######## design 1 ########
==> design_1/zoom.png <==
Scale bar: 10 um. Region (22, 13) to (52, 43) um. Cells in gray, sequential cells in the stronger gray; small squares are vias.
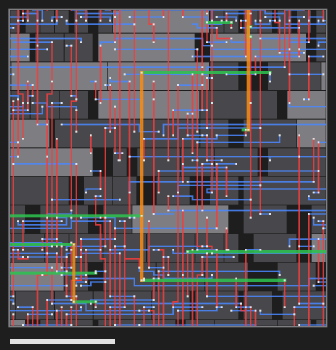
==> design_1/port_nets.png <==
Scale bar: 20 um.
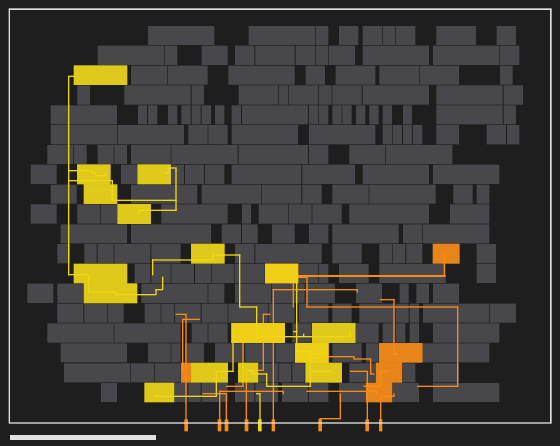
==> design_1/met1.png <==
Supply wires on this layer in gray.
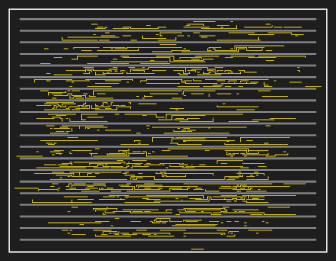
`src/rtl/serial_adder_pkg.sv`:
```
// Shared constants for the bit-serial adder: FSM state encoding and default width.
package serial_adder_pkg;

    localparam int DEF_WIDTH = 8;

    typedef enum logic [1:0] {
        IDLE = 2'b00,
        RUN  = 2'b01,
        DONE = 2'b10
    } state_t;

endpackage

```
`src/rtl/FA.sv`:
```
// Single-bit full adder cell, purely combinational.
module FA (
    input  logic a,
    input  logic b,
    input  logic ci,
    output logic s,
    output logic co
);

    assign s  = a ^ b ^ ci;
    assign co = (a & b) | (ci & (a ^ b));

endmodule

```
`src/rtl/serial_adder.sv`:
```
// Bit-serial adder: one FA cell plus registered carry, LSB first, WIDTH cycles per add.
// Latency start-accept to done is WIDTH cycles; start is ignored while busy (no queuing).
module serial_adder
    import serial_adder_pkg::*;
#(
    parameter int WIDTH = DEF_WIDTH
) (
    input  logic             clk,
    input  logic             rst,
    input  logic             start,
    input  logic [WIDTH-1:0] A,
    input  logic [WIDTH-1:0] B,
    input  logic             Cin,
    output logic             busy,
    output logic             done,
    output logic [WIDTH-1:0] Sum,
    output logic             Cout
);

    localparam int            CW   = $clog2(WIDTH);
    localparam logic [CW-1:0] LAST = CW'(WIDTH - 1);

    state_t           state;
    state_t           state_nxt;
    logic [WIDTH-1:0] a_sh;
    logic [WIDTH-1:0] b_sh;
    logic [WIDTH-1:0] res_sh;
    logic             carry;
    logic [CW-1:0]    cnt;
    logic             last_bit;
    logic             fa_s;
    logic             fa_co;

    assign last_bit = (cnt == LAST);

    FA u_fa (
        .a  (a_sh[0]),
        .b  (b_sh[0]),
        .ci (carry),
        .s  (fa_s),
        .co (fa_co)
    );

    always_ff @(posedge clk or posedge rst) begin
        if (rst) begin
            state <= IDLE;
        end else begin
            state <= state_nxt;
        end
    end

    always_comb begin
        state_nxt = state;
        case (state)
            IDLE:    if (start) state_nxt = RUN;
            RUN:     if (last_bit) state_nxt = DONE;
            DONE:    state_nxt = IDLE;
            default: state_nxt = IDLE;
        endcase
    end

    always_comb begin
        busy = (state != IDLE);
        done = (state == DONE);
    end

    // Result shifts in at the MSB so the first (LSB) bit lands at bit 0 after WIDTH shifts.
    always_ff @(posedge clk or posedge rst) begin
        if (rst) begin
            a_sh   <= '0;
            b_sh   <= '0;
            res_sh <= '0;
            carry  <= 1'b0;
            cnt    <= '0;
            Sum    <= '0;
            Cout   <= 1'b0;
        end else if (state == IDLE && start) begin
            a_sh  <= A;
            b_sh  <= B;
            carry <= Cin;
            cnt   <= '0;
        end else if (state == RUN) begin
            a_sh   <= {1'b0, a_sh[WIDTH-1:1]};
            b_sh   <= {1'b0, b_sh[WIDTH-1:1]};
            res_sh <= {fa_s, res_sh[WIDTH-1:1]};
            carry  <= fa_co;
            cnt    <= cnt + 1'b1;
            // Sum is a separate register so it never ripples while bits are in flight.
            if (last_bit) begin
                Sum  <= {fa_s, res_sh[WIDTH-1:1]};
                Cout <= fa_co;
            end
        end
    end

endmodule

```
`config.mk`:
```
export PLATFORM = sky130hd
export DESIGN_NAME = serial_adder
export DESIGN_NICKNAME = d
export VERILOG_FILES = /design/src/rtl/serial_adder_pkg.sv /design/src/rtl/FA.sv /design/src/rtl/serial_adder.sv
export SDC_FILE = /design/constraint.sdc
export NUM_CORES = 1
export LEC_CHECK = 0
export CAP_MARGIN = 10
export CORE_ASPECT_RATIO = 0.75
export CORE_MARGIN = 2
export CORE_UTILIZATION = 46
export DETAILED_ROUTE_END_ITERATION = 7
export PLACE_DENSITY_LB_ADDON = 0.2
export RECOVER_POWER = 25
export SETUP_SLACK_MARGIN = 0.2
export SLEW_MARGIN = 10
export SYNTH_ARGS = -nofsm -noshare
export SYNTH_HDL_FRONTEND = slang
export SYNTH_SLANG_ARGS = --single-unit
```
`constraint.sdc`:
```
create_clock -name clk -period 1.28 [get_ports clk]
set_input_delay 0.256 -clock clk [delete_from_list [all_inputs] [get_ports clk]]
set_output_delay 0.256 -clock clk [all_outputs]
set_load 0.005 [all_outputs]
```
==> results.txt <==
number of global-route vias before repair = 1606
Synth Register Bits = 38
Top cells excl fill/tap = 36 x dfrtp_1, 31 x buf_4, 23 x nand2_1, 17 x clkdlybuf4s50_1, 12 x buf_6
Iter 0 DRT Violations = 43
sequential group share of total power = 33.9%
clock group share of total power = 18.9%
GR Util met2 = 39.41%
Power Total = 6.468 mW
grt ovf = 0
# H-tree levels = 2
Final setup violation count = 28
final instance area = 2724 sq um
and-or/or-and share of the synthesized area = 14.41%
Layout area overhead = 60.90%
Final nets = 252
worst reg2reg path startpoint = state[1]
hold path start = res_sh[1]
Final WS setup = -160.3 ps
Buffers, non-clock = 75
Worst Path Arrival = 1180 ps
Synth Net Count = 178
first-pass GRT wire length = 7.824 mm
YS chip area = 1693 sq um
Crit path depth = 3
Simple Share, Synth = 14.49%
failing checks = negative setup slack
largest registers = Sum (8), a_sh (8), b_sh (8)
grt met1 use = 34.04%
wl on met1 = 2.099 mm
Netlist cell types = 26
Horiz. Die Dim = 74.05 um
status = finished, violations left
clk_buf instances = 5
MI comb area = 907.1 sq um
non-filler instance count after layout = 282
Final Hold Vio Count = 0
combinational power = 3.05 mW
WL met3 = 163 um
XOR/XNOR Area Share = 0%
Hold WC Path Type = reg -> reg
## Picture notes: design_1/zoom.png
Key: orange = met4; green = met3; red = met2; blue = met1
Most frequent: nand2_1 (14), buf_4 (11). Netlist names of flops here include a_sh (2), state (2). 70 logic cells have their middle in the window. Sequential cells in the window: 9.

## Picture notes: design_1/port_nets.png
Key: orange = A [bits 8, direction input, edge bottom, end cells 8, buffers 8, wire 237 um]; yellow = start [bits 1, direction input, edge bottom, end cells 16, buffers 3, wire 182 um]
I/O pin cnt: 31
port bufs: 30

## Picture notes: design_1/met1.png
The layer holds 45% of the routed length. The longest straight run is 22.1 um. 232 nets have wire on it.

==> repair_timing <==
action / in CTS / in global routing
buffers inserted: 16 / 3
setup endpoints to repair: 48 / 49
pin swaps: 26 / 6
hold buffers: 0 / 0
resized: 88 / 22
cloned: 2 / 1
==> worst min path at each step <==
| stage | endpoint | slack [ps] | cells after the start |
|---|---|---|---|
| 2_1_floorplan | Cout | 220 | 1 |
| 3_3_place_gp | res_sh[1] | 460 | 2 |
| 3_5_place_dp | res_sh[1] | 480 | 2 |
| 4_1_cts | Sum[1] | 360 | 3 |
| 5_1_grt | cnt[1] | 530 | 3 |
| 6_report | res_sh[1] | 500 | 2 |

######## design 2 ########
==> design_2/met4.png <==
Supply wires on this layer in gray.
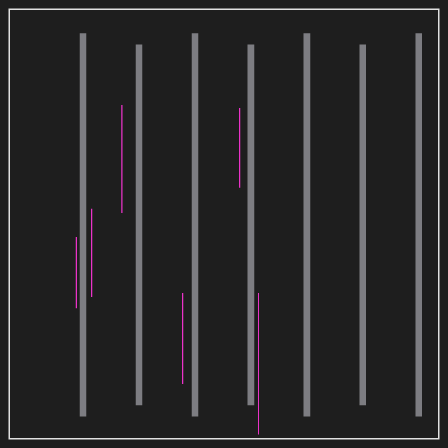
==> design_2/met1.png <==
Supply wires on this layer in gray.
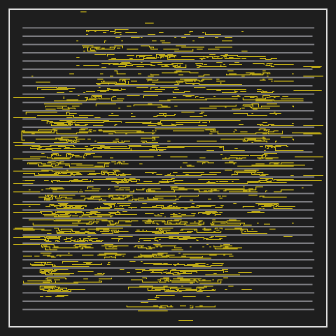
<file path="src/rtl/jtkiwi_obj_pkg.sv">
// Shared definitions for the object line scanner: FSM states, LUT word
// selection and the bit layout of the two attribute words.
package jtkiwi_obj_pkg;

    typedef enum logic [2:0] {
        IDLE,
        YCHK,
        ATTR_A,
        ATTR_B,
        ISSUE,
        DONE
    } state_t;

    // word_sel bit of lut_addr
    localparam logic WORD_A = 1'b1;
    localparam logic WORD_B = 1'b0;

    // Word A: {pal[4:0], code[15:14], xpos[8:0]}
    localparam int A_PAL_LSB    = 11;
    localparam int A_CODEHI_LSB = 9;
    localparam int A_XPOS_LSB   = 0;

    // Word B: {hflip, vflip, code[13:0]}
    localparam int B_HFLIP_BIT  = 15;
    localparam int B_VFLIP_BIT  = 14;
    localparam int B_CODE_LSB   = 0;

endpackage

</file>
<file path="src/rtl/jtkiwi_objscan_match.sv">
// Combinational Y test: does the object at y_data cover the line about to be
// drawn, and which row of the object is it.
module jtkiwi_objscan_match
    import jtkiwi_obj_pkg::*;
#(
    parameter int HW = 4
) (
    input  logic          flip_i,
    input  logic [8:0]    vdump_i,
    input  logic [7:0]    y_data_i,
    output logic          match_o,
    output logic [HW-1:0] ysub_o
);

    logic [8:0] vf;
    logic [8:0] ydiff;
    logic       unused_vf_msb;

    // Next line (flipped when needed) minus object Y; a borrow or any bit at or
    // above HW means the line lies outside the object.
    always_comb begin
        vf      = {9{flip_i}} ^ (vdump_i - 9'd1);
        ydiff   = {1'b0, vf[7:0]} - {1'b0, y_data_i};
        match_o = (ydiff[8:HW] == '0);
        ysub_o  = ydiff[HW-1:0];
    end

    // Only the low byte of the line number takes part in the comparison
    assign unused_vf_msb = vf[8];

endmodule

</file>
<file path="src/rtl/jtkiwi_objscan.sv">
// Object line scanner: walks the object table from the top index down,
// fetches both attribute words of every object on the next line and hands
// them to the draw engine through a draw/busy handshake.
module jtkiwi_objscan
    import jtkiwi_obj_pkg::*;
#(
    parameter int OBJW    = 9,
    parameter int HW      = 4,
    parameter int LIMIT   = 0,
    parameter int LUT_LAT = 1
) (
    input  logic            clk,
    input  logic            rst_n,
    input  logic            lut_cen_i,
    input  logic            hs_i,
    input  logic            vb_i,
    input  logic            flip_i,
    input  logic            page_i,
    input  logic [8:0]      vdump_i,
    output logic [OBJW+2:0] lut_addr_o,
    input  logic [15:0]     lut_data_i,
    output logic [OBJW-1:0] y_addr_o,
    input  logic [7:0]      y_data_i,
    output logic            dr_draw_o,
    input  logic            dr_busy_i,
    output logic [12:0]     dr_code_o,
    output logic [4:0]      dr_pal_o,
    output logic            dr_hflip_o,
    output logic            dr_vflip_o,
    output logic [8:0]      dr_xpos_o,
    output logic [HW-1:0]   dr_ysub_o,
    output logic            ovf_o,
    output logic            done_o
);

    localparam logic [OBJW-1:0] OBJ_TOP  = {OBJW{1'b1}};
    localparam logic [OBJW:0]   LIMIT_W  = (OBJW+1)'(LIMIT);
    localparam logic [1:0]      LAT_LAST = 2'(LUT_LAT - 1);

    state_t          state_q;
    logic [OBJW-1:0] objcnt_q;
    logic [OBJW:0]   draws_q;
    logic [1:0]      wait_q;
    logic [HW-1:0]   ysub_q;
    logic [4:0]      pal_q;
    logic [8:0]      xpos_q;
    logic [12:0]     code_q;
    logic            hflip_q;
    logic            vflip_q;
    logic            dr_draw_q;
    logic [12:0]     dr_code_q;
    logic [4:0]      dr_pal_q;
    logic            dr_hflip_q;
    logic            dr_vflip_q;
    logic [8:0]      dr_xpos_q;
    logic [HW-1:0]   dr_ysub_q;
    logic            ovf_q;
    logic            done_q;

    logic            match;
    logic [HW-1:0]   ysub;
    logic            limit_hit;
    logic            last_obj;
    logic            word_sel;

    jtkiwi_objscan_match #(.HW(HW)) u_match (
        .flip_i   (flip_i),
        .vdump_i  (vdump_i),
        .y_data_i (y_data_i),
        .match_o  (match),
        .ysub_o   (ysub)
    );

    assign limit_hit = (LIMIT != 0) && (draws_q == LIMIT_W);
    assign last_obj  = (objcnt_q == '0);
    assign word_sel  = (state_q == ATTR_A) ? WORD_A : WORD_B;

    assign lut_addr_o = {page_i, 1'b0, word_sel, objcnt_q};
    assign y_addr_o   = objcnt_q;
    assign dr_draw_o  = dr_draw_q;
    assign dr_code_o  = dr_code_q;
    assign dr_pal_o   = dr_pal_q;
    assign dr_hflip_o = dr_hflip_q;
    assign dr_vflip_o = dr_vflip_q;
    assign dr_xpos_o  = dr_xpos_q;
    assign dr_ysub_o  = dr_ysub_q;
    assign ovf_o      = ovf_q;
    assign done_o     = done_q;

    // Scan FSM; hs/vb restart the line and take priority over any pending issue
    always_ff @(posedge clk or negedge rst_n) begin
        if (!rst_n) begin
            state_q    <= IDLE;
            objcnt_q   <= OBJ_TOP;
            draws_q    <= '0;
            wait_q     <= '0;
            ysub_q     <= '0;
            pal_q      <= '0;
            xpos_q     <= '0;
            code_q     <= '0;
            hflip_q    <= 1'b0;
            vflip_q    <= 1'b0;
            dr_draw_q  <= 1'b0;
            dr_code_q  <= '0;
            dr_pal_q   <= '0;
            dr_hflip_q <= 1'b0;
            dr_vflip_q <= 1'b0;
            dr_xpos_q  <= '0;
            dr_ysub_q  <= '0;
            ovf_q      <= 1'b0;
            done_q     <= 1'b0;
        end else if (hs_i || vb_i) begin
            state_q   <= YCHK;
            objcnt_q  <= OBJ_TOP;
            draws_q   <= '0;
            wait_q    <= '0;
            dr_draw_q <= 1'b0;
            ovf_q     <= 1'b0;
            done_q    <= 1'b0;
        end else begin
            dr_draw_q <= 1'b0;
            case (state_q)
                YCHK: if (lut_cen_i) begin
                    ysub_q <= ysub;
                    wait_q <= '0;
                    if (match && limit_hit) begin
                        ovf_q   <= 1'b1;
                        done_q  <= 1'b1;
                        state_q <= DONE;
                    end else if (match) begin
                        state_q <= ATTR_A;
                    end else if (last_obj) begin
                        done_q  <= 1'b1;
                        state_q <= DONE;
                    end else begin
                        objcnt_q <= objcnt_q - 1'b1;
                    end
                end
                ATTR_A: if (lut_cen_i) begin
                    if (wait_q == LAT_LAST) begin
                        pal_q   <= lut_data_i[A_PAL_LSB +: 5];
                        xpos_q  <= lut_data_i[A_XPOS_LSB +: 9];
                        wait_q  <= '0;
                        state_q <= ATTR_B;
                    end else begin
                        wait_q <= wait_q + 2'd1;
                    end
                end
                ATTR_B: if (lut_cen_i) begin
                    if (wait_q == LAT_LAST) begin
                        hflip_q <= lut_data_i[B_HFLIP_BIT];
                        vflip_q <= lut_data_i[B_VFLIP_BIT];
                        code_q  <= lut_data_i[B_CODE_LSB +: 13];
                        wait_q  <= '0;
                        state_q <= ISSUE;
                    end else begin
                        wait_q <= wait_q + 2'd1;
                    end
                end
                // Handshake runs at full clock rate, independent of lut_cen
                ISSUE: if (!dr_busy_i) begin
                    dr_draw_q  <= 1'b1;
                    dr_code_q  <= code_q;
                    dr_pal_q   <= pal_q;
                    dr_hflip_q <= hflip_q ^ flip_i;
                    dr_vflip_q <= vflip_q;
                    dr_xpos_q  <= xpos_q;
                    dr_ysub_q  <= ~ysub_q;
                    draws_q    <= draws_q + 1'b1;
                    if (last_obj) begin
                        done_q  <= 1'b1;
                        state_q <= DONE;
                    end else begin
                        objcnt_q <= objcnt_q - 1'b1;
                        state_q  <= YCHK;
                    end
                end
                IDLE, DONE: ;
                default: state_q <= IDLE;
            endcase
        end
    end

endmodule

</file>
<file path="config.mk">
export PLATFORM = sky130hd
export DESIGN_NAME = jtkiwi_objscan
export DESIGN_NICKNAME = d
export VERILOG_FILES = /design/src/rtl/jtkiwi_obj_pkg.sv /design/src/rtl/jtkiwi_objscan_match.sv /design/src/rtl/jtkiwi_objscan.sv
export SDC_FILE = /design/constraint.sdc
export NUM_CORES = 1
export LEC_CHECK = 0
export CORE_MARGIN = 4
export CORE_UTILIZATION = 45
export CTS_CLUSTER_SIZE = 25
export DETAILED_ROUTE_END_ITERATION = 12
export PLACE_DENSITY = 0.87
export SYNTH_ARGS = -nofsm -noshare
export SYNTH_HDL_FRONTEND = slang
export SYNTH_HIERARCHICAL = 1
export SYNTH_SLANG_ARGS = --single-unit
</file>
<file path="constraint.sdc">
create_clock -name clk -period 2.3 [get_ports clk]
set_clock_uncertainty 0.15 [all_clocks]
set_input_delay 0.345 -clock clk [delete_from_list [all_inputs] [get_ports clk]]
set_output_delay 0.345 -clock clk [all_outputs]
set_load 0.01 [all_outputs]
</file>
==> results.txt <==
status = finished, violations left
failing checks = negative setup slack
adder-cell area share of the yosys netlist = 4.121%
largest net degree at the start of global routing = 50
GR Util met3 = 4.664%
cells in synth_stat.txt = 405
Critical Path Sink = y_addr_o[1]
initial antenna violation count = 0
sequential group share of total power = 46.6%
Mapped Avg Cell Area = 10.19 sq um
root buffer cell = clkbuf_8
Simple Share, Synth = 18.67%
CP bufs+invs = 4
Final setup violation count = 13
Slowest-stage cell, CP = or4b_4
FP Rows = 34
Sw Ratio = 25.85%
Top-area cell share = 44.24%
clock group share of total power = 35.9%
Post-synth area hogs = dfrtp_1 44%, nand2_1 8.8%, dfstp_2 5.7%, mux2_1 5.5%, ha_1 3.6%
Final WS setup = -1073 ps
Crit path depth = 17
CTS Hold Bufs = 1
Max Root-Sink Buffers = 2
Register Area = 2063 sq um
MI comb area = 1951 sq um
TNS Setup = -11660 ps
Critical Path Max Stage Delay = 530 ps
Seq cells = 82
CP Capture Type = flop
internal power = 2.406 mW
combinational share of power = 17.5%
DRC = 0
layout cell share with drive strength beyond 1 = 23.88%
port bufs = 92
Post-synth EDFFs = 0
layout buffering overhead excluding clock cells = 23.32%
Worst Path Arrival = 3490 ps
multi-input gates = 274
final instance area = 5822 sq um
XOR/XNOR Area Share = 3.818%
## Picture notes: design_2/met4.png
The wires run mostly vertical. The layer holds 1.3% of the routed length. The longest straight run is 34.0 um. 5 nets have wire on it.

## Picture notes: design_2/met1.png
534 nets have wire on it. The longest straight run is 26.2 um.
Routed WL: 10.47 mm
vias: 3379
grt met1 use: 22.89%

[through the flow]
stage                     power [mW]  hold slack [ps]  util, %
after floorplan                1.814           -100.6        -
after global routing           3.381            326.4    66.11
final                          3.245            307.3    66.11
after CTS                      3.238            305.3    65.59
after detailed placement       2.059            177.4    61.58
after global placement         2.035            164.5    61.58
[power groups by stage]
stage | Clock, mW | Combinational, mW | Sequential, mW
after global placement | 0 | 0.496 | 1.54
after detailed placement | 0 | 0.517 | 1.54
after global routing | 1.24 | 0.620 | 1.52
final | 1.16 | 0.568 | 1.51
after floorplan | 0 | 0.276 | 1.54
after CTS | 1.18 | 0.548 | 1.51

######## design 3 ########
==> design_3/zoom.png <==
Scale bar: 10 um. Region (52, 53) to (82, 83) um. Cells in gray, sequential cells in the stronger gray; small squares are vias.
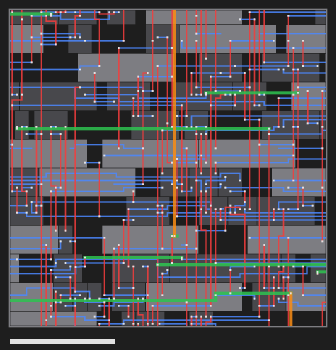
==> design_3/met1.png <==
Supply wires on this layer in gray.
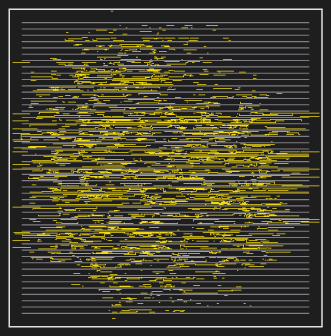
`src/rtl/mandel_status_pio_in.sv`:
```
//------------------------------------------------------------------------------
// mandel_status_pio_in : Avalon-MM input PIO with synchroniser, edge capture, irq
// Revision: 1.0
//------------------------------------------------------------------------------
`default_nettype none

module mandel_status_pio_in #(
    parameter int WIDTH       = 32,
    parameter int EDGE_TYPE   = 0,
    parameter int SYNC_STAGES = 2
) (
    input  logic             clk,
    input  logic             reset_n,
    input  logic [1:0]       address,
    input  logic             chipselect,
    input  logic             write_n,
    input  logic [31:0]      writedata,
    output logic [31:0]      readdata,
    input  logic [WIDTH-1:0] in_port,
    output logic             irq
);

    localparam int c_WARM_MAX = SYNC_STAGES + 1;
    localparam int c_CNT_W    = $clog2(c_WARM_MAX + 1);

    localparam logic [1:0] c_ADDR_DATA = 2'd0;
    localparam logic [1:0] c_ADDR_MASK = 2'd2;
    localparam logic [1:0] c_ADDR_CAP  = 2'd3;

    logic [WIDTH-1:0]   r_sync [SYNC_STAGES];
    logic [WIDTH-1:0]   r_prev;
    logic [WIDTH-1:0]   r_mask;
    logic [WIDTH-1:0]   r_cap;
    logic [31:0]        r_readdata;
    logic [c_CNT_W-1:0] r_warm;

    logic [WIDTH-1:0]   w_sync;
    logic [WIDTH-1:0]   w_edge_raw;
    logic [WIDTH-1:0]   w_edge;
    logic [WIDTH-1:0]   w_clr;
    logic [WIDTH-1:0]   w_rd_sel;
    logic [31:0]        w_rd_ext;
    logic               w_wr;
    logic               w_rd;
    logic               w_warm_done;

    assign w_sync      = r_sync[SYNC_STAGES-1];
    assign w_wr        = chipselect & ~write_n;
    assign w_rd        = chipselect & write_n;
    assign w_warm_done = (r_warm == c_CNT_W'(c_WARM_MAX));

    always_ff @(posedge clk or negedge reset_n) begin
        if (!reset_n) begin
            for (int i = 0; i < SYNC_STAGES; i++) begin
                r_sync[i] <= '0;
            end
            r_prev <= '0;
        end else begin
            r_sync[0] <= in_port;
            for (int i = 1; i < SYNC_STAGES; i++) begin
                r_sync[i] <= r_sync[i-1];
            end
            r_prev <= w_sync;
        end
    end

    // Hold off edge detection until sync and prev both reflect real input,
    // so a line already high at reset release is not seen as an edge.
    always_ff @(posedge clk or negedge reset_n) begin
        if (!reset_n) begin
            r_warm <= '0;
        end else if (!w_warm_done) begin
            r_warm <= r_warm + 1'b1;
        end
    end

    generate
        if (EDGE_TYPE == 1) begin : g_edge_fall
            assign w_edge_raw = ~w_sync & r_prev;
        end else if (EDGE_TYPE == 2) begin : g_edge_any
            assign w_edge_raw = w_sync ^ r_prev;
        end else begin : g_edge_rise
            assign w_edge_raw = w_sync & ~r_prev;
        end
    endgenerate

    assign w_edge = w_warm_done ? w_edge_raw : '0;
    assign w_clr  = (w_wr && (address == c_ADDR_CAP)) ? writedata[WIDTH-1:0] : '0;

    // OR-ing the new edge after the clear means a coincident edge survives.
    always_ff @(posedge clk or negedge reset_n) begin
        if (!reset_n) begin
            r_cap  <= '0;
            r_mask <= '0;
        end else begin
            r_cap <= (r_cap & ~w_clr) | w_edge;
            if (w_wr && (address == c_ADDR_MASK)) begin
                r_mask <= writedata[WIDTH-1:0];
            end
        end
    end

    always_comb begin
        w_rd_sel = '0;
        case (address)
            c_ADDR_DATA: w_rd_sel = w_sync;
            c_ADDR_MASK: w_rd_sel = r_mask;
            c_ADDR_CAP:  w_rd_sel = r_cap;
            default:     w_rd_sel = '0;
        endcase
    end

    generate
        if (WIDTH < 32) begin : g_rd_pad
            assign w_rd_ext = {{(32-WIDTH){1'b0}}, w_rd_sel};
        end else begin : g_rd_full
            assign w_rd_ext = w_rd_sel;
        end
    endgenerate

    always_ff @(posedge clk or negedge reset_n) begin
        if (!reset_n) begin
            r_readdata <= '0;
        end else if (w_rd) begin
            r_readdata <= w_rd_ext;
        end
    end

    assign readdata = r_readdata;
    assign irq      = |(r_cap & r_mask);

endmodule

`default_nettype wire

```
`config.mk`:
```
export PLATFORM = sky130hd
export DESIGN_NAME = mandel_status_pio_in
export DESIGN_NICKNAME = d
export VERILOG_FILES = /design/src/rtl/mandel_status_pio_in.sv
export SDC_FILE = /design/constraint.sdc
export NUM_CORES = 1
export LEC_CHECK = 0
export CELL_PAD_IN_SITES_DETAIL_PLACEMENT = 0
export CELL_PAD_IN_SITES_GLOBAL_PLACEMENT = 1
export CORE_AREA = 5 5 129 131
export CTS_CLUSTER_SIZE = 12
export DETAILED_ROUTE_END_ITERATION = 8
export DIE_AREA = 0 0 134 136
export PLACE_DENSITY = 0.88
export SYNTH_ARGS = -nofsm -noshare
export SYNTH_HDL_FRONTEND = slang
export SYNTH_SLANG_ARGS = --single-unit
```
`constraint.sdc`:
```
create_clock -name clk -period 4.3 [get_ports clk]
set_input_delay 1.29 -clock clk [delete_from_list [all_inputs] [get_ports clk]]
set_output_delay 1.29 -clock clk [all_outputs]
set_load 0.01 [all_outputs]
```
==> results.txt <==
WL met3 = 899 um
CTS tree = built
and-or/or-and share of the synthesized area = 11.33%
FP Rows = 46
CP startpoint = r_mask[1]
OpenROAD warning count = 26
postcts setup bufs = 0
Mapped Avg Cell Area = 14.09 sq um
Late-Pin Clk Latency = 430 ps
Final WS setup = 605.0 ps
hold slack = 342.5 ps
crit share post-route = 85.93%
port bufs = 102
Horiz. Die Dim = 134 um
Top cells excl fill/tap = 194 x dfrtp_1, 100 x clkdlybuf4s50_1, 56 x nand2_1, 48 x a22oi_1, 35 x mux2_2
sequential group share of total power = 49.7%
Sw Ratio = 25.10%
max-slew violations = 0
Psw = 1.078 mW
PD cells = 480.7 nW/um^2
power in sequential cells = 2.13 mW
wire length on met2 = 7.728 mm
most used routing layer = met2
Core Area = 15480 sq um
internal power = 3.219 mW
CP required = 3010 ps
number of global-route vias before repair = 4802
RSZ-0062 raised after global routing = false
critical path startpoint category = flop
status = completed
post-layout util = 57.73%
Ys Warns = 0
most numerous logic cell after layout = dfrtp_1
CP Capture Type = output port
Slew @ Worst Pin = 762.9 ps
Layout area overhead = 24.92%
P_leak = 3.777 nW
clk sinks = 194
cells after synthesis = 508
Hold WC Path Type = reg -> reg
Post-synth EDFFs = 0
Notes on design_3/zoom.png above:
Key: green = met3; red = met2; orange = met4; blue = met1
51 logic cells have their middle in the window. Sequential cells in the window: 12. Netlist names of flops here include r_cap (4), r_mask (4), r_warm (2). Most frequent: dfrtp_1 (12), nand2_1 (6).

Notes on design_3/met1.png above:
The longest straight run is 42.8 um. 622 nets have wire on it. The layer carries 7220 um of wire. The layer holds 45% of the routed length. The wires run mostly horizontal.

worst max-delay path, stage by stage, from the launching register on:
cell and delay, ps:
dfrtp_1 400, a22oi_1 350, nand4_1 110, or4_1 590, clkdlybuf4s50_1 520
sequential cells by signal (all words and copies together) (netlist names):
name / flops
r_cap: 32
r_mask: 32
r_prev: 32
r_sync: 32
r_warm: 2
readdata: 32
w_sync: 32
layout make-up:
type	count	area (sq um)	area share, %
clock buffer	17	425.4	4.759
clock inverter	14	172.7	1.932
inverter	8	30.03	0.3359
multi-input combinational	276	2076	23.22
sequential	194	4855	54.31
tap	192	240.2	2.688
timing repair buffer	113	1140	12.75

######## design 4 ########
[src/rtl/tom_bus_arbiter_if.sv]
// Bus-ownership handshake between Tom's bus masters and the bus arbiter.
// The master side drives the requests and memory strobes. The slave side (the
// arbiter) returns the one-hot acknowledges, the owner code and the idle flag.
interface tom_bus_arbiter_if;
    logic       dma_breq;
    logic [1:0] blit_breq;
    logic       gpu_breq;
    logic       lock;
    logic       ack;
    logic       dma_back;
    logic       blit_back;
    logic       gpu_back;
    logic [1:0] owner;
    logic       bus_idle;

    modport master (
        output dma_breq, blit_breq, gpu_breq, lock, ack,
        input  dma_back, blit_back, gpu_back, owner, bus_idle
    );

    modport slave (
        input  dma_breq, blit_breq, gpu_breq, lock, ack,
        output dma_back, blit_back, gpu_back, owner, bus_idle
    );
endinterface

[src/rtl/tom_bus_arbiter.sv]
// Tom shared external bus arbiter.
// Three masters compete for the bus: DMA, blitter and GPU. DMA has the highest
// priority, followed by a high-priority blitter request. The GPU and a
// normal-priority blitter request share the lowest class and are served in
// round-robin order. An owner gives up the bus when it drops its request, or at
// a memory-cycle boundary (ack) when it is preempted. Preemption happens when
// DMA wants the bus, or when the owner has used up its burst allowance and a
// competitor is waiting. Lock suppresses preemption. Every release is followed
// by a fixed turnaround window before the next grant.
module tom_bus_arbiter #(
    parameter int unsigned MAX_BURST       = 8,
    parameter int unsigned CNT_W           = 4,
    parameter int unsigned HANDOVER_CYCLES = 1
) (
    input  logic              clk,
    input  logic              reset_n,
    tom_bus_arbiter_if.slave  bus
);

    // Owner codes, as seen on the owner output.
    localparam logic [1:0] OWN_NONE = 2'd0;
    localparam logic [1:0] OWN_DMA  = 2'd1;
    localparam logic [1:0] OWN_BLIT = 2'd2;
    localparam logic [1:0] OWN_GPU  = 2'd3;

    // The burst comparison is one bit wider so that count+1 cannot wrap.
    localparam logic [CNT_W:0]   BURST_LIMIT = (CNT_W + 1)'(MAX_BURST);
    localparam logic [CNT_W-1:0] CNT_SAT     = CNT_W'(MAX_BURST);
    localparam logic [1:0]       HO_LAST     = 2'(HANDOVER_CYCLES - 1);

    typedef enum logic [1:0] {
        ST_IDLE     = 2'd0,
        ST_OWN      = 2'd1,
        ST_HANDOVER = 2'd2
    } state_t;

    state_t           r_state;
    state_t           w_state_nxt;
    logic [1:0]       r_owner;
    logic [1:0]       w_owner_nxt;
    logic [CNT_W-1:0] r_cnt;
    logic [CNT_W-1:0] w_cnt_nxt;
    logic             r_rr_gpu_first;
    logic             w_rr_nxt;
    logic [1:0]       r_ho_cnt;
    logic [1:0]       w_ho_nxt;

    logic             r_dma_back;
    logic             r_blit_back;
    logic             r_gpu_back;
    logic             r_bus_idle;
    logic             w_dma_back_nxt;
    logic             w_blit_back_nxt;
    logic             w_gpu_back_nxt;
    logic             w_bus_idle_nxt;

    logic             w_own_req;
    logic             w_competitor;
    logic [CNT_W:0]   w_cnt_inc;
    logic [CNT_W-1:0] w_cnt_sat;
    logic             w_burst_hit;
    logic             w_preempt;
    logic [1:0]       w_grant_owner;
    logic             w_grant_rr;

    // The count is at most MAX_BURST, so count+1 is at most MAX_BURST+1. The
    // extra bit of w_cnt_inc keeps that value from wrapping.
    assign w_cnt_inc   = {1'b0, r_cnt} + {{CNT_W{1'b0}}, 1'b1};
    assign w_burst_hit = (w_cnt_inc >= BURST_LIMIT);
    assign w_cnt_sat   = w_burst_hit ? CNT_SAT : w_cnt_inc[CNT_W-1:0];

    // Live request of the current owner, and whether a competitor of its class is pending.
    always_comb begin
        w_own_req    = 1'b0;
        w_competitor = 1'b0;
        case (r_owner)
            OWN_DMA: begin
                w_own_req    = bus.dma_breq;
                w_competitor = 1'b0;
            end
            OWN_BLIT: begin
                w_own_req = |bus.blit_breq;
                // The blitter's class follows blit_breq[1] live.
                if (bus.blit_breq[1]) begin
                    w_competitor = bus.dma_breq;
                end else begin
                    w_competitor = bus.dma_breq | bus.gpu_breq;
                end
            end
            OWN_GPU: begin
                w_own_req    = bus.gpu_breq;
                w_competitor = bus.dma_breq | (|bus.blit_breq);
            end
            default: begin
                w_own_req    = 1'b0;
                w_competitor = 1'b0;
            end
        endcase
    end

    // Preemption is only considered at an unlocked memory-cycle boundary.
    assign w_preempt = bus.ack & ~bus.lock &
                       ((bus.dma_breq & (r_owner != OWN_DMA)) | (w_burst_hit & w_competitor));

    // Fixed-priority choice in IDLE, with round-robin inside the GPU / normal-blitter pair.
    always_comb begin
        w_grant_owner = OWN_NONE;
        w_grant_rr    = 1'b0;
        if (bus.dma_breq) begin
            w_grant_owner = OWN_DMA;
        end else if (bus.blit_breq[1]) begin
            w_grant_owner = OWN_BLIT;
        end else if (bus.gpu_breq && bus.blit_breq[0]) begin
            w_grant_owner = r_rr_gpu_first ? OWN_GPU : OWN_BLIT;
            w_grant_rr    = 1'b1;
        end else if (bus.gpu_breq) begin
            w_grant_owner = OWN_GPU;
            w_grant_rr    = 1'b1;
        end else if (bus.blit_breq[0]) begin
            w_grant_owner = OWN_BLIT;
            w_grant_rr    = 1'b1;
        end else begin
            w_grant_owner = OWN_NONE;
            w_grant_rr    = 1'b0;
        end
    end

    // State register: FSM state, owner, burst count, round-robin pointer and handover count.
    always_ff @(posedge clk or negedge reset_n) begin
        if (!reset_n) begin
            r_state        <= ST_IDLE;
            r_owner        <= OWN_NONE;
            r_cnt          <= {CNT_W{1'b0}};
            r_rr_gpu_first <= 1'b1;
            r_ho_cnt       <= 2'd0;
        end else begin
            r_state        <= w_state_nxt;
            r_owner        <= w_owner_nxt;
            r_cnt          <= w_cnt_nxt;
            r_rr_gpu_first <= w_rr_nxt;
            r_ho_cnt       <= w_ho_nxt;
        end
    end

    // Next-state logic: grant from IDLE, release or burst counting in OWN, turnaround in HANDOVER.
    always_comb begin
        w_state_nxt = r_state;
        w_owner_nxt = r_owner;
        w_cnt_nxt   = r_cnt;
        w_rr_nxt    = r_rr_gpu_first;
        w_ho_nxt    = r_ho_cnt;
        case (r_state)
            ST_IDLE: begin
                if (w_grant_owner != OWN_NONE) begin
                    w_state_nxt = ST_OWN;
                    w_owner_nxt = w_grant_owner;
                    w_cnt_nxt   = {CNT_W{1'b0}};
                    w_rr_nxt    = w_grant_rr ? ~r_rr_gpu_first : r_rr_gpu_first;
                end else begin
                    w_state_nxt = ST_IDLE;
                    w_owner_nxt = OWN_NONE;
                end
            end
            ST_OWN: begin
                // A request drop wins over everything, including lock and a coincident ack.
                if (!w_own_req || w_preempt) begin
                    w_state_nxt = ST_HANDOVER;
                    w_owner_nxt = OWN_NONE;
                    w_ho_nxt    = 2'd0;
                end else if (bus.ack) begin
                    w_cnt_nxt = w_cnt_sat;
                end else begin
                    w_cnt_nxt = r_cnt;
                end
            end
            ST_HANDOVER: begin
                w_owner_nxt = OWN_NONE;
                if (r_ho_cnt == HO_LAST) begin
                    w_state_nxt = ST_IDLE;
                    w_ho_nxt    = 2'd0;
                end else begin
                    w_ho_nxt = r_ho_cnt + 2'd1;
                end
            end
            default: begin
                w_state_nxt = ST_IDLE;
                w_owner_nxt = OWN_NONE;
                w_ho_nxt    = 2'd0;
            end
        endcase
    end

    // Output decode: one-hot acknowledges from the next owner, and the idle flag.
    always_comb begin
        w_dma_back_nxt  = (w_owner_nxt == OWN_DMA);
        w_blit_back_nxt = (w_owner_nxt == OWN_BLIT);
        w_gpu_back_nxt  = (w_owner_nxt == OWN_GPU);
        // Idle means IDLE now and staying there, so bus_idle never overlaps a granted cycle.
        if ((r_state == ST_IDLE) && (w_state_nxt == ST_IDLE)) begin
            w_bus_idle_nxt = 1'b1;
        end else begin
            w_bus_idle_nxt = 1'b0;
        end
    end

    // Output registers: the acknowledges drive tri-state enables, so they must be glitch-free.
    always_ff @(posedge clk or negedge reset_n) begin
        if (!reset_n) begin
            r_dma_back  <= 1'b0;
            r_blit_back <= 1'b0;
            r_gpu_back  <= 1'b0;
            r_bus_idle  <= 1'b1;
        end else begin
            r_dma_back  <= w_dma_back_nxt;
            r_blit_back <= w_blit_back_nxt;
            r_gpu_back  <= w_gpu_back_nxt;
            r_bus_idle  <= w_bus_idle_nxt;
        end
    end

    assign bus.dma_back  = r_dma_back;
    assign bus.blit_back = r_blit_back;
    assign bus.gpu_back  = r_gpu_back;
    assign bus.owner     = r_owner;
    assign bus.bus_idle  = r_bus_idle;

endmodule

[src/flat_wrapper.sv]
// flat-port wrapper written by rule: the top's interface ports become plain ports
module tom_bus_arbiter_flat 
#(
    parameter int unsigned MAX_BURST       = 8,
    parameter int unsigned CNT_W           = 4,
    parameter int unsigned HANDOVER_CYCLES = 1
)
  (clk, reset_n, bus_dma_breq, bus_blit_breq, bus_gpu_breq, bus_lock, bus_ack, bus_dma_back, bus_blit_back, bus_gpu_back, bus_owner, bus_bus_idle);
  tom_bus_arbiter_if bus_i ();
  input  logic clk;
  input  logic reset_n;
  input wire logic [$bits(bus_i.dma_breq)-1:0] bus_dma_breq;
  input wire logic [$bits(bus_i.blit_breq)-1:0] bus_blit_breq;
  input wire logic [$bits(bus_i.gpu_breq)-1:0] bus_gpu_breq;
  input wire logic [$bits(bus_i.lock)-1:0] bus_lock;
  input wire logic [$bits(bus_i.ack)-1:0] bus_ack;
  output wire logic [$bits(bus_i.dma_back)-1:0] bus_dma_back;
  output wire logic [$bits(bus_i.blit_back)-1:0] bus_blit_back;
  output wire logic [$bits(bus_i.gpu_back)-1:0] bus_gpu_back;
  output wire logic [$bits(bus_i.owner)-1:0] bus_owner;
  output wire logic [$bits(bus_i.bus_idle)-1:0] bus_bus_idle;
  assign bus_i.dma_breq = bus_dma_breq;
  assign bus_i.blit_breq = bus_blit_breq;
  assign bus_i.gpu_breq = bus_gpu_breq;
  assign bus_i.lock = bus_lock;
  assign bus_i.ack = bus_ack;
  assign bus_dma_back = bus_i.dma_back;
  assign bus_blit_back = bus_i.blit_back;
  assign bus_gpu_back = bus_i.gpu_back;
  assign bus_owner = bus_i.owner;
  assign bus_bus_idle = bus_i.bus_idle;
  tom_bus_arbiter #(.MAX_BURST(MAX_BURST), .CNT_W(CNT_W), .HANDOVER_CYCLES(HANDOVER_CYCLES)) u_core (.clk(clk), .reset_n(reset_n), .bus(bus_i));
endmodule
[config.mk]
export PLATFORM = sky130hd
export DESIGN_NAME = tom_bus_arbiter_flat
export DESIGN_NICKNAME = d
export VERILOG_FILES = /design/src/rtl/tom_bus_arbiter_if.sv /design/src/rtl/tom_bus_arbiter.sv /design/src/flat_wrapper.sv
export SDC_FILE = /design/constraint.sdc
export NUM_CORES = 1
export LEC_CHECK = 0
export ABC_AREA = 1
export CAP_MARGIN = 0
export CORE_ASPECT_RATIO = 0.7
export CORE_MARGIN = 4
export CORE_UTILIZATION = 31
export DETAILED_ROUTE_END_ITERATION = 6
export HOLD_SLACK_MARGIN = 0.08
export SLEW_MARGIN = 10
export SYNTH_ARGS = -nofsm -noshare
export SYNTH_HDL_FRONTEND = slang
export SYNTH_SLANG_ARGS = --single-unit
[constraint.sdc]
create_clock -name clk -period 2.7 [get_ports clk]
set_input_delay 0.675 -clock clk [delete_from_list [all_inputs] [get_ports clk]]
set_output_delay 0.675 -clock clk [all_outputs]
set_load 0.1 [all_outputs]
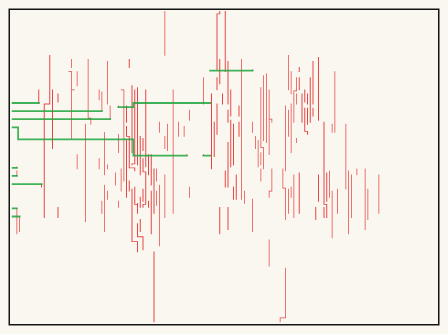
(design_4/metal_stack.png)
Only two layers are drawn.
Key: red = met2 [wire length 829 um]; green = met3 [wire length 102 um]

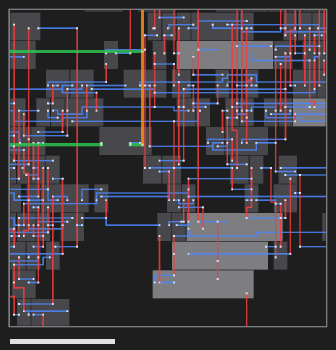
(design_4/zoom.png)
Scale bar: 10 um. Region (21, 11) to (51, 41) um. Cells in gray, sequential cells in the stronger gray; small squares are vias.
Key: orange = met4; red = met2; blue = met1; green = met3
Sequential cells in the window: 4. 67 logic cells have their middle in the window. Netlist names of flops here include u_core.r_state (2). Most frequent: nand2_1 (21), inv_1 (7), nor2_1 (6).

==> results.txt <==
CP startpoint = bus_dma_breq
Critical Path Sink = u_core.r_cnt[0]
Power Total = 1.108 mW
cells after synthesis = 112
post-layout util = 41.98%
MI comb area = 429.2 sq um
placed cell area = 1041 sq um
Worst path most repeated cell = nand2_1
TNS Setup = 0 ps
CP Cell Sequence = clkdlybuf4s50_1 > inv_2 > nand4_1 > nand2_1 > o21ai_1 > nand2_4 > nand2_1 > nand2_1
multi-input gates = 77
Final setup violation count = 0
adder-cell area share of the yosys netlist = 5.666%
root buffer cell = clkbuf_8
Layout area overhead = 23.09%
status = completed
crit path kind = in -> reg
Layout Skew = 7.635 ps
cells in synth_stat.txt = 112
Post-synth EDFFs = 0
Post-synth top cells = 30 x nand2_1, 14 x inv_1, 13 x dfrtp_1
-- sequential cells by signal, summed over array words and instances, names as in the netlist --
name / count
u_core.r_cnt: 4
u_core.bus.owner: 2
u_core.r_ho_cnt: 2
u_core.r_state: 2
u_core.bus.blit_back: 1
u_core.bus.bus_idle: 1
u_core.bus.dma_back: 1
u_core.bus.gpu_back: 1
u_core.r_rr_gpu_first: 1
-- worst reg2reg max path, delay by kind of cell (launching register included) --
family / cells / cell delay, ps
fa+ha+maj: 1 / 240
flops: 1 / 450
simple gates: 12 / 860

######## design 5 ########
==> design_5/met4.png <==
Supply wires on this layer in gray.
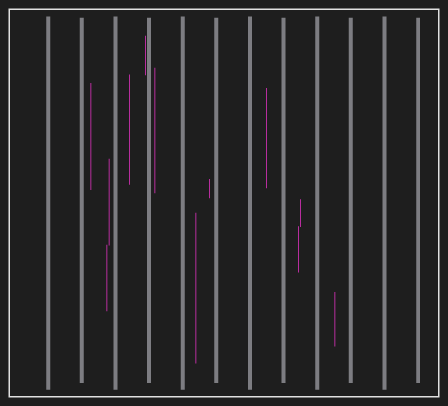
==> design_5/final_clocks.png <==
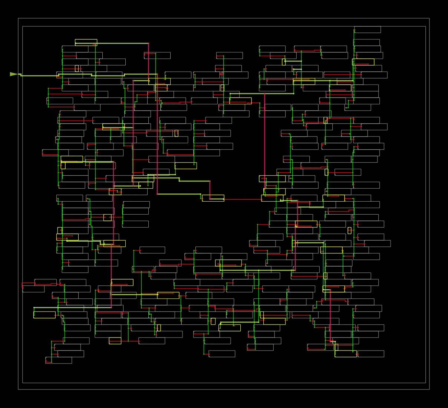
`src/rtl/ln_pkg.sv`:
```
// Shared definitions for the local-network psum router.
// Latency: n/a (types and constants only).
// Backpressure: n/a.
// Contents: mode_t (BUS=0, CHAIN=1), default psum geometry.
package ln_pkg;

   // Routing mode of the router: BUS sends local psums to the shared bus,
   // CHAIN hands them straight back to the local PE.
   typedef enum logic {
      MODE_BUS   = 1'b0,
      MODE_CHAIN = 1'b1
   } mode_t;

   localparam int DATA_SIZE_DEF = 16;
   localparam int PSUM_NUM_DEF  = 4;

endpackage

```
`src/rtl/ln_fifo.sv`:
```
// Synchronous FIFO holding outgoing psum transfers.
// Latency: 1 cycle push-to-head (head is read from registered storage).
// Backpressure: push ignored when full, pop ignored when empty.
// Ports: clk, rst (async, active-high); push/push_data; pop; head (current
//        entry, stale when empty); full; empty; count (occupancy 0..DEPTH).
module ln_fifo #(
   parameter int WIDTH = 64,
   parameter int DEPTH = 4
) (
   input  logic                     clk,
   input  logic                     rst,
   input  logic                     push,
   input  logic [WIDTH-1:0]         push_data,
   input  logic                     pop,
   output logic [WIDTH-1:0]         head,
   output logic                     full,
   output logic                     empty,
   output logic [$clog2(DEPTH):0]   count
);

   localparam int AW = $clog2(DEPTH);

   logic [WIDTH-1:0] mem [DEPTH];
   logic [AW-1:0]    wr_ptr;
   logic [AW-1:0]    rd_ptr;
   logic             do_push;
   logic             do_pop;

   assign full    = (count == (AW+1)'(DEPTH));
   assign empty   = (count == '0);
   assign do_push = push && !full;
   assign do_pop  = pop && !empty;
   assign head    = mem[rd_ptr];

   // Pointers wrap naturally because DEPTH is a power of two.
   always_ff @(posedge clk or posedge rst) begin
      if (rst) begin
         wr_ptr <= '0;
         rd_ptr <= '0;
         count  <= '0;
      end else begin
         if (do_push) wr_ptr <= wr_ptr + AW'(1);
         if (do_pop)  rd_ptr <= rd_ptr + AW'(1);
         case ({do_push, do_pop})
            2'b10:   count <= count + (AW+1)'(1);
            2'b01:   count <= count - (AW+1)'(1);
            default: count <= count;
         endcase
      end
   end

   // Payload storage is deliberately left out of reset.
   always_ff @(posedge clk) begin
      if (do_push) mem[wr_ptr] <= push_data;
   end

endmodule

```
`src/rtl/ln_router.sv`:
```
// Local-network psum router: buffers local psums and routes them to the PE
// (CHAIN) or to the shared bus (BUS), with a drain-before-switch mode change.
// Latency: 1 cycle opsum-to-output via FIFO; bus-to-PE path is combinational.
// Backpressure: opsum_ready low when FIFO full or a mode change is pending.
// Ports: clk, rst; set_info/connect_flag/cfg_busy (config); opsum_* (from PE);
//        ipsum_* (to PE); ipsum_bus_* (from bus); opsum_bus_* (to bus);
//        fifo_count (occupancy).
module ln_router
   import ln_pkg::*;
#(
   parameter int DATA_SIZE = DATA_SIZE_DEF,
   parameter int PSUM_NUM  = PSUM_NUM_DEF,
   parameter int DEPTH     = 4
) (
   input  logic                            clk,
   input  logic                            rst,
   input  logic                            set_info,
   input  logic                            connect_flag,
   output logic                            cfg_busy,
   input  logic [PSUM_NUM*DATA_SIZE-1:0]   opsum_data,
   input  logic                            opsum_valid,
   output logic                            opsum_ready,
   output logic [PSUM_NUM*DATA_SIZE-1:0]   ipsum_data,
   output logic                            ipsum_valid,
   input  logic                            ipsum_ready,
   input  logic [PSUM_NUM*DATA_SIZE-1:0]   ipsum_bus_data,
   input  logic                            ipsum_bus_valid,
   output logic                            ipsum_bus_ready,
   output logic [PSUM_NUM*DATA_SIZE-1:0]   opsum_bus_data,
   output logic                            opsum_bus_valid,
   input  logic                            opsum_bus_ready,
   output logic [$clog2(DEPTH):0]          fifo_count
);

   localparam int W = PSUM_NUM * DATA_SIZE;

   mode_t          mode_q;
   mode_t          pend_q;
   logic           busy_q;
   logic           fifo_full;
   logic           fifo_empty;
   logic [W-1:0]   fifo_head;
   logic           fifo_push;
   logic           fifo_pop;

   assign cfg_busy    = busy_q;
   assign opsum_ready = !fifo_full && !busy_q;
   assign fifo_push   = opsum_valid && opsum_ready;
   // Pop decision uses the registered empty flag, so an entry pushed into an
   // empty FIFO can never leave in the same cycle.
   assign fifo_pop    = !fifo_empty &&
                        ((mode_q == MODE_CHAIN) ? ipsum_ready : opsum_bus_ready);

   ln_fifo #(
      .WIDTH (W),
      .DEPTH (DEPTH)
   ) u_fifo (
      .clk       (clk),
      .rst       (rst),
      .push      (fifo_push),
      .push_data (opsum_data),
      .pop       (fifo_pop),
      .head      (fifo_head),
      .full      (fifo_full),
      .empty     (fifo_empty),
      .count     (fifo_count)
   );

   // Mode change: set_info records the request and holds off new pushes;
   // the switch happens only once the FIFO has drained under the old mode.
   // A fresh set_info always wins over completion so a late request is not lost.
   always_ff @(posedge clk or posedge rst) begin
      if (rst) begin
         mode_q <= MODE_BUS;
         pend_q <= MODE_BUS;
         busy_q <= 1'b0;
      end else if (set_info) begin
         pend_q <= mode_t'(connect_flag);
         busy_q <= 1'b1;
      end else if (busy_q && fifo_empty) begin
         mode_q <= pend_q;
         busy_q <= 1'b0;
      end
   end

   // Output steering; every data bus is zeroed while its valid is low.
   always_comb begin
      ipsum_valid     = 1'b0;
      ipsum_data      = '0;
      ipsum_bus_ready = 1'b0;
      opsum_bus_valid = 1'b0;
      opsum_bus_data  = '0;
      if (mode_q == MODE_CHAIN) begin
         ipsum_valid = !fifo_empty;
         if (!fifo_empty) ipsum_data = fifo_head;
      end else begin
         opsum_bus_valid = !fifo_empty;
         if (!fifo_empty) opsum_bus_data = fifo_head;
         ipsum_valid     = ipsum_bus_valid;
         if (ipsum_bus_valid) ipsum_data = ipsum_bus_data;
         ipsum_bus_ready = ipsum_ready;
      end
   end

endmodule

```
`config.mk`:
```
export PLATFORM = sky130hd
export DESIGN_NAME = ln_router
export DESIGN_NICKNAME = d
export VERILOG_FILES = /design/src/rtl/ln_pkg.sv /design/src/rtl/ln_fifo.sv /design/src/rtl/ln_router.sv
export SDC_FILE = /design/constraint.sdc
export NUM_CORES = 1
export LEC_CHECK = 0
export CORE_ASPECT_RATIO = 0.9
export CORE_MARGIN = 1.5
export CORE_UTILIZATION = 42
export CTS_CLUSTER_DIAMETER = 150
export DETAILED_ROUTE_END_ITERATION = 8
export HOLD_SLACK_MARGIN = 0.12
export MAX_ROUTING_LAYER = met4
export PLACE_DENSITY = 0.7
export SETUP_SLACK_MARGIN = 0.5
export SLEW_MARGIN = 10
export SYNTH_ARGS = -nofsm -noshare
export SYNTH_HDL_FRONTEND = slang
export SYNTH_SLANG_ARGS = --single-unit
```
`constraint.sdc`:
```
create_clock -name clk -period 3.6 [get_ports clk]
set_input_delay 0.72 -clock clk [delete_from_list [all_inputs] [get_ports clk]]
set_output_delay 0.72 -clock clk [all_outputs]
set_load 0.1 [all_outputs]
```
==> results.txt <==
final instance area = 15560 sq um
layout cell share with drive strength beyond 1 = 34.47%
CTS Hold Bufs = 0
fillers = 1839
Die Area = 26900 sq um
post-cts sizing count = 4
CP bufs+invs = 1
grt met1 use = 23.30%
crit path time final = 3060 ps
# H-tree levels = 1
status = completed
Max-Cap Viols = 0
first-pass GRT wire length = 38.30 mm
Notes on design_5/met4.png above:
The longest straight run is 60.5 um. 6 nets have wire on it. The wires run mostly vertical. The layer holds 1.5% of the routed length.

Notes on design_5/final_clocks.png above:
Late-Pin Clk Latency: 520 ps
clk sinks: 266
clk_buf instances: 37

-- layout make-up --
cell class	instances	area [sq um]	area share (%)
Tap cell	342	427.9	2.751
Clock buffer	37	721.9	4.641
Sequential cell	266	7949	51.10
Timing Repair Buffer	297	3546	22.79
Multi-Input combinational cell	231	2791	17.94
Inverter	8	30.03	0.1930
Clock inverter	11	90.09	0.5791
-- cell families (layout without fill, tap and decap cells) --
kind of cell	Yosys count	count (layout)
flops	266	266
simple gates	80	83
mux	69	69
compound gates	67	67
buf+inv	43	353
fa+ha+maj	6	6
xor+xnor	6	6

######## design 6 ########
===== src/rtl/band_peak_finder_if.sv =====
// Bin-stream input and peak-stream output bundle for band_peak_finder.
// The master side feeds bins and accepts peaks; the slave side is the finder itself.
interface band_peak_finder_if;
  logic [15:0] magnitude;
  logic        magnitude_ready;
  logic [8:0]  index;
  logic        frame_done;
  logic        peak_valid;
  logic        peak_ready;
  logic [2:0]  peak_band;
  logic [8:0]  peak_index;
  logic [15:0] peak_mag;
  logic        frame_end;
  logic [7:0]  frame_id;
  logic        overflow;

  modport master (
    output magnitude, magnitude_ready, index, frame_done, peak_ready,
    input  peak_valid, peak_band, peak_index, peak_mag, frame_end, frame_id, overflow
  );

  modport slave (
    input  magnitude, magnitude_ready, index, frame_done, peak_ready,
    output peak_valid, peak_band, peak_index, peak_mag, frame_end, frame_id, overflow
  );
endinterface


===== src/rtl/band_peak_finder.sv =====
// Per-frame band peak finder: tracks the largest bin magnitude in each of six
// frequency bands, then streams out every band peak at or above THRESHOLD
// over a valid/ready handshake, followed by a one-cycle frame_end pulse.
module band_peak_finder #(
  parameter logic [15:0] THRESHOLD = 16'd64
) (
  input logic              clk,
  input logic              reset,
  band_peak_finder_if.slave bus
);

  typedef enum logic [1:0] {COLLECT, EMIT, END} state_t;

  localparam logic [2:0] LAST_BAND = 3'd5;

  state_t      state;
  state_t      state_next;
  logic [2:0]  p;
  logic [15:0] band_max [0:5];
  logic [8:0]  band_idx [0:5];
  logic [2:0]  sample_band;
  logic        sample_take;
  logic        emit_load;
  logic        emit_step;

  logic        peak_valid_q;
  logic [2:0]  peak_band_q;
  logic [8:0]  peak_index_q;
  logic [15:0] peak_mag_q;
  logic        frame_end_q;
  logic [7:0]  frame_id_q;
  logic        overflow_q;

  // Map a bin number to its band; bin 0 (DC) is filtered out by the caller.
  function automatic logic [2:0] band_of(input logic [8:0] idx);
    if (idx <= 9'd10)       return 3'd0;
    else if (idx <= 9'd20)  return 3'd1;
    else if (idx <= 9'd40)  return 3'd2;
    else if (idx <= 9'd80)  return 3'd3;
    else if (idx <= 9'd160) return 3'd4;
    else                    return 3'd5;
  endfunction

  // State register.
  always_ff @(posedge clk) begin
    // NOTE: registers use non-blocking assignments so every flop samples the
    // pre-edge values; blocking here would create order-dependent races.
    if (!reset) state <= COLLECT;
    else        state <= state_next;
  end

  // Next-state and per-cycle control decisions.
  always_comb begin
    // NOTE: every signal gets a default first so no path leaves it unassigned,
    // which would otherwise infer a latch.
    state_next  = state;
    sample_band = band_of(bus.index);
    sample_take = 1'b0;
    emit_load   = 1'b0;
    emit_step   = 1'b0;
    case (state)
      COLLECT: begin
        // A strictly-greater compare keeps the earlier (lower) index on ties.
        sample_take = bus.magnitude_ready && (bus.index != 9'd0) &&
                      (bus.magnitude > band_max[sample_band]);
        if (bus.frame_done) state_next = EMIT;
      end
      EMIT: begin
        if (peak_valid_q) begin
          emit_step = bus.peak_ready;
        end else if (band_max[p] >= THRESHOLD) begin
          emit_load = 1'b1;
        end else begin
          emit_step = 1'b1;
        end
        if (emit_step && (p == LAST_BAND)) state_next = END;
      end
      END:     state_next = COLLECT;
      default: state_next = COLLECT;
    endcase
  end

  // Band trackers, emit pointer, registered outputs and the overflow flag.
  always_ff @(posedge clk) begin
    if (!reset) begin
      // NOTE: the band trackers are a tiny flop array, not a RAM, and their
      // zero state is functionally required, so they are reset explicitly.
      for (int b = 0; b < 6; b++) begin
        band_max[b] <= '0;
        band_idx[b] <= '0;
      end
      p            <= '0;
      peak_valid_q <= 1'b0;
      peak_band_q  <= '0;
      peak_index_q <= '0;
      peak_mag_q   <= '0;
      frame_end_q  <= 1'b0;
      frame_id_q   <= '0;
      overflow_q   <= 1'b0;
    end else begin
      if (sample_take) begin
        band_max[sample_band] <= bus.magnitude;
        band_idx[sample_band] <= bus.index;
      end

      // Leaving END starts a fresh frame, so the trackers are cleared here.
      if (state == END) begin
        for (int b = 0; b < 6; b++) begin
          band_max[b] <= '0;
          band_idx[b] <= '0;
        end
      end

      if (state == COLLECT) p <= '0;

      if (emit_load) begin
        peak_valid_q <= 1'b1;
        peak_band_q  <= p;
        peak_index_q <= band_idx[p];
        peak_mag_q   <= band_max[p];
      end

      if (emit_step) begin
        peak_valid_q <= 1'b0;
        p            <= (p == LAST_BAND) ? 3'd0 : p + 3'd1;
      end

      // frame_end is high exactly while the FSM sits in END.
      frame_end_q <= (state == EMIT) && (state_next == END);
      if ((state == EMIT) && (state_next == END)) frame_id_q <= frame_id_q + 8'd1;

      if ((state != COLLECT) && (bus.magnitude_ready || bus.frame_done)) overflow_q <= 1'b1;
    end
  end

  assign bus.peak_valid = peak_valid_q;
  assign bus.peak_band  = peak_band_q;
  assign bus.peak_index = peak_index_q;
  assign bus.peak_mag   = peak_mag_q;
  assign bus.frame_end  = frame_end_q;
  assign bus.frame_id   = frame_id_q;
  assign bus.overflow   = overflow_q;

endmodule


===== src/flat_wrapper.sv =====
// flat-port wrapper written by rule: the top's interface ports become plain ports
module band_peak_finder_flat 
#(
  parameter logic [15:0] THRESHOLD = 16'd64
)
  (clk, reset, bus_magnitude, bus_magnitude_ready, bus_index, bus_frame_done, bus_peak_ready, bus_peak_valid, bus_peak_band, bus_peak_index, bus_peak_mag, bus_frame_end, bus_frame_id, bus_overflow);
  band_peak_finder_if bus_i ();
  input logic clk;
  input logic reset;
  input wire logic [$bits(bus_i.magnitude)-1:0] bus_magnitude;
  input wire logic [$bits(bus_i.magnitude_ready)-1:0] bus_magnitude_ready;
  input wire logic [$bits(bus_i.index)-1:0] bus_index;
  input wire logic [$bits(bus_i.frame_done)-1:0] bus_frame_done;
  input wire logic [$bits(bus_i.peak_ready)-1:0] bus_peak_ready;
  output wire logic [$bits(bus_i.peak_valid)-1:0] bus_peak_valid;
  output wire logic [$bits(bus_i.peak_band)-1:0] bus_peak_band;
  output wire logic [$bits(bus_i.peak_index)-1:0] bus_peak_index;
  output wire logic [$bits(bus_i.peak_mag)-1:0] bus_peak_mag;
  output wire logic [$bits(bus_i.frame_end)-1:0] bus_frame_end;
  output wire logic [$bits(bus_i.frame_id)-1:0] bus_frame_id;
  output wire logic [$bits(bus_i.overflow)-1:0] bus_overflow;
  assign bus_i.magnitude = bus_magnitude;
  assign bus_i.magnitude_ready = bus_magnitude_ready;
  assign bus_i.index = bus_index;
  assign bus_i.frame_done = bus_frame_done;
  assign bus_i.peak_ready = bus_peak_ready;
  assign bus_peak_valid = bus_i.peak_valid;
  assign bus_peak_band = bus_i.peak_band;
  assign bus_peak_index = bus_i.peak_index;
  assign bus_peak_mag = bus_i.peak_mag;
  assign bus_frame_end = bus_i.frame_end;
  assign bus_frame_id = bus_i.frame_id;
  assign bus_overflow = bus_i.overflow;
  band_peak_finder #(.THRESHOLD(THRESHOLD)) u_core (.clk(clk), .reset(reset), .bus(bus_i));
endmodule

===== config.mk =====
export PLATFORM = sky130hd
export DESIGN_NAME = band_peak_finder_flat
export DESIGN_NICKNAME = d
export VERILOG_FILES = /design/src/rtl/band_peak_finder_if.sv /design/src/rtl/band_peak_finder.sv /design/src/flat_wrapper.sv
export SDC_FILE = /design/constraint.sdc
export NUM_CORES = 1
export LEC_CHECK = 0
export CAP_MARGIN = 0
export CORE_MARGIN = 10
export CORE_UTILIZATION = 40
export CTS_CLUSTER_DIAMETER = 200
export DETAILED_ROUTE_END_ITERATION = 16
export GPL_TIMING_DRIVEN = 0
export PLACE_DENSITY = 0.63
export SLEW_MARGIN = 25
export SYNTH_ARGS = -nofsm -noshare
export SYNTH_HDL_FRONTEND = slang
export SYNTH_SLANG_ARGS = --single-unit

===== constraint.sdc =====
create_clock -name clk -period 11.6 [get_ports clk]
set_input_delay 1.74 -clock clk [delete_from_list [all_inputs] [get_ports clk]]
set_output_delay 1.74 -clock clk [all_outputs]
set_load 0.005 [all_outputs]

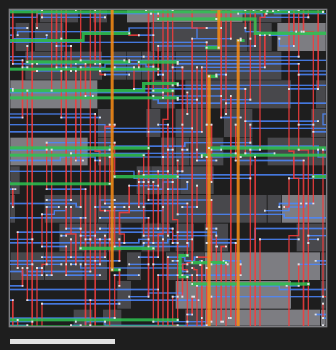
(design_6/zoom.png)
Scale bar: 10 um. Region (80, 80) to (110, 110) um. Cells in gray, sequential cells in the stronger gray; small squares are vias.
Key: green = met3; red = met2; orange = met4; blue = met1
56 logic cells have their middle in the window. Sequential cells in the window: 5. Netlist names of flops here include u_core.band_idx (3), u_core.band_max (2). Most frequent: clkbuf_1 (14), edfxtp_1 (5), nor3_1 (4).

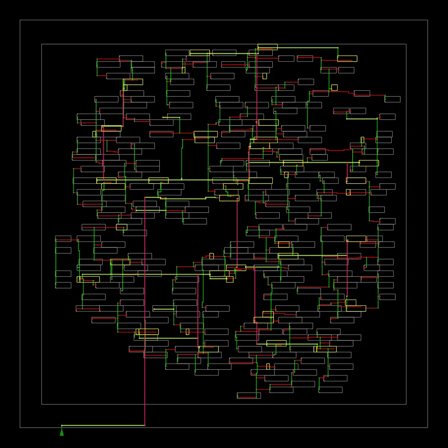
(design_6/final_clocks.png)
Clock Power: 0.889 mW
clk sinks: 247

==> results.txt <==
vias per cell = 5.372
Simple Share, Synth = 12.45%
CP Cell Sequence = clkdlybuf4s50_1 > or4_1 > o21ai_0 > nand3b_1 > a21oi_1 > clkbuf_1 > buf_1 > a222oi_1 > o21a_1 > ha_1 > nand4_1 > nor3_1 > a41oi_1 > o21ai_0 > a211o_1 > clkbuf_1 > clkbuf_1 > nor3_1
Layout area overhead = 21.69%
CTS clock-pin slew for the worst setup and hold paths = 60 ps
critical path startpoint category = input pin
mapped cell area = 11670 sq um
Hold WC Path Type = reg -> reg
Iter 0 DRT Violations = 656
worst-path fanout max = 11
Max Root-Sink Buffers = 3
Core Area = 28780 sq um
hold path start = u_core.bus.overflow
hold slack = 462.5 ps
Async S/R FF share, synth = 0%
sequential group share of total power = 48.8%
status = completed
Horiz. Die Dim = 190.8 um
initial antenna violation count = 0
# H-tree levels = 1
final instance area = 14200 sq um
DP Cell Count = 1360
-- layer usage --
layer / up-vias / track usage (%) / wire length (um)
li1: 3489 / - / -
met1: 3749 / 22.02 / 12860
met2: 298 / 28.14 / 14870
met3: 39 / 2.890 / 2468
met4: 0 / 4.300 / 583
met5: - / 0 / 0
-- metrics by stage --
stage,utilization [%],worst slack (ps)
floorplan,-,4381
global placement,45.42,785.6
detailed placement,46.12,3473
CTS,49.33,3959
global route,49.34,3536
finish,49.34,3811

######## design 7 ########
**src/rtl/lin_pkg.sv**
```systemverilog
// Shared LIN definitions: framed symbol constants, FSM encoding, diagnostic IDs
// and the PID / framing / checksum helpers used by the master TX and slave RX paths.
package lin_pkg;

  localparam logic [9:0] IDLE_SYM  = 10'h3FF;
  localparam logic [9:0] BREAK_SYM = 10'h000;
  localparam logic [9:0] DELIM_SYM = 10'h200;
  localparam logic [9:0] SYNC_SYM  = 10'h2AA;

  localparam int         LIN_IFS_CYCLES = 4;
  localparam logic [3:0] LIN_MAX_LEN    = 4'd8;

  // Diagnostic frames always carry a classic checksum.
  localparam logic [5:0] DIAG_ID_MREQ  = 6'h3C;
  localparam logic [5:0] DIAG_ID_SRESP = 6'h3D;

  typedef enum logic [3:0] {
    ST_IDLE,
    ST_BRK,
    ST_DLM,
    ST_SYN,
    ST_PID,
    ST_DATA,
    ST_CHK,
    ST_RESP,
    ST_IFS
  } lin_state_e;

  function automatic logic [7:0] lin_pid(input logic [5:0] id);
    logic p0;
    logic p1;
    p0 = id[0] ^ id[1] ^ id[2] ^ id[4];
    p1 = ~(id[1] ^ id[3] ^ id[4] ^ id[5]);
    return {p1, p0, id};
  endfunction

  function automatic logic [9:0] lin_frame(input logic [7:0] b);
    return {1'b1, b, 1'b0};
  endfunction

  // 8-bit add with end-around carry; the largest sum 0x1FE folds to 0xFF.
  function automatic logic [7:0] lin_csum_add(input logic [7:0] s, input logic [7:0] b);
    logic [8:0] t;
    t = {1'b0, s} + {1'b0, b};
    return t[8] ? (t[7:0] + 8'd1) : t[7:0];
  endfunction

endpackage

```
**src/rtl/lin_master_frame_tx_if.sv**
```systemverilog
// Request/status bundle between the application layer and the master frame transmitter.
interface lin_master_frame_tx_if;

  logic        start;
  logic [5:0]  frame_id;
  logic        master_pub;
  logic [3:0]  data_len;
  logic        enhanced;
  logic [63:0] tx_data;
  logic [9:0]  data_out;
  logic        busy;
  logic        done;
  logic        len_err;

  modport master (
    output start, frame_id, master_pub, data_len, enhanced, tx_data,
    input  data_out, busy, done, len_err
  );

  modport slave (
    input  start, frame_id, master_pub, data_len, enhanced, tx_data,
    output data_out, busy, done, len_err
  );

endinterface

```
**src/rtl/lin_checksum_acc.sv**
```systemverilog
// Carry-wrapping LIN checksum accumulator; clear beats load beats add.
module lin_checksum_acc
  import lin_pkg::*;
(
  input  logic       clk,
  input  logic       reset,
  input  logic       clr,
  input  logic       load,
  input  logic [7:0] init,
  input  logic       add_en,
  input  logic [7:0] add_byte,
  output logic [7:0] sum
);

  logic [7:0] sum_reg;

  always_ff @(posedge clk) begin
    if (!reset || clr) begin
      sum_reg <= 8'h00;
    end else if (load) begin
      sum_reg <= init;
    end else if (add_en) begin
      sum_reg <= lin_csum_add(sum_reg, add_byte);
    end
  end

  assign sum = sum_reg;

endmodule

```
**src/rtl/lin_master_frame_tx.sv**
```systemverilog
// LIN master frame transmitter: break, delimiter, sync, PID, then data+checksum
// or a recessive slave-response window, followed by the inter-frame space.
module lin_master_frame_tx
  import lin_pkg::*;
#(
  parameter int IFS_CYCLES = LIN_IFS_CYCLES
)
(
  input  logic               clk,
  input  logic               reset,
  lin_master_frame_tx_if.slave bus
);

  localparam logic [3:0] IFS_LAST = 4'(IFS_CYCLES - 1);

  lin_state_e  state_reg, state_next;
  logic [3:0]  cnt_reg, cnt_next;
  logic [9:0]  data_out_reg, data_out_next;
  logic        busy_reg, busy_next;
  logic        done_reg, done_next;
  logic        len_err_reg, len_err_next;

  logic [5:0]  id_reg;
  logic        mpub_reg;
  logic [3:0]  len_reg;
  logic        enh_reg;
  logic [63:0] data_reg;

  logic        len_ok;
  logic        can_accept;
  logic        accept;
  logic [7:0]  pid;
  logic [7:0]  csum_init;
  logic        acc_load;
  logic        acc_add;
  logic [7:0]  cur_byte;
  logic [7:0]  acc_sum;
  logic [7:0]  data_bytes [8];

  for (genvar gi = 0; gi < 8; gi++) begin : g_bytes
    assign data_bytes[gi] = data_reg[8*gi +: 8];
  end

  assign len_ok    = (bus.data_len != 4'd0) && (bus.data_len <= LIN_MAX_LEN);
  assign pid       = lin_pid(id_reg);
  assign csum_init = (enh_reg && (id_reg != DIAG_ID_MREQ) && (id_reg != DIAG_ID_SRESP))
                     ? pid : 8'h00;
  // Counter never exceeds 7 while in DATA, so the low bits index the byte directly.
  assign cur_byte  = data_bytes[cnt_next[2:0]];

  // The last IFS cycle doubles as an idle slot so a held start chains frames
  // with BREAK directly after the done cycle.
  assign can_accept = (state_reg == ST_IDLE) ||
                      ((state_reg == ST_IFS) && (cnt_reg == IFS_LAST));

  always_comb begin
    state_next   = state_reg;
    cnt_next     = cnt_reg;
    accept       = 1'b0;
    len_err_next = 1'b0;

    unique case (state_reg)
      ST_IDLE: state_next = ST_IDLE;
      ST_BRK:  state_next = ST_DLM;
      ST_DLM:  state_next = ST_SYN;
      ST_SYN:  state_next = ST_PID;
      ST_PID: begin
        state_next = mpub_reg ? ST_DATA : ST_RESP;
        cnt_next   = 4'd0;
      end
      ST_DATA: begin
        if (cnt_reg == len_reg - 4'd1) begin
          state_next = ST_CHK;
          cnt_next   = 4'd0;
        end else begin
          cnt_next = cnt_reg + 4'd1;
        end
      end
      ST_CHK: begin
        state_next = ST_IFS;
        cnt_next   = 4'd0;
      end
      ST_RESP: begin
        if (cnt_reg == len_reg) begin
          state_next = ST_IFS;
          cnt_next   = 4'd0;
        end else begin
          cnt_next = cnt_reg + 4'd1;
        end
      end
      ST_IFS: begin
        if (cnt_reg == IFS_LAST) begin
          state_next = ST_IDLE;
          cnt_next   = 4'd0;
        end else begin
          cnt_next = cnt_reg + 4'd1;
        end
      end
      default: begin
        state_next = ST_IDLE;
        cnt_next   = 4'd0;
      end
    endcase

    if (can_accept && bus.start) begin
      if (len_ok) begin
        accept     = 1'b1;
        state_next = ST_BRK;
        cnt_next   = 4'd0;
      end else begin
        len_err_next = 1'b1;
      end
    end
  end

  // Outputs are registered from the next state so each symbol lines up with its state.
  always_comb begin
    data_out_next = IDLE_SYM;
    acc_load      = 1'b0;
    acc_add       = 1'b0;
    unique case (state_next)
      ST_BRK:  data_out_next = BREAK_SYM;
      ST_DLM:  data_out_next = DELIM_SYM;
      ST_SYN:  data_out_next = SYNC_SYM;
      ST_PID: begin
        data_out_next = lin_frame(pid);
        acc_load      = 1'b1;
      end
      ST_DATA: begin
        data_out_next = lin_frame(cur_byte);
        acc_add       = 1'b1;
      end
      ST_CHK:  data_out_next = lin_frame(~acc_sum);
      default: data_out_next = IDLE_SYM;
    endcase
    busy_next = (state_next != ST_IDLE);
    done_next = (state_next == ST_IFS) && (cnt_next == IFS_LAST);
  end

  always_ff @(posedge clk) begin
    if (!reset) begin
      state_reg    <= ST_IDLE;
      cnt_reg      <= 4'd0;
      data_out_reg <= IDLE_SYM;
      busy_reg     <= 1'b0;
      done_reg     <= 1'b0;
      len_err_reg  <= 1'b0;
      id_reg       <= 6'd0;
      mpub_reg     <= 1'b0;
      len_reg      <= 4'd0;
      enh_reg      <= 1'b0;
      data_reg     <= 64'd0;
    end else begin
      state_reg    <= state_next;
      cnt_reg      <= cnt_next;
      data_out_reg <= data_out_next;
      busy_reg     <= busy_next;
      done_reg     <= done_next;
      len_err_reg  <= len_err_next;
      if (accept) begin
        id_reg   <= bus.frame_id;
        mpub_reg <= bus.master_pub;
        len_reg  <= bus.data_len;
        enh_reg  <= bus.enhanced;
        data_reg <= bus.tx_data;
      end
    end
  end

  lin_checksum_acc u_csum (
    .clk      (clk),
    .reset    (reset),
    .clr      (accept),
    .load     (acc_load),
    .init     (csum_init),
    .add_en   (acc_add),
    .add_byte (cur_byte),
    .sum      (acc_sum)
  );

  assign bus.data_out = data_out_reg;
  assign bus.busy     = busy_reg;
  assign bus.done     = done_reg;
  assign bus.len_err  = len_err_reg;

endmodule

```
**src/flat_wrapper.sv**
```systemverilog
// flat-port wrapper written by rule: the top's interface ports become plain ports
module lin_master_frame_tx_flat import lin_pkg::*;
#(
  parameter int IFS_CYCLES = LIN_IFS_CYCLES
)
  (clk, reset, bus_start, bus_frame_id, bus_master_pub, bus_data_len, bus_enhanced, bus_tx_data, bus_data_out, bus_busy, bus_done, bus_len_err);
  lin_master_frame_tx_if bus_i ();
  input  logic clk;
  input  logic reset;
  input wire logic [$bits(bus_i.start)-1:0] bus_start;
  input wire logic [$bits(bus_i.frame_id)-1:0] bus_frame_id;
  input wire logic [$bits(bus_i.master_pub)-1:0] bus_master_pub;
  input wire logic [$bits(bus_i.data_len)-1:0] bus_data_len;
  input wire logic [$bits(bus_i.enhanced)-1:0] bus_enhanced;
  input wire logic [$bits(bus_i.tx_data)-1:0] bus_tx_data;
  output wire logic [$bits(bus_i.data_out)-1:0] bus_data_out;
  output wire logic [$bits(bus_i.busy)-1:0] bus_busy;
  output wire logic [$bits(bus_i.done)-1:0] bus_done;
  output wire logic [$bits(bus_i.len_err)-1:0] bus_len_err;
  assign bus_i.start = bus_start;
  assign bus_i.frame_id = bus_frame_id;
  assign bus_i.master_pub = bus_master_pub;
  assign bus_i.data_len = bus_data_len;
  assign bus_i.enhanced = bus_enhanced;
  assign bus_i.tx_data = bus_tx_data;
  assign bus_data_out = bus_i.data_out;
  assign bus_busy = bus_i.busy;
  assign bus_done = bus_i.done;
  assign bus_len_err = bus_i.len_err;
  lin_master_frame_tx #(.IFS_CYCLES(IFS_CYCLES)) u_core (.clk(clk), .reset(reset), .bus(bus_i));
endmodule
```
**config.mk**
```make
export PLATFORM = sky130hd
export DESIGN_NAME = lin_master_frame_tx_flat
export DESIGN_NICKNAME = d
export VERILOG_FILES = /design/src/rtl/lin_pkg.sv /design/src/rtl/lin_master_frame_tx_if.sv /design/src/rtl/lin_checksum_acc.sv /design/src/rtl/lin_master_frame_tx.sv /design/src/flat_wrapper.sv
export SDC_FILE = /design/constraint.sdc
export NUM_CORES = 1
export LEC_CHECK = 0
export CAP_MARGIN = 30
export CORE_MARGIN = 2
export CORE_UTILIZATION = 45
export CTS_BUF_LIST = sky130_fd_sc_hd__clkbuf_4
export CTS_CLUSTER_DIAMETER = 150
export DETAILED_ROUTE_END_ITERATION = 10
export PLACE_DENSITY = 0.68
export SYNTH_ARGS = -nofsm -noshare
export SYNTH_HDL_FRONTEND = slang
export SYNTH_SLANG_ARGS = --single-unit
```
**constraint.sdc**
```tcl
create_clock -name clk -period 11.1 [get_ports clk]
set_clock_uncertainty 0.2 [all_clocks]
set_input_delay 2.22 -clock clk [delete_from_list [all_inputs] [get_ports clk]]
set_output_delay 2.22 -clock clk [all_outputs]
set_load 0.005 [all_outputs]
```
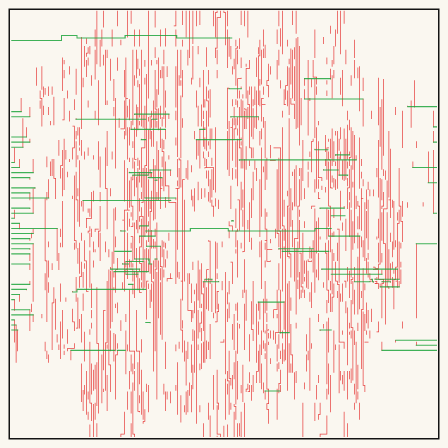
(design_7/metal_stack.png)
Only two layers are drawn.
Key: green = met3 [wire length 686 um]; red = met2 [wire length 6930 um]
DR WL/cell: 16.01 um
Routed WL: 15.18 mm
All-Layer GR Usage: 23.57%

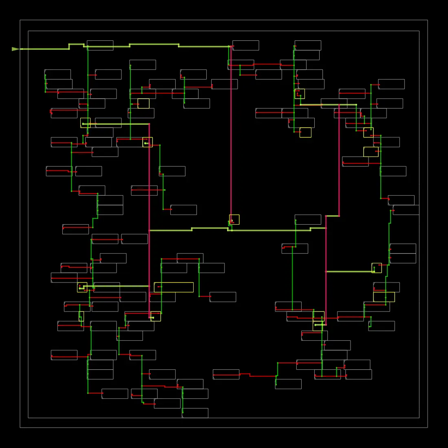
(design_7/final_clocks.png)
clk_buf instances: 9
Late-Pin Clk Latency: 510 ps
Seq cells: 105
CTS buffer count: 9
clk sinks: 105

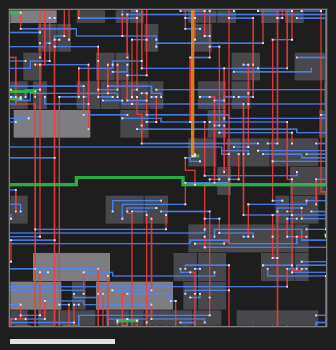
(design_7/zoom.png)
Scale bar: 10 um. Region (42, 42) to (72, 72) um. Cells in gray, sequential cells in the stronger gray; small squares are vias.
Key: blue = met1; orange = met4; red = met2; green = met3
Most frequent: nand2_1 (11). Netlist names of flops here include u_core.cnt_reg (3), u_core.data_reg (1). Sequential cells in the window: 4. 50 logic cells have their middle in the window.

==> results.txt <==
Max Root-Sink Buffers = 2
Clock Power = 0.214 mW
crit path time final = 7353 ps
internal power = 0.5708 mW
Die Area = 13130 sq um
Yosys top cell by instances = nand2_1
crit path kind = in -> reg
DP Cell Count = 932
status = completed
port bufs = 91
mapped cell area = 5504 sq um
inverters = 14
CTS clock-pin slew for the worst setup and hold paths = 170 ps
hold path start = u_core.data_reg[39]
crit share post-route = 66.25%
Seq share, synth = 38.19%
HPWL after detailed placement = 11.28 mm
XOR/XNOR Area Share = 4.569%
root buffer cell = clkbuf_4
Seq/total area = 31.82%
P_leak = 2.290 nW
vias = 5341
MI comb area = 3133 sq um
Initial Utilization = 46.01%
fillers = 1138
flop2flop setup slack = 5360 ps
PD cells = 128.0 nW/um^2
Final nets = 889
Post-synth top cells = 193 x nand2_1, 105 x dfxtp_1, 90 x a21oi_1
DRC = 0
CP required = 11330 ps
tap cells = 147
initial antenna violation count = 0
Max-Cap Viols = 0
RePlAce Congestion = 0.9057
cells in synth_stat.txt = 740
Final setup violation count = 0
## worst max-delay path: stages
cell and delay, ps:
clkdlybuf4s50_1 430, nor3_1 330, xnor2_1 170, nand2_2 90, buf_4 600, and2_1 220, buf_4 270, nand2b_1 280
a32oi_1 470, nand2_1 100, o21ai_1 100, ha_1 180, inv_1 50, fa_1 400, nor2b_1 170, o2111ai_1 150
a31oi_1 580, nor4bb_1 340, xnor2_1 160, a21oi_1 80, nor3_1 180
## metal layers
layer	track usage, %	up-vias	part of all wire (%)
met5	0	-	0
met4	7.724	0	2.0
met3	4.553	27	4.5
met2	37.28	141	46
met1	32.33	2498	48
li1	-	2675	-

######## design 8 ########
==> design_8/final_clocks.png <==
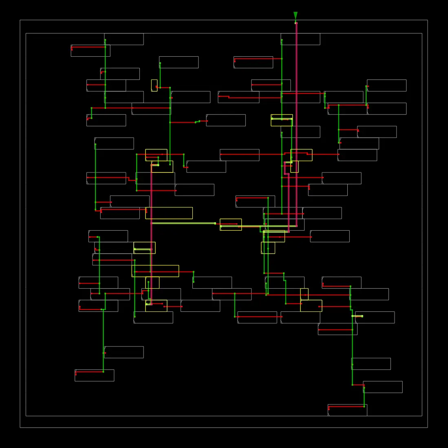
==> design_8/met4.png <==
Supply wires on this layer in gray.
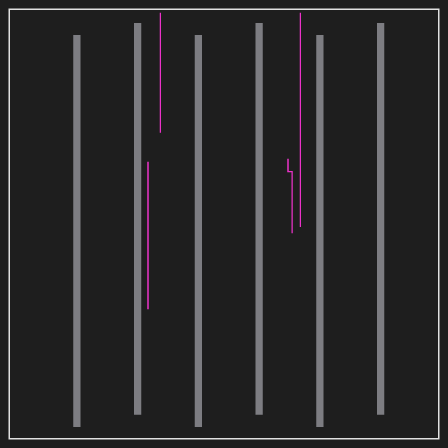
--- src/rtl/alu_pkg.sv ---
// Shared widths, arbiter FSM states and opcode names for the shared-ALU datapath slice.
package alu_pkg;

    localparam int unsigned ALU_W = 16;
    localparam int unsigned SEL_W = 4;

    typedef enum logic [1:0] {
        IDLE = 2'd0,
        EXEC = 2'd1,
        RESP = 2'd2
    } arb_state_t;

    localparam logic [SEL_W-1:0] OP_PASS = 4'b0000;
    localparam logic [SEL_W-1:0] OP_XOR  = 4'b0101;
    localparam logic [SEL_W-1:0] OP_SUB  = 4'b0110;
    localparam logic [SEL_W-1:0] OP_ADD  = 4'b1001;
    localparam logic [SEL_W-1:0] OP_INC  = 4'b1111;

endpackage

--- src/rtl/rr_arbiter.sv ---
// Combinational round-robin arbiter: searches from last+1 upward, wrapping modulo NREQ.
module rr_arbiter #(
    parameter int unsigned NREQ = 2,
    parameter int unsigned IDW  = $clog2(NREQ)
) (
    input  logic [NREQ-1:0] req,
    input  logic [IDW-1:0]  last,
    output logic [NREQ-1:0] grant,
    output logic [IDW-1:0]  grant_id
);

    logic [IDW-1:0] cand;
    logic           found;

    always_comb begin
        grant    = '0;
        grant_id = '0;
        cand     = '0;
        found    = 1'b0;
        // off = NREQ lands back on last itself, so it has the lowest priority
        for (int unsigned off = 1; off <= NREQ; off++) begin
            cand = IDW'((32'(last) + off) % NREQ);
            if (!found && req[cand]) begin
                found       = 1'b1;
                grant[cand] = 1'b1;
                grant_id    = cand;
            end
        end
    end

endmodule

--- src/rtl/alu_arbiter.sv ---
// Shares one combinational ALU between NREQ requesters, one request in flight at a time,
// with the result held in a response register under a valid/ready handshake.
module alu_arbiter
    import alu_pkg::*;
#(
    parameter int unsigned NREQ = 2,
    parameter int unsigned IDW  = $clog2(NREQ)
) (
    input  logic                  clk,
    input  logic                  rst_n,
    input  logic [NREQ-1:0]       req_valid,
    output logic [NREQ-1:0]       req_ready,
    input  logic [NREQ*ALU_W-1:0] req_a,
    input  logic [NREQ*ALU_W-1:0] req_b,
    input  logic [NREQ*SEL_W-1:0] req_sel,
    input  logic [NREQ-1:0]       req_cin,
    output logic [ALU_W-1:0]      alu_a,
    output logic [ALU_W-1:0]      alu_b,
    output logic [SEL_W-1:0]      alu_sel,
    output logic                  alu_cin,
    input  logic [ALU_W-1:0]      alu_out,
    input  logic                  alu_cout,
    input  logic                  alu_cmp,
    output logic                  rsp_valid,
    input  logic                  rsp_ready,
    output logic [IDW-1:0]        rsp_id,
    output logic [ALU_W-1:0]      rsp_data,
    output logic                  rsp_cout,
    output logic                  rsp_cmp
);

    arb_state_t       state_q;
    logic [ALU_W-1:0] op_a_q;
    logic [ALU_W-1:0] op_b_q;
    logic [SEL_W-1:0] op_sel_q;
    logic             op_cin_q;
    logic [IDW-1:0]   cur_id_q;
    logic [IDW-1:0]   last_grant_q;
    logic             rsp_valid_q;
    logic [IDW-1:0]   rsp_id_q;
    logic [ALU_W-1:0] rsp_data_q;
    logic             rsp_cout_q;
    logic             rsp_cmp_q;

    logic [NREQ-1:0]  grant;
    logic [IDW-1:0]   grant_id;

    rr_arbiter #(
        .NREQ (NREQ),
        .IDW  (IDW)
    ) u_rr_arbiter (
        .req      (req_valid),
        .last     (last_grant_q),
        .grant    (grant),
        .grant_id (grant_id)
    );

    assign req_ready = (state_q == IDLE) ? grant : '0;

    // The ALU is combinational, so it may see the operand register in every state
    assign alu_a   = op_a_q;
    assign alu_b   = op_b_q;
    assign alu_sel = op_sel_q;
    assign alu_cin = op_cin_q;

    assign rsp_valid = rsp_valid_q;
    assign rsp_id    = rsp_id_q;
    assign rsp_data  = rsp_data_q;
    assign rsp_cout  = rsp_cout_q;
    assign rsp_cmp   = rsp_cmp_q;

    always_ff @(posedge clk or negedge rst_n) begin
        if (!rst_n) begin
            state_q      <= IDLE;
            op_a_q       <= '0;
            op_b_q       <= '0;
            op_sel_q     <= '0;
            op_cin_q     <= 1'b0;
            cur_id_q     <= '0;
            last_grant_q <= IDW'(NREQ - 1);
            rsp_valid_q  <= 1'b0;
            rsp_id_q     <= '0;
            rsp_data_q   <= '0;
            rsp_cout_q   <= 1'b0;
            rsp_cmp_q    <= 1'b0;
        end else begin
            unique case (state_q)
                IDLE: begin
                    if (|req_valid) begin
                        op_a_q       <= req_a[ALU_W*grant_id +: ALU_W];
                        op_b_q       <= req_b[ALU_W*grant_id +: ALU_W];
                        op_sel_q     <= req_sel[SEL_W*grant_id +: SEL_W];
                        op_cin_q     <= req_cin[grant_id];
                        cur_id_q     <= grant_id;
                        last_grant_q <= grant_id;
                        state_q      <= EXEC;
                    end
                end
                EXEC: begin
                    rsp_data_q  <= alu_out;
                    rsp_cout_q  <= alu_cout;
                    rsp_cmp_q   <= alu_cmp;
                    rsp_id_q    <= cur_id_q;
                    rsp_valid_q <= 1'b1;
                    state_q     <= RESP;
                end
                RESP: begin
                    if (rsp_ready) begin
                        rsp_valid_q <= 1'b0;
                        state_q     <= IDLE;
                    end
                end
                default: state_q <= IDLE;
            endcase
        end
    end

endmodule

--- config.mk ---
export PLATFORM = sky130hd
export DESIGN_NAME = alu_arbiter
export DESIGN_NICKNAME = d
export VERILOG_FILES = /design/src/rtl/alu_pkg.sv /design/src/rtl/rr_arbiter.sv /design/src/rtl/alu_arbiter.sv
export SDC_FILE = /design/constraint.sdc
export NUM_CORES = 1
export LEC_CHECK = 0
export ABC_AREA = 1
export CORE_UTILIZATION = 35
export DETAILED_ROUTE_END_ITERATION = 10
export HOLD_SLACK_MARGIN = 0.08
export PLACE_DENSITY = 0.72
export SLEW_MARGIN = 20
export SYNTH_ARGS = -nofsm -noshare
export SYNTH_HDL_FRONTEND = slang
export SYNTH_SLANG_ARGS = --single-unit
--- constraint.sdc ---
create_clock -name clk -period 1.9 [get_ports clk]
set_input_delay 0.38 -clock clk [delete_from_list [all_inputs] [get_ports clk]]
set_output_delay 0.38 -clock clk [all_outputs]
set_load 0.02 [all_outputs]
==> results.txt <==
status = completed
PD cells = 1517 nW/um^2
cells after synthesis = 425
Pwr top = combinational logic
cells on worst reg2reg path = 7
CP bufs+invs = 3
post-layout util = 59.68%
flop2flop setup slack = 370 ps
layout cell share with drive strength beyond 1 = 5.802%
DP Cell Count = 674
Iter 0 DRT Violations = 83
Initial Utilization = 36.77%
worst-path fanout max = 3
Register Area = 1528 sq um
Late-Pin Clk Latency = 330 ps
All-Layer GR Usage = 19.60%
Critical Path Sink = req_ready[1]
Slowest-stage cell, CP = clkdlybuf4s50_1
Notes on design_8/final_clocks.png above:
clk sinks: 61
clk_buf instances: 10
Layout Skew: 11.06 ps
Seq cells: 61

Notes on design_8/met4.png above:
The wires run mostly vertical. 3 nets have wire on it.

==> metal layers <==
layer / share of wire [%] / GRT usage, % / up-vias
li1: - / - / 1571
met1: 42 / 22.46 / 1417
met2: 52 / 36.49 / 85
met3: 4.5 / 3.270 / 10
met4: 1.5 / 6.841 / 0
met5: 0 / 0 / -
==> cells by family after synthesis <==
| logic type | Yosys count | synth area share (%) |
|---|---|---|
| simple gates | 253 | 34.48 |
| compound gates | 5 | 0.8159 |
| flops | 61 | 49.82 |
| buf+inv | 106 | 14.89 |

######## design 9 ########
[src/rtl/timer_regs.sv]
// timer_regs: bus-mapped control/status registers for a 64-bit timer.
// Map (addr[4:2]): 0 CTRL, 1 STATUS, 2 CMP_LO, 3 CMP_HI, 4 COUNT_LO, 5 COUNT_HI.
// Optional macro TIMER_REGS_SNAPSHOT_EN: COUNT_LO reads latch counter[63:32]
// into a hold register returned by COUNT_HI reads (default: COUNT_HI is live).
module timer_regs #(
   parameter int unsigned ADDR_W = 5
) (
   input  logic              clk,
   input  logic              rst,
   input  logic              req,
   input  logic              we,
   input  logic [ADDR_W-1:0] addr,
   input  logic [31:0]       wdata,
   output logic              gnt,
   output logic              rvalid,
   output logic [31:0]       rdata,
   output logic              err,
   output logic [63:0]       cmp_value,
   output logic              start_timer,
   output logic              timer_en,
   output logic              interrupt_en,
   output logic              auto_reload,
   input  logic              done,
   input  logic              irq,
   input  logic [63:0]       counter,
   output logic              irq_o
);

   localparam logic [2:0] OFF_CTRL     = 3'd0;
   localparam logic [2:0] OFF_STATUS   = 3'd1;
   localparam logic [2:0] OFF_CMP_LO   = 3'd2;
   localparam logic [2:0] OFF_CMP_HI   = 3'd3;
   localparam logic [2:0] OFF_COUNT_LO = 3'd4;
   localparam logic [2:0] OFF_COUNT_HI = 3'd5;

   logic [2:0]  off;
   logic        bad_c;
   logic        wr_c;
   logic        rd_c;
   logic [1:0]  clr_c;
   logic [31:0] rdata_c;
   logic [31:0] count_hi_c;
   logic [31:0] shadow;
   logic        done_flag;
   logic        irq_flag;

   assign gnt   = req;
   assign off   = addr[4:2];
   assign irq_o = irq_flag;

   // Decode: misaligned, unmapped and COUNT writes are errors with no side effects
   always_comb begin
      bad_c = (addr[1:0] != 2'b00) || (off > OFF_COUNT_HI) ||
              (we && ((off == OFF_COUNT_LO) || (off == OFF_COUNT_HI)));
      wr_c  = req && we && !bad_c;
      rd_c  = req && !we && !bad_c;
      clr_c = (wr_c && (off == OFF_STATUS)) ? wdata[1:0] : 2'b00;
   end

`ifdef TIMER_REGS_SNAPSHOT_EN
   logic [31:0] count_hold;

   // Capture the upper counter half alongside a COUNT_LO read
   always_ff @(posedge clk or posedge rst) begin
      if (rst) begin
         count_hold <= '0;
      end else if (rd_c && (off == OFF_COUNT_LO)) begin
         count_hold <= counter[63:32];
      end
   end

   assign count_hi_c = count_hold;
`else
   assign count_hi_c = counter[63:32];
`endif

   // Read mux over pre-update register state
   always_comb begin
      rdata_c = '0;
      if (rd_c) begin
         case (off)
            OFF_CTRL:     rdata_c = {29'b0, auto_reload, interrupt_en, timer_en};
            OFF_STATUS:   rdata_c = {30'b0, irq_flag, done_flag};
            OFF_CMP_LO:   rdata_c = shadow;
            OFF_CMP_HI:   rdata_c = cmp_value[63:32];
            OFF_COUNT_LO: rdata_c = counter[31:0];
            OFF_COUNT_HI: rdata_c = count_hi_c;
            default:      rdata_c = '0;
         endcase
      end
   end

   // Bus response: one registered beat per granted request
   always_ff @(posedge clk or posedge rst) begin
      if (rst) begin
         rvalid <= 1'b0;
         err    <= 1'b0;
         rdata  <= '0;
      end else begin
         rvalid <= req;
         err    <= req && bad_c;
         rdata  <= rdata_c;
      end
   end

   // Control fields, start pulse and 64-bit compare value with atomic high-word commit
   always_ff @(posedge clk or posedge rst) begin
      if (rst) begin
         timer_en     <= 1'b0;
         interrupt_en <= 1'b0;
         auto_reload  <= 1'b0;
         start_timer  <= 1'b0;
         shadow       <= '0;
         cmp_value    <= '0;
      end else begin
         start_timer <= wr_c && (off == OFF_CTRL) && wdata[3];
         if (wr_c && (off == OFF_CTRL)) begin
            timer_en     <= wdata[0];
            interrupt_en <= wdata[1];
            auto_reload  <= wdata[2];
         end
         if (wr_c && (off == OFF_CMP_LO)) begin
            shadow <= wdata;
         end
         if (wr_c && (off == OFF_CMP_HI)) begin
            cmp_value <= {wdata, shadow};
         end
      end
   end

   // Sticky flags: a set in the same cycle wins over a W1C clear
   always_ff @(posedge clk or posedge rst) begin
      if (rst) begin
         done_flag <= 1'b0;
         irq_flag  <= 1'b0;
      end else begin
         done_flag <= done || (done_flag && !clr_c[0]);
         irq_flag  <= irq  || (irq_flag  && !clr_c[1]);
      end
   end

endmodule

[config.mk]
export PLATFORM = sky130hd
export DESIGN_NAME = timer_regs
export DESIGN_NICKNAME = d
export VERILOG_FILES = /design/src/rtl/timer_regs.sv
export SDC_FILE = /design/constraint.sdc
export NUM_CORES = 1
export LEC_CHECK = 0
export CORE_ASPECT_RATIO = 0.6
export CORE_MARGIN = 3
export CORE_UTILIZATION = 41
export DETAILED_ROUTE_END_ITERATION = 10
export PLACE_DENSITY = 0.83
export SYNTH_ARGS = -nofsm -noshare
export SYNTH_HDL_FRONTEND = slang
export SYNTH_SLANG_ARGS = --single-unit
[constraint.sdc]
create_clock -name clk -period 4.3 [get_ports clk]
set_input_delay 0.86 -clock clk [delete_from_list [all_inputs] [get_ports clk]]
set_output_delay 0.86 -clock clk [all_outputs]
set_load 0.01 [all_outputs]
==> results.txt <==
status = completed
Die Area = 16550 sq um
Mapped Avg Cell Area = 14.71 sq um
hold slack = 512.2 ps
CTS buffer count = 17
Post-synth EDFFs = 0
Yosys top cell by instances = dfrtp_1
Final Hold Vio Count = 0
crit share post-route = 68.36%
sequential group share of total power = 41.3%
GR Util met3 = 7.266%
Rel. slew slack = 31.14%
Seq cells = 136
CP Cell Sequence = clkdlybuf4s50_1 > clkdlybuf4s50_1
inverters = 4
Final WS setup = 1361 ps
final instance area = 9030 sq um
crit path kind = in -> out
Simple Share, Synth = 3.764%
crit path time final = 2939 ps
OpenROAD warning count = 26
VDD IR max = 0.2216 mV
wire length on met2 = 7.605 mm
Core Area = 14160 sq um
critical path startpoint category = input pin
fillers = 1020
CP required = 3440 ps
CP bufs+invs = 2
CTS clock-pin slew for the worst setup and hold paths = 60 ps
Power Total = 3.546 mW
DP Cell Count = 798
Psw = 0.8853 mW
Slew @ Worst Pin = 1031 ps
Ys Warns = 0
Netlist cell types = 27
Horiz. Die Dim = 164.1 um
Max-Cap Viols = 0
## how the worst max path moves through the flow
stage	start	to	slack, ps	cells past startpoint
3_3_place_gp	addr[4]	cmp_value[9]	1230	5
2_1_floorplan	rst	auto_reload	1750	1
5_1_grt	req	gnt	1330	2
4_1_cts	req	gnt	1360	2
3_5_place_dp	addr[4]	cmp_value[7]	1150	5
6_report	req	gnt	1360	2
## registers in the layout, summed over array words and instances, names as in the netlist
register / cells
cmp_value: 64
rdata: 32
shadow: 32
auto_reload: 1
done_flag: 1
err: 1
interrupt_en: 1
irq_o: 1
rvalid: 1
start_timer: 1
timer_en: 1
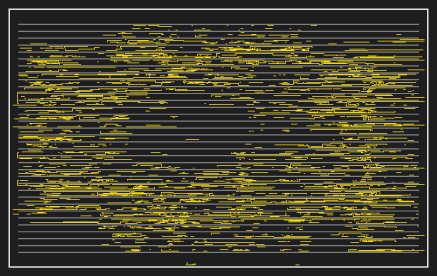
(design_9/met1.png)
Supply wires on this layer in gray.
619 nets have wire on it. The longest straight run is 61.2 um. The layer holds 43% of the routed length. The wires run mostly horizontal.


######## design 10 ########
==> design_10/zoom.png <==
Scale bar: 10 um. Region (85, 85) to (115, 115) um. Cells in gray, sequential cells in the stronger gray; small squares are vias.
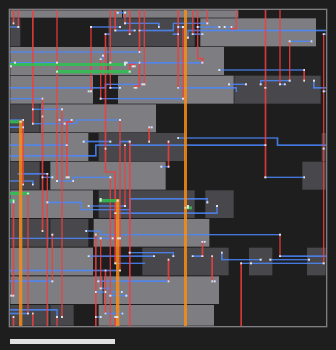
`src/rtl/imem_fetch_queue_if.sv`:
```
// Core-side and instruction-memory-side signal bundle for imem_fetch_queue.
// master = fetch queue view, slave = core/memory environment view.
interface imem_fetch_queue_if #(
  parameter int XLEN        = 32,
  parameter int PARCEL_SIZE = 32
);
  logic [XLEN-1:0]          if_nxt_pc;
  logic                     if_stall_nxt_pc;
  logic                     if_stall;
  logic                     if_flush;
  logic [PARCEL_SIZE-1:0]   if_parcel;
  logic [XLEN-1:0]          if_parcel_pc;
  logic [PARCEL_SIZE/16-1:0] if_parcel_valid;
  logic                     if_parcel_misaligned;
  logic                     if_parcel_page_fault;

  logic                     imem_req;
  logic [XLEN-1:0]          imem_adr;
  logic                     imem_stall;
  logic                     imem_ack;
  logic                     imem_err;
  logic [PARCEL_SIZE-1:0]   imem_q;

  modport master (
    input  if_nxt_pc, if_stall, if_flush,
    input  imem_stall, imem_ack, imem_err, imem_q,
    output if_stall_nxt_pc, if_parcel, if_parcel_pc, if_parcel_valid,
    output if_parcel_misaligned, if_parcel_page_fault,
    output imem_req, imem_adr
  );

  modport slave (
    output if_nxt_pc, if_stall, if_flush,
    output imem_stall, imem_ack, imem_err, imem_q,
    input  if_stall_nxt_pc, if_parcel, if_parcel_pc, if_parcel_valid,
    input  if_parcel_misaligned, if_parcel_page_fault,
    input  imem_req, imem_adr
  );
endinterface

```
`src/rtl/imem_fetch_queue.sv`:
```
// Pipelined instruction fetch queue: issues aligned reads, tags responses in order, presents one parcel.
// Define FETCH_PERF_CNT_EN to add the saturating perf_starve_cnt / perf_discard_cnt outputs.
module imem_fetch_queue #(
  parameter int XLEN        = 32,
  parameter int PARCEL_SIZE = 32,
  parameter int DEPTH       = 4
) (
  input  logic clk,
  input  logic rst,
`ifdef FETCH_PERF_CNT_EN
  output logic [31:0] perf_starve_cnt,
  output logic [31:0] perf_discard_cnt,
`endif
  imem_fetch_queue_if.master fq
);
  localparam int AW   = $clog2(DEPTH);
  localparam int CW   = AW + 1;
  localparam int OFFW = $clog2(PARCEL_SIZE / 8);
  localparam int NV   = PARCEL_SIZE / 16;

  localparam logic [CW:0]   DEPTH_SUM = (CW+1)'(DEPTH);
  localparam logic [CW-1:0] DEPTH_CNT = CW'(DEPTH);
  localparam logic [CW-1:0] ONE       = CW'(1);
  localparam logic [AW-1:0] PTR_ONE   = AW'(1);

  logic [CW-1:0] r_outstanding, r_count, r_discard;
  logic [CW-1:0] w_outstanding_next, w_count_next, w_discard_next;
  logic [AW-1:0] r_tag_wptr, r_tag_rptr, r_dq_wptr, r_dq_rptr;
  logic [AW-1:0] w_tag_wptr_next, w_tag_rptr_next, w_dq_wptr_next, w_dq_rptr_next;

  logic [XLEN-1:0]        r_tag_pc  [DEPTH];
  logic                   r_tag_mis [DEPTH];
  logic [PARCEL_SIZE-1:0] r_dq_data [DEPTH];
  logic [XLEN-1:0]        r_dq_pc   [DEPTH];
  logic                   r_dq_mis  [DEPTH];
  logic                   r_dq_err  [DEPTH];

  logic [CW:0]     w_credit_used;
  logic            w_issue_ok;
  logic            w_accept;
  logic            w_ack_any;
  logic            w_drop;
  logic            w_push;
  logic            w_pop;
  logic            w_valid;
  logic            w_misaligned;
  logic [XLEN-1:0] w_adr_aligned;

  // r_outstanding counts every in-flight request; r_discard is the subset to be dropped.
  assign w_credit_used = {1'b0, r_outstanding} + {1'b0, r_count};
  assign w_issue_ok    = !rst && (w_credit_used < DEPTH_SUM) && !fq.if_flush && (r_discard == '0);
  assign w_accept      = w_issue_ok && !fq.imem_stall;
  assign w_ack_any     = fq.imem_ack && (r_outstanding != '0);
  assign w_drop        = w_ack_any && (fq.if_flush || (r_discard != '0));
  assign w_push        = w_ack_any && !w_drop;
  assign w_valid       = (r_count != '0);
  assign w_pop         = w_valid && !fq.if_stall && !fq.if_flush;

  assign w_misaligned  = (fq.if_nxt_pc[OFFW-1:0] != '0);
  assign w_adr_aligned = {fq.if_nxt_pc[XLEN-1:OFFW], {OFFW{1'b0}}};

  always_comb begin
    w_outstanding_next = r_outstanding;
    w_discard_next     = r_discard;
    w_count_next       = r_count;
    w_tag_wptr_next    = r_tag_wptr;
    w_tag_rptr_next    = r_tag_rptr;
    w_dq_wptr_next     = r_dq_wptr;
    w_dq_rptr_next     = r_dq_rptr;

    if (fq.if_flush) begin
      // An ack landing in the flush cycle is consumed here, so it is not counted as a discard.
      w_outstanding_next = r_outstanding - (w_ack_any ? ONE : '0);
      w_discard_next     = w_outstanding_next;
      w_count_next       = '0;
      w_tag_wptr_next    = '0;
      w_tag_rptr_next    = '0;
      w_dq_wptr_next     = '0;
      w_dq_rptr_next     = '0;
    end else begin
      case ({w_accept, w_ack_any})
        2'b10:   w_outstanding_next = r_outstanding + ONE;
        2'b01:   w_outstanding_next = r_outstanding - ONE;
        default: w_outstanding_next = r_outstanding;
      endcase

      if (w_drop) begin
        w_discard_next = r_discard - ONE;
      end
      if (w_accept) begin
        w_tag_wptr_next = r_tag_wptr + PTR_ONE;
      end
      if (w_push) begin
        w_tag_rptr_next = r_tag_rptr + PTR_ONE;
        w_dq_wptr_next  = r_dq_wptr + PTR_ONE;
      end
      if (w_pop) begin
        w_dq_rptr_next = r_dq_rptr + PTR_ONE;
      end

      case ({w_push, w_pop})
        2'b10:   w_count_next = r_count + ONE;
        2'b01:   w_count_next = r_count - ONE;
        default: w_count_next = r_count;
      endcase
    end
  end

  always_ff @(posedge clk or posedge rst) begin
    if (rst) begin
      r_outstanding <= '0;
      r_discard     <= '0;
      r_count       <= '0;
      r_tag_wptr    <= '0;
      r_tag_rptr    <= '0;
      r_dq_wptr     <= '0;
      r_dq_rptr     <= '0;
    end else begin
      r_outstanding <= w_outstanding_next;
      r_discard     <= w_discard_next;
      r_count       <= w_count_next;
      r_tag_wptr    <= w_tag_wptr_next;
      r_tag_rptr    <= w_tag_rptr_next;
      r_dq_wptr     <= w_dq_wptr_next;
      r_dq_rptr     <= w_dq_rptr_next;
    end
  end

  // Payload storage carries no reset; the head outputs are masked while the queue is empty.
  always_ff @(posedge clk) begin
    if (w_accept) begin
      r_tag_pc[r_tag_wptr]  <= fq.if_nxt_pc;
      r_tag_mis[r_tag_wptr] <= w_misaligned;
    end
    if (w_push) begin
      r_dq_data[r_dq_wptr] <= fq.imem_q;
      r_dq_pc[r_dq_wptr]   <= r_tag_pc[r_tag_rptr];
      r_dq_mis[r_dq_wptr]  <= r_tag_mis[r_tag_rptr];
      r_dq_err[r_dq_wptr]  <= fq.imem_err;
    end
  end

  assign fq.imem_req             = w_issue_ok;
  assign fq.imem_adr             = rst ? '0 : w_adr_aligned;
  assign fq.if_stall_nxt_pc      = !w_issue_ok || fq.imem_stall;
  assign fq.if_parcel_valid      = {NV{w_valid}};
  assign fq.if_parcel            = w_valid ? r_dq_data[r_dq_rptr] : '0;
  assign fq.if_parcel_pc         = w_valid ? r_dq_pc[r_dq_rptr]   : '0;
  assign fq.if_parcel_misaligned = w_valid && r_dq_mis[r_dq_rptr];
  assign fq.if_parcel_page_fault = w_valid && r_dq_err[r_dq_rptr];

`ifdef FETCH_PERF_CNT_EN
  logic [31:0] r_starve_cnt;
  logic [31:0] r_discard_cnt;

  always_ff @(posedge clk or posedge rst) begin
    if (rst) begin
      r_starve_cnt  <= '0;
      r_discard_cnt <= '0;
    end else begin
      if (!fq.if_stall && !w_valid && !fq.if_flush && (r_starve_cnt != '1)) begin
        r_starve_cnt <= r_starve_cnt + 32'd1;
      end
      if (w_drop && (r_discard_cnt != '1)) begin
        r_discard_cnt <= r_discard_cnt + 32'd1;
      end
    end
  end

  assign perf_starve_cnt  = r_starve_cnt;
  assign perf_discard_cnt = r_discard_cnt;
`endif

  a_no_overflow: assert property (@(posedge clk) disable iff (rst)
    !(w_push && !w_pop && (r_count == DEPTH_CNT)));

  // An ack with nothing in flight is a bus protocol error; it is ignored, never enqueued.
  a_no_spurious_ack: assert property (@(posedge clk) disable iff (rst)
    !(fq.imem_ack && (r_outstanding == '0)));

endmodule
```
`src/flat_wrapper.sv`:
```
// flat-port wrapper written by rule: the top's interface ports become plain ports
module imem_fetch_queue_flat 
#(
  parameter int XLEN        = 32,
  parameter int PARCEL_SIZE = 32,
  parameter int DEPTH       = 4
)
  (clk, rst, fq_if_nxt_pc, fq_if_stall, fq_if_flush, fq_imem_stall, fq_imem_ack, fq_imem_err, fq_imem_q, fq_if_stall_nxt_pc, fq_if_parcel, fq_if_parcel_pc, fq_if_parcel_valid, fq_if_parcel_misaligned, fq_if_parcel_page_fault, fq_imem_req, fq_imem_adr);
  imem_fetch_queue_if #(.XLEN(XLEN), .PARCEL_SIZE(PARCEL_SIZE)) fq_i ();
  input  logic clk;
  input  logic rst;
  input wire logic [$bits(fq_i.if_nxt_pc)-1:0] fq_if_nxt_pc;
  input wire logic [$bits(fq_i.if_stall)-1:0] fq_if_stall;
  input wire logic [$bits(fq_i.if_flush)-1:0] fq_if_flush;
  input wire logic [$bits(fq_i.imem_stall)-1:0] fq_imem_stall;
  input wire logic [$bits(fq_i.imem_ack)-1:0] fq_imem_ack;
  input wire logic [$bits(fq_i.imem_err)-1:0] fq_imem_err;
  input wire logic [$bits(fq_i.imem_q)-1:0] fq_imem_q;
  output wire logic [$bits(fq_i.if_stall_nxt_pc)-1:0] fq_if_stall_nxt_pc;
  output wire logic [$bits(fq_i.if_parcel)-1:0] fq_if_parcel;
  output wire logic [$bits(fq_i.if_parcel_pc)-1:0] fq_if_parcel_pc;
  output wire logic [$bits(fq_i.if_parcel_valid)-1:0] fq_if_parcel_valid;
  output wire logic [$bits(fq_i.if_parcel_misaligned)-1:0] fq_if_parcel_misaligned;
  output wire logic [$bits(fq_i.if_parcel_page_fault)-1:0] fq_if_parcel_page_fault;
  output wire logic [$bits(fq_i.imem_req)-1:0] fq_imem_req;
  output wire logic [$bits(fq_i.imem_adr)-1:0] fq_imem_adr;
  assign fq_i.if_nxt_pc = fq_if_nxt_pc;
  assign fq_i.if_stall = fq_if_stall;
  assign fq_i.if_flush = fq_if_flush;
  assign fq_i.imem_stall = fq_imem_stall;
  assign fq_i.imem_ack = fq_imem_ack;
  assign fq_i.imem_err = fq_imem_err;
  assign fq_i.imem_q = fq_imem_q;
  assign fq_if_stall_nxt_pc = fq_i.if_stall_nxt_pc;
  assign fq_if_parcel = fq_i.if_parcel;
  assign fq_if_parcel_pc = fq_i.if_parcel_pc;
  assign fq_if_parcel_valid = fq_i.if_parcel_valid;
  assign fq_if_parcel_misaligned = fq_i.if_parcel_misaligned;
  assign fq_if_parcel_page_fault = fq_i.if_parcel_page_fault;
  assign fq_imem_req = fq_i.imem_req;
  assign fq_imem_adr = fq_i.imem_adr;
  imem_fetch_queue #(.XLEN(XLEN), .PARCEL_SIZE(PARCEL_SIZE), .DEPTH(DEPTH)) u_core (.clk(clk), .rst(rst), .fq(fq_i));
endmodule
```
`config.mk`:
```
export PLATFORM = sky130hd
export DESIGN_NAME = imem_fetch_queue_flat
export DESIGN_NICKNAME = d
export VERILOG_FILES = /design/src/rtl/imem_fetch_queue_if.sv /design/src/rtl/imem_fetch_queue.sv /design/src/flat_wrapper.sv
export SDC_FILE = /design/constraint.sdc
export NUM_CORES = 1
export LEC_CHECK = 0
export ABC_CLOCK_PERIOD_IN_PS = 3300
export CAP_MARGIN = 20
export CORE_MARGIN = 10
export CORE_UTILIZATION = 50
export CTS_CLUSTER_SIZE = 40
export DETAILED_ROUTE_END_ITERATION = 7
export PLACE_DENSITY = 0.82
export SYNTH_ARGS = -nofsm -noshare
export SYNTH_HDL_FRONTEND = slang
export SYNTH_SLANG_ARGS = --single-unit
```
`constraint.sdc`:
```
create_clock -name clk -period 3.3 [get_ports clk]
set_input_delay 0.66 -clock clk [delete_from_list [all_inputs] [get_ports clk]]
set_output_delay 0.66 -clock clk [all_outputs]
set_load 0.005 [all_outputs]
```
==> results.txt <==
Clock Power = 4.46 mW
Routed WL = 31.87 mm
FP Rows = 65
Pwr top = registers
status = completed
Layout area overhead = 23.16%
DRC = 0
Power Total = 13.77 mW
RePlAce Congestion = 0.7825
multi-input gates = 294
vias = 7826
Initial Utilization = 50.99%
CP Capture Type = output port
Late-Pin Clk Latency = 550 ps
YS chip area = 16170 sq um
cells after synthesis = 761
postcts setup bufs = 2
max-slew violations = 0
pre-CTS setup slack = 286.5 ps
final instance area = 19920 sq um
Top cells excl fill/tap = 396 x edfxtp_1, 170 x clkdlybuf4s50_1, 99 x mux4_2, 71 x and2_1, 43 x clkbuf_16
first-pass GRT wire length = 49.20 mm
Psw = 3.371 mW
DP Cell Count = 1318
Seq cells = 413
# H-tree levels = 2
GR Util met3 = 3.081%
XOR/XNOR Area Share = 0.5725%
Post-synth EDFFs = 396
Notes on design_10/zoom.png above:
Key: blue = met1; green = met3; orange = met4; red = met2
Most frequent: edfxtp_1 (14), mux4_2 (4), and2_1 (2). Netlist names of flops here include u_core.r_dq_pc (14). Sequential cells in the window: 14. 23 logic cells have their middle in the window.

## final timing paths
path | end | cells after the start
worst max register to register | u_core.r_count[2] | 10
max in group asynchronous | u_core.r_dq_rptr[0] | 3
worst max-delay path | fq_if_parcel[15] | 4
worst min register to register | u_core.r_count[2] | 2
min in group asynchronous | u_core.r_dq_wptr[0] | 3
worst min-delay path | u_core.r_count[2] | 2
## critical path, delay by kind of cell, from the launching register on
family / cells / cell delay (ps)
flip-flops: 1 / 550
buffers and inverters: 2 / 700
AND/OR/NAND/NOR: 1 / 180
multiplexers: 1 / 540

######## design 11 ########
==> design_11/metal_stack.png <==
Only two layers are drawn.
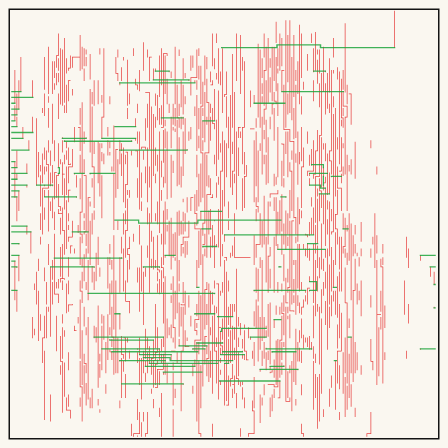
==> design_11/met1.png <==
Supply wires on this layer in gray.
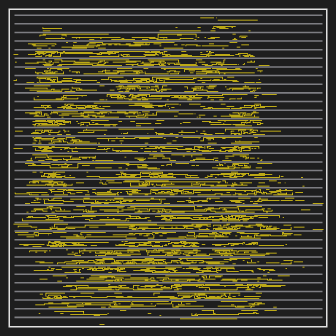
==> design_11/zoom.png <==
Scale bar: 10 um. Region (35, 35) to (65, 65) um. Cells in gray, sequential cells in the stronger gray; small squares are vias.
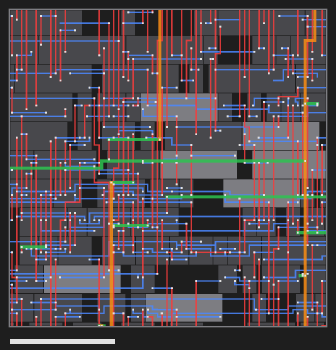
[config.mk]
export PLATFORM = sky130hd
export DESIGN_NAME = seq_mult_acc
export DESIGN_NICKNAME = d
export VERILOG_FILES = /design/src/rtl/mult_pkg.sv /design/src/rtl/full_adder.sv /design/src/rtl/seq_mult_acc_pp_row_adder.sv /design/src/rtl/seq_mult_acc.sv
export SDC_FILE = /design/constraint.sdc
export NUM_CORES = 1
export LEC_CHECK = 0
export CORE_UTILIZATION = 53
export DETAILED_ROUTE_END_ITERATION = 8
export HOLD_SLACK_MARGIN = 0.05
export PLACE_DENSITY = 0.87
export SLEW_MARGIN = 40
export SYNTH_ARGS = -nofsm -noshare
export SYNTH_HDL_FRONTEND = slang
export SYNTH_SLANG_ARGS = --single-unit
[constraint.sdc]
create_clock -name clk -period 7.95 [get_ports clk]
set_clock_uncertainty 0.2 [all_clocks]
set_input_delay 0.795 -clock clk [delete_from_list [all_inputs] [get_ports clk]]
set_output_delay 0.795 -clock clk [all_outputs]
set_load 0.02 [all_outputs]
[src/rtl/mult_pkg.sv]
// Shared types and elaboration helpers for the sequential multiply-accumulate unit.
package mult_pkg;

  typedef enum logic [1:0] {
    IDLE = 2'd0,
    BUSY = 2'd1,
    DONE = 2'd2
  } state_t;

  function automatic bit cfg_ok(input int width, input int digit);
    return (digit == 1 || digit == 2 || digit == 4) && (width >= 2) && (width % digit == 0);
  endfunction

  function automatic int cnt_width(input int n);
    return (n > 1) ? $clog2(n) : 1;
  endfunction

endpackage

[src/rtl/full_adder.sv]
// One-bit full adder cell; purely combinational.
module full_adder (
  input  logic a,
  input  logic b,
  input  logic ci,
  output logic s,
  output logic co
);

  assign s  = a ^ b ^ ci;
  assign co = (a & b) | (ci & (a ^ b));

endmodule

[src/rtl/seq_mult_acc_pp_row_adder.sv]
// Adds WIDTH x DIGIT partial products, placed at bit DIGIT*cnt, into a 2*WIDTH sum.
// Combinational, no handshake; one ripple chain of full adders per multiplier bit.
module pp_row_adder
  import mult_pkg::*;
#(
  parameter int WIDTH = 8,
  parameter int DIGIT = 2,
  parameter int CW    = cnt_width(WIDTH / DIGIT)
) (
  input  logic [WIDTH-1:0]   a_mag,
  input  logic [DIGIT-1:0]   b_dig,
  input  logic [CW-1:0]      cnt,
  input  logic [2*WIDTH-1:0] sum_in,
  output logic [2*WIDTH-1:0] sum_out
);

  localparam int W2 = 2 * WIDTH;

  logic [DIGIT:0][W2-1:0]   stage;
  logic [DIGIT-1:0][W2-1:0] row;

  assign stage[0] = sum_in;

  for (genvar j = 0; j < DIGIT; j++) begin : g_row
    logic [W2-1:0] cy;

    assign row[j] = {{WIDTH{1'b0}}, a_mag & {WIDTH{b_dig[j]}}} << (DIGIT * int'(cnt) + j);
    assign cy[0]  = 1'b0;

    for (genvar k = 0; k < W2 - 1; k++) begin : g_bit
      full_adder u_fa (
        .a  (stage[j][k]),
        .b  (row[j][k]),
        .ci (cy[k]),
        .s  (stage[j+1][k]),
        .co (cy[k+1])
      );
    end

    // The full product never exceeds 2*WIDTH bits, so the top carry-out is not needed.
    assign stage[j+1][W2-1] = stage[j][W2-1] ^ row[j][W2-1] ^ cy[W2-1];
  end

  assign sum_out = stage[DIGIT];

endmodule

[src/rtl/seq_mult_acc.sv]
// Sequential signed/unsigned multiply-accumulate retiring DIGIT multiplier bits per cycle.
// Result is valid WIDTH/DIGIT edges after accept; it holds in DONE until out_ready, in_ready is low meanwhile.
module seq_mult_acc
  import mult_pkg::*;
#(
  parameter int WIDTH = 8,
  parameter int DIGIT = 2
) (
  input  logic               clk,
  input  logic               rst,
  input  logic               in_valid,
  output logic               in_ready,
  input  logic [WIDTH-1:0]   a,
  input  logic [WIDTH-1:0]   b,
  input  logic               is_signed,
  input  logic               accumulate,
  input  logic               acc_clr,
  output logic               out_valid,
  input  logic               out_ready,
  output logic [2*WIDTH-1:0] result,
  output logic               overflow
);

  localparam int N  = WIDTH / DIGIT;
  localparam int CW = cnt_width(N);
  localparam int W2 = 2 * WIDTH;
  localparam logic [CW-1:0] LAST = CW'(N - 1);

  if (!cfg_ok(WIDTH, DIGIT)) begin : g_cfg_err
    $error("seq_mult_acc: DIGIT must be 1, 2 or 4 and divide WIDTH");
  end

  state_t          state, state_nxt;
  logic [CW-1:0]   cnt;
  logic [WIDTH-1:0] a_mag, b_sh;
  logic            neg, acc_op, sgn_op;
  logic [W2-1:0]   partial, partial_nxt, acc, result_q, prod, sum;
  logic            ovf_q, carry, ovf_nxt, accept;

  function automatic logic [WIDTH-1:0] mag(input logic [WIDTH-1:0] v, input logic s);
    return (s && v[WIDTH-1]) ? -v : v;
  endfunction

  always_comb begin
    state_nxt = state;
    case (state)
      IDLE:    if (in_valid)     state_nxt = BUSY;
      BUSY:    if (cnt == LAST)  state_nxt = DONE;
      DONE:    if (out_ready)    state_nxt = IDLE;
      default:                   state_nxt = IDLE;
    endcase
  end

  assign in_ready  = (state == IDLE);
  assign out_valid = (state == DONE);
  assign accept    = (state == IDLE) && in_valid;
  assign result    = result_q;
  assign overflow  = ovf_q;

  pp_row_adder #(.WIDTH(WIDTH), .DIGIT(DIGIT), .CW(CW)) u_row (
    .a_mag   (a_mag),
    .b_dig   (b_sh[DIGIT-1:0]),
    .cnt     (cnt),
    .sum_in  (partial),
    .sum_out (partial_nxt)
  );

  // Finalisation on the last BUSY edge: restore sign, then optional accumulate.
  always_comb begin
    prod         = neg ? -partial_nxt : partial_nxt;
    {carry, sum} = {1'b0, acc} + {1'b0, prod};
    ovf_nxt      = 1'b0;
    if (acc_op) begin
      ovf_nxt = sgn_op ? ((acc[W2-1] == prod[W2-1]) && (sum[W2-1] != acc[W2-1])) : carry;
    end
  end

  always_ff @(posedge clk) begin
    if (rst) begin
      state    <= IDLE;
      cnt      <= '0;
      a_mag    <= '0;
      b_sh     <= '0;
      neg      <= 1'b0;
      acc_op   <= 1'b0;
      sgn_op   <= 1'b0;
      partial  <= '0;
      acc      <= '0;
      result_q <= '0;
      ovf_q    <= 1'b0;
    end else begin
      state <= state_nxt;
      // A clear coinciding with accept lands before the operation's add.
      if (state == IDLE && acc_clr) acc <= '0;
      if (accept) begin
        a_mag   <= mag(a, is_signed);
        b_sh    <= mag(b, is_signed);
        neg     <= is_signed & (a[WIDTH-1] ^ b[WIDTH-1]);
        acc_op  <= accumulate;
        sgn_op  <= is_signed;
        partial <= '0;
        cnt     <= '0;
      end else if (state == BUSY) begin
        partial <= partial_nxt;
        cnt     <= cnt + CW'(1);
        b_sh    <= b_sh >> DIGIT;
        if (cnt == LAST) begin
          result_q <= acc_op ? sum : prod;
          acc      <= acc_op ? sum : prod;
          ovf_q    <= ovf_nxt;
        end
      end
    end
  end

endmodule

==> results.txt <==
status = completed
Slew @ Worst Pin = 794.1 ps
Iter 0 DRT Violations = 317
Register Area = 1444 sq um
Async S/R FF share, synth = 0%
CP Capture Type = flop
Post-synth EDFFs = 0
Rel. slew slack = 46.99%
Initial Utilization = 54.58%
VDD IR max = 0.09444 mV
Buffers, non-clock = 53
hold path start = result[9]
number of global-route vias before repair = 4500
sequential group share of total power = 43.5%
layout buffering overhead excluding clock cells = 8.377%
OpenROAD warning count = 28
max-slew violations = 0
most used routing layer = met2
Late-Pin Clk Latency = 360 ps
tap cells = 129
first-pass GRT wire length = 21.05 mm
Simple Share, Synth = 20.99%
Final Hold Vio Count = 0
Core Area = 9240 sq um
CTS tree = built
multi-input gates = 483
final instance area = 5974 sq um
internal power = 0.6157 mW
non-filler instance count after layout = 791
crit path kind = reg -> reg
Worst Path Arrival = 7980 ps
Dominant combinational family = simple AND/OR/NAND/NOR gates
Netlist cell types = 55
cells after synthesis = 623
initial antenna violation count = 0
## Picture notes: design_11/metal_stack.png
Key: red = met2 [wire length 6070 um]; green = met3 [wire length 664 um]

## Picture notes: design_11/met1.png
The layer carries 5550 um of wire. The layer holds 44% of the routed length.
vias: 4590
Routed WL: 12.52 mm

## Picture notes: design_11/zoom.png
Key: blue = met1; red = met2; orange = met4; green = met3
Sequential cells in the window: 7. 73 logic cells have their middle in the window. Netlist names of flops here include partial (5), acc (2). Most frequent: inv_1 (9), dfxtp_1 (7), nand2_1 (6).

flip-flops by register name, summed over array words and instances (netlist names), 2 cells and up:
name and flops:
acc 16, partial 16, result 16, a_mag 8, b_sh 8, cnt 2
state 2
per-stage QoR:
step | setup WS [ps] | setup TNS [ps]
floorplan | -38.32 | -38.32
CTS | 2.030 | 0
finish | 32.95 | 0
global route | -169.0 | -378.0
global placement | 91.49 | 0
detailed placement | -227.3 | -484.2
worst paths after layout:
path               endpoint  slack (ps)  cells after the start
hold / removal    result[9]         260                      2
hold reg to reg   result[9]         260                      2
setup reg to reg   overflow          30                     34
setup / recovery   overflow          30                     34


## Gallery

Clock nets.
(a)
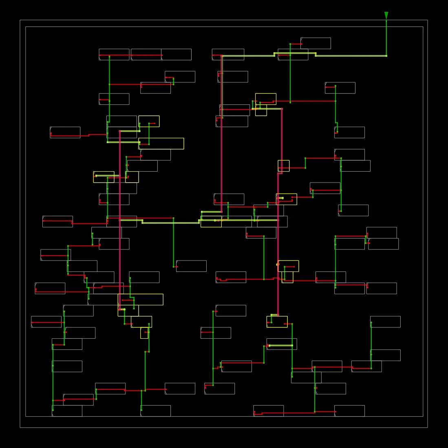
(b)
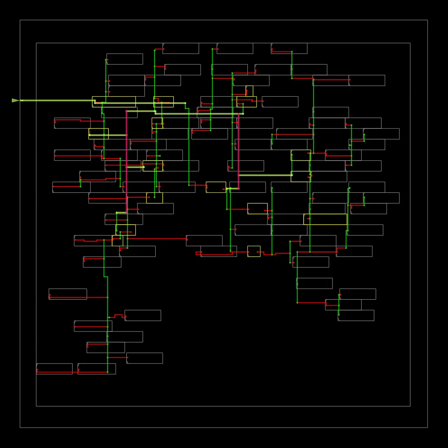
(c)
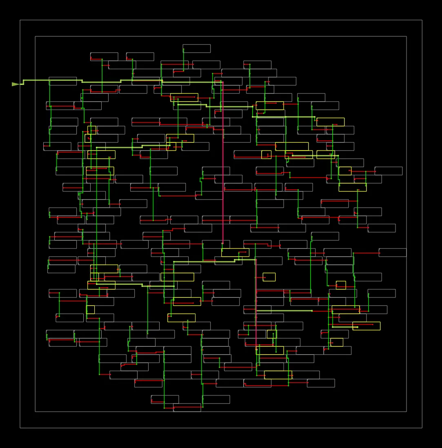
(d)
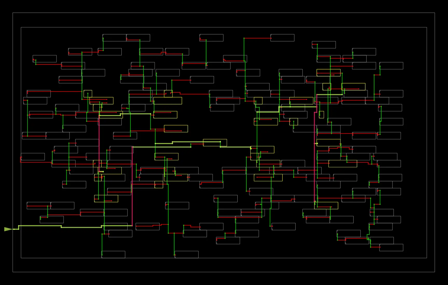
(e)
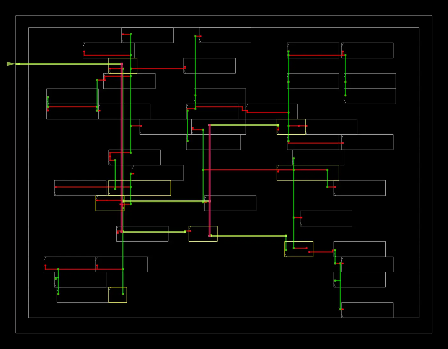
(f)
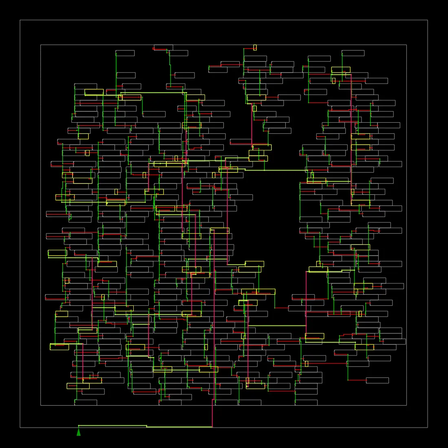
The one with the most clock buffers is (f).
design 1: (e)
design 9: (d)
design 2: (b)
design 11: (a)
design 10: (f)
design 3: (c)


## Gallery

M4 wires.
Supply wires on this layer in gray.
Plate I
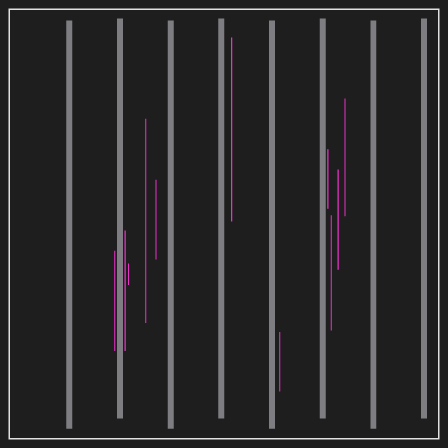
Plate II
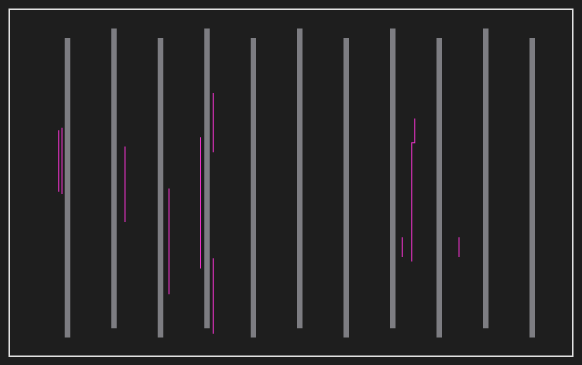
Plate III
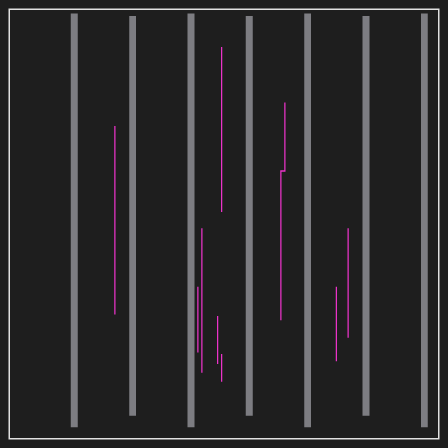
Plate IV
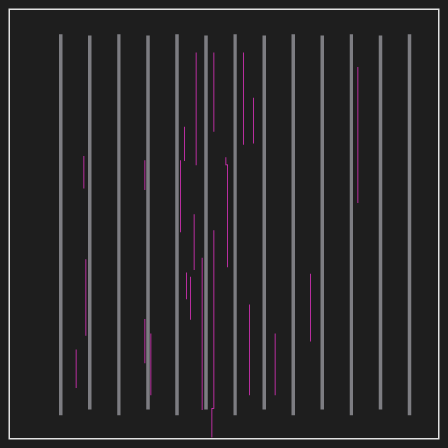
Plate V
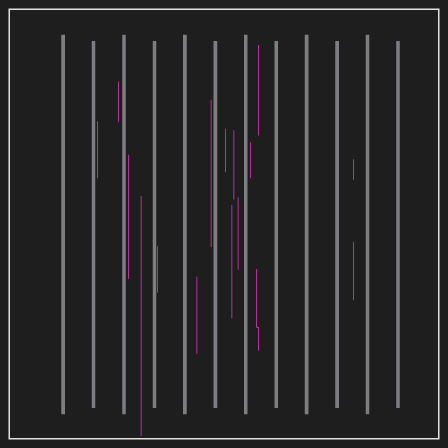
Plate II -> design 9
Plate I -> design 7
Plate III -> design 11
Plate IV -> design 10
Plate V -> design 6

No activity file was given, so power comes from the tool's default toggle rates.
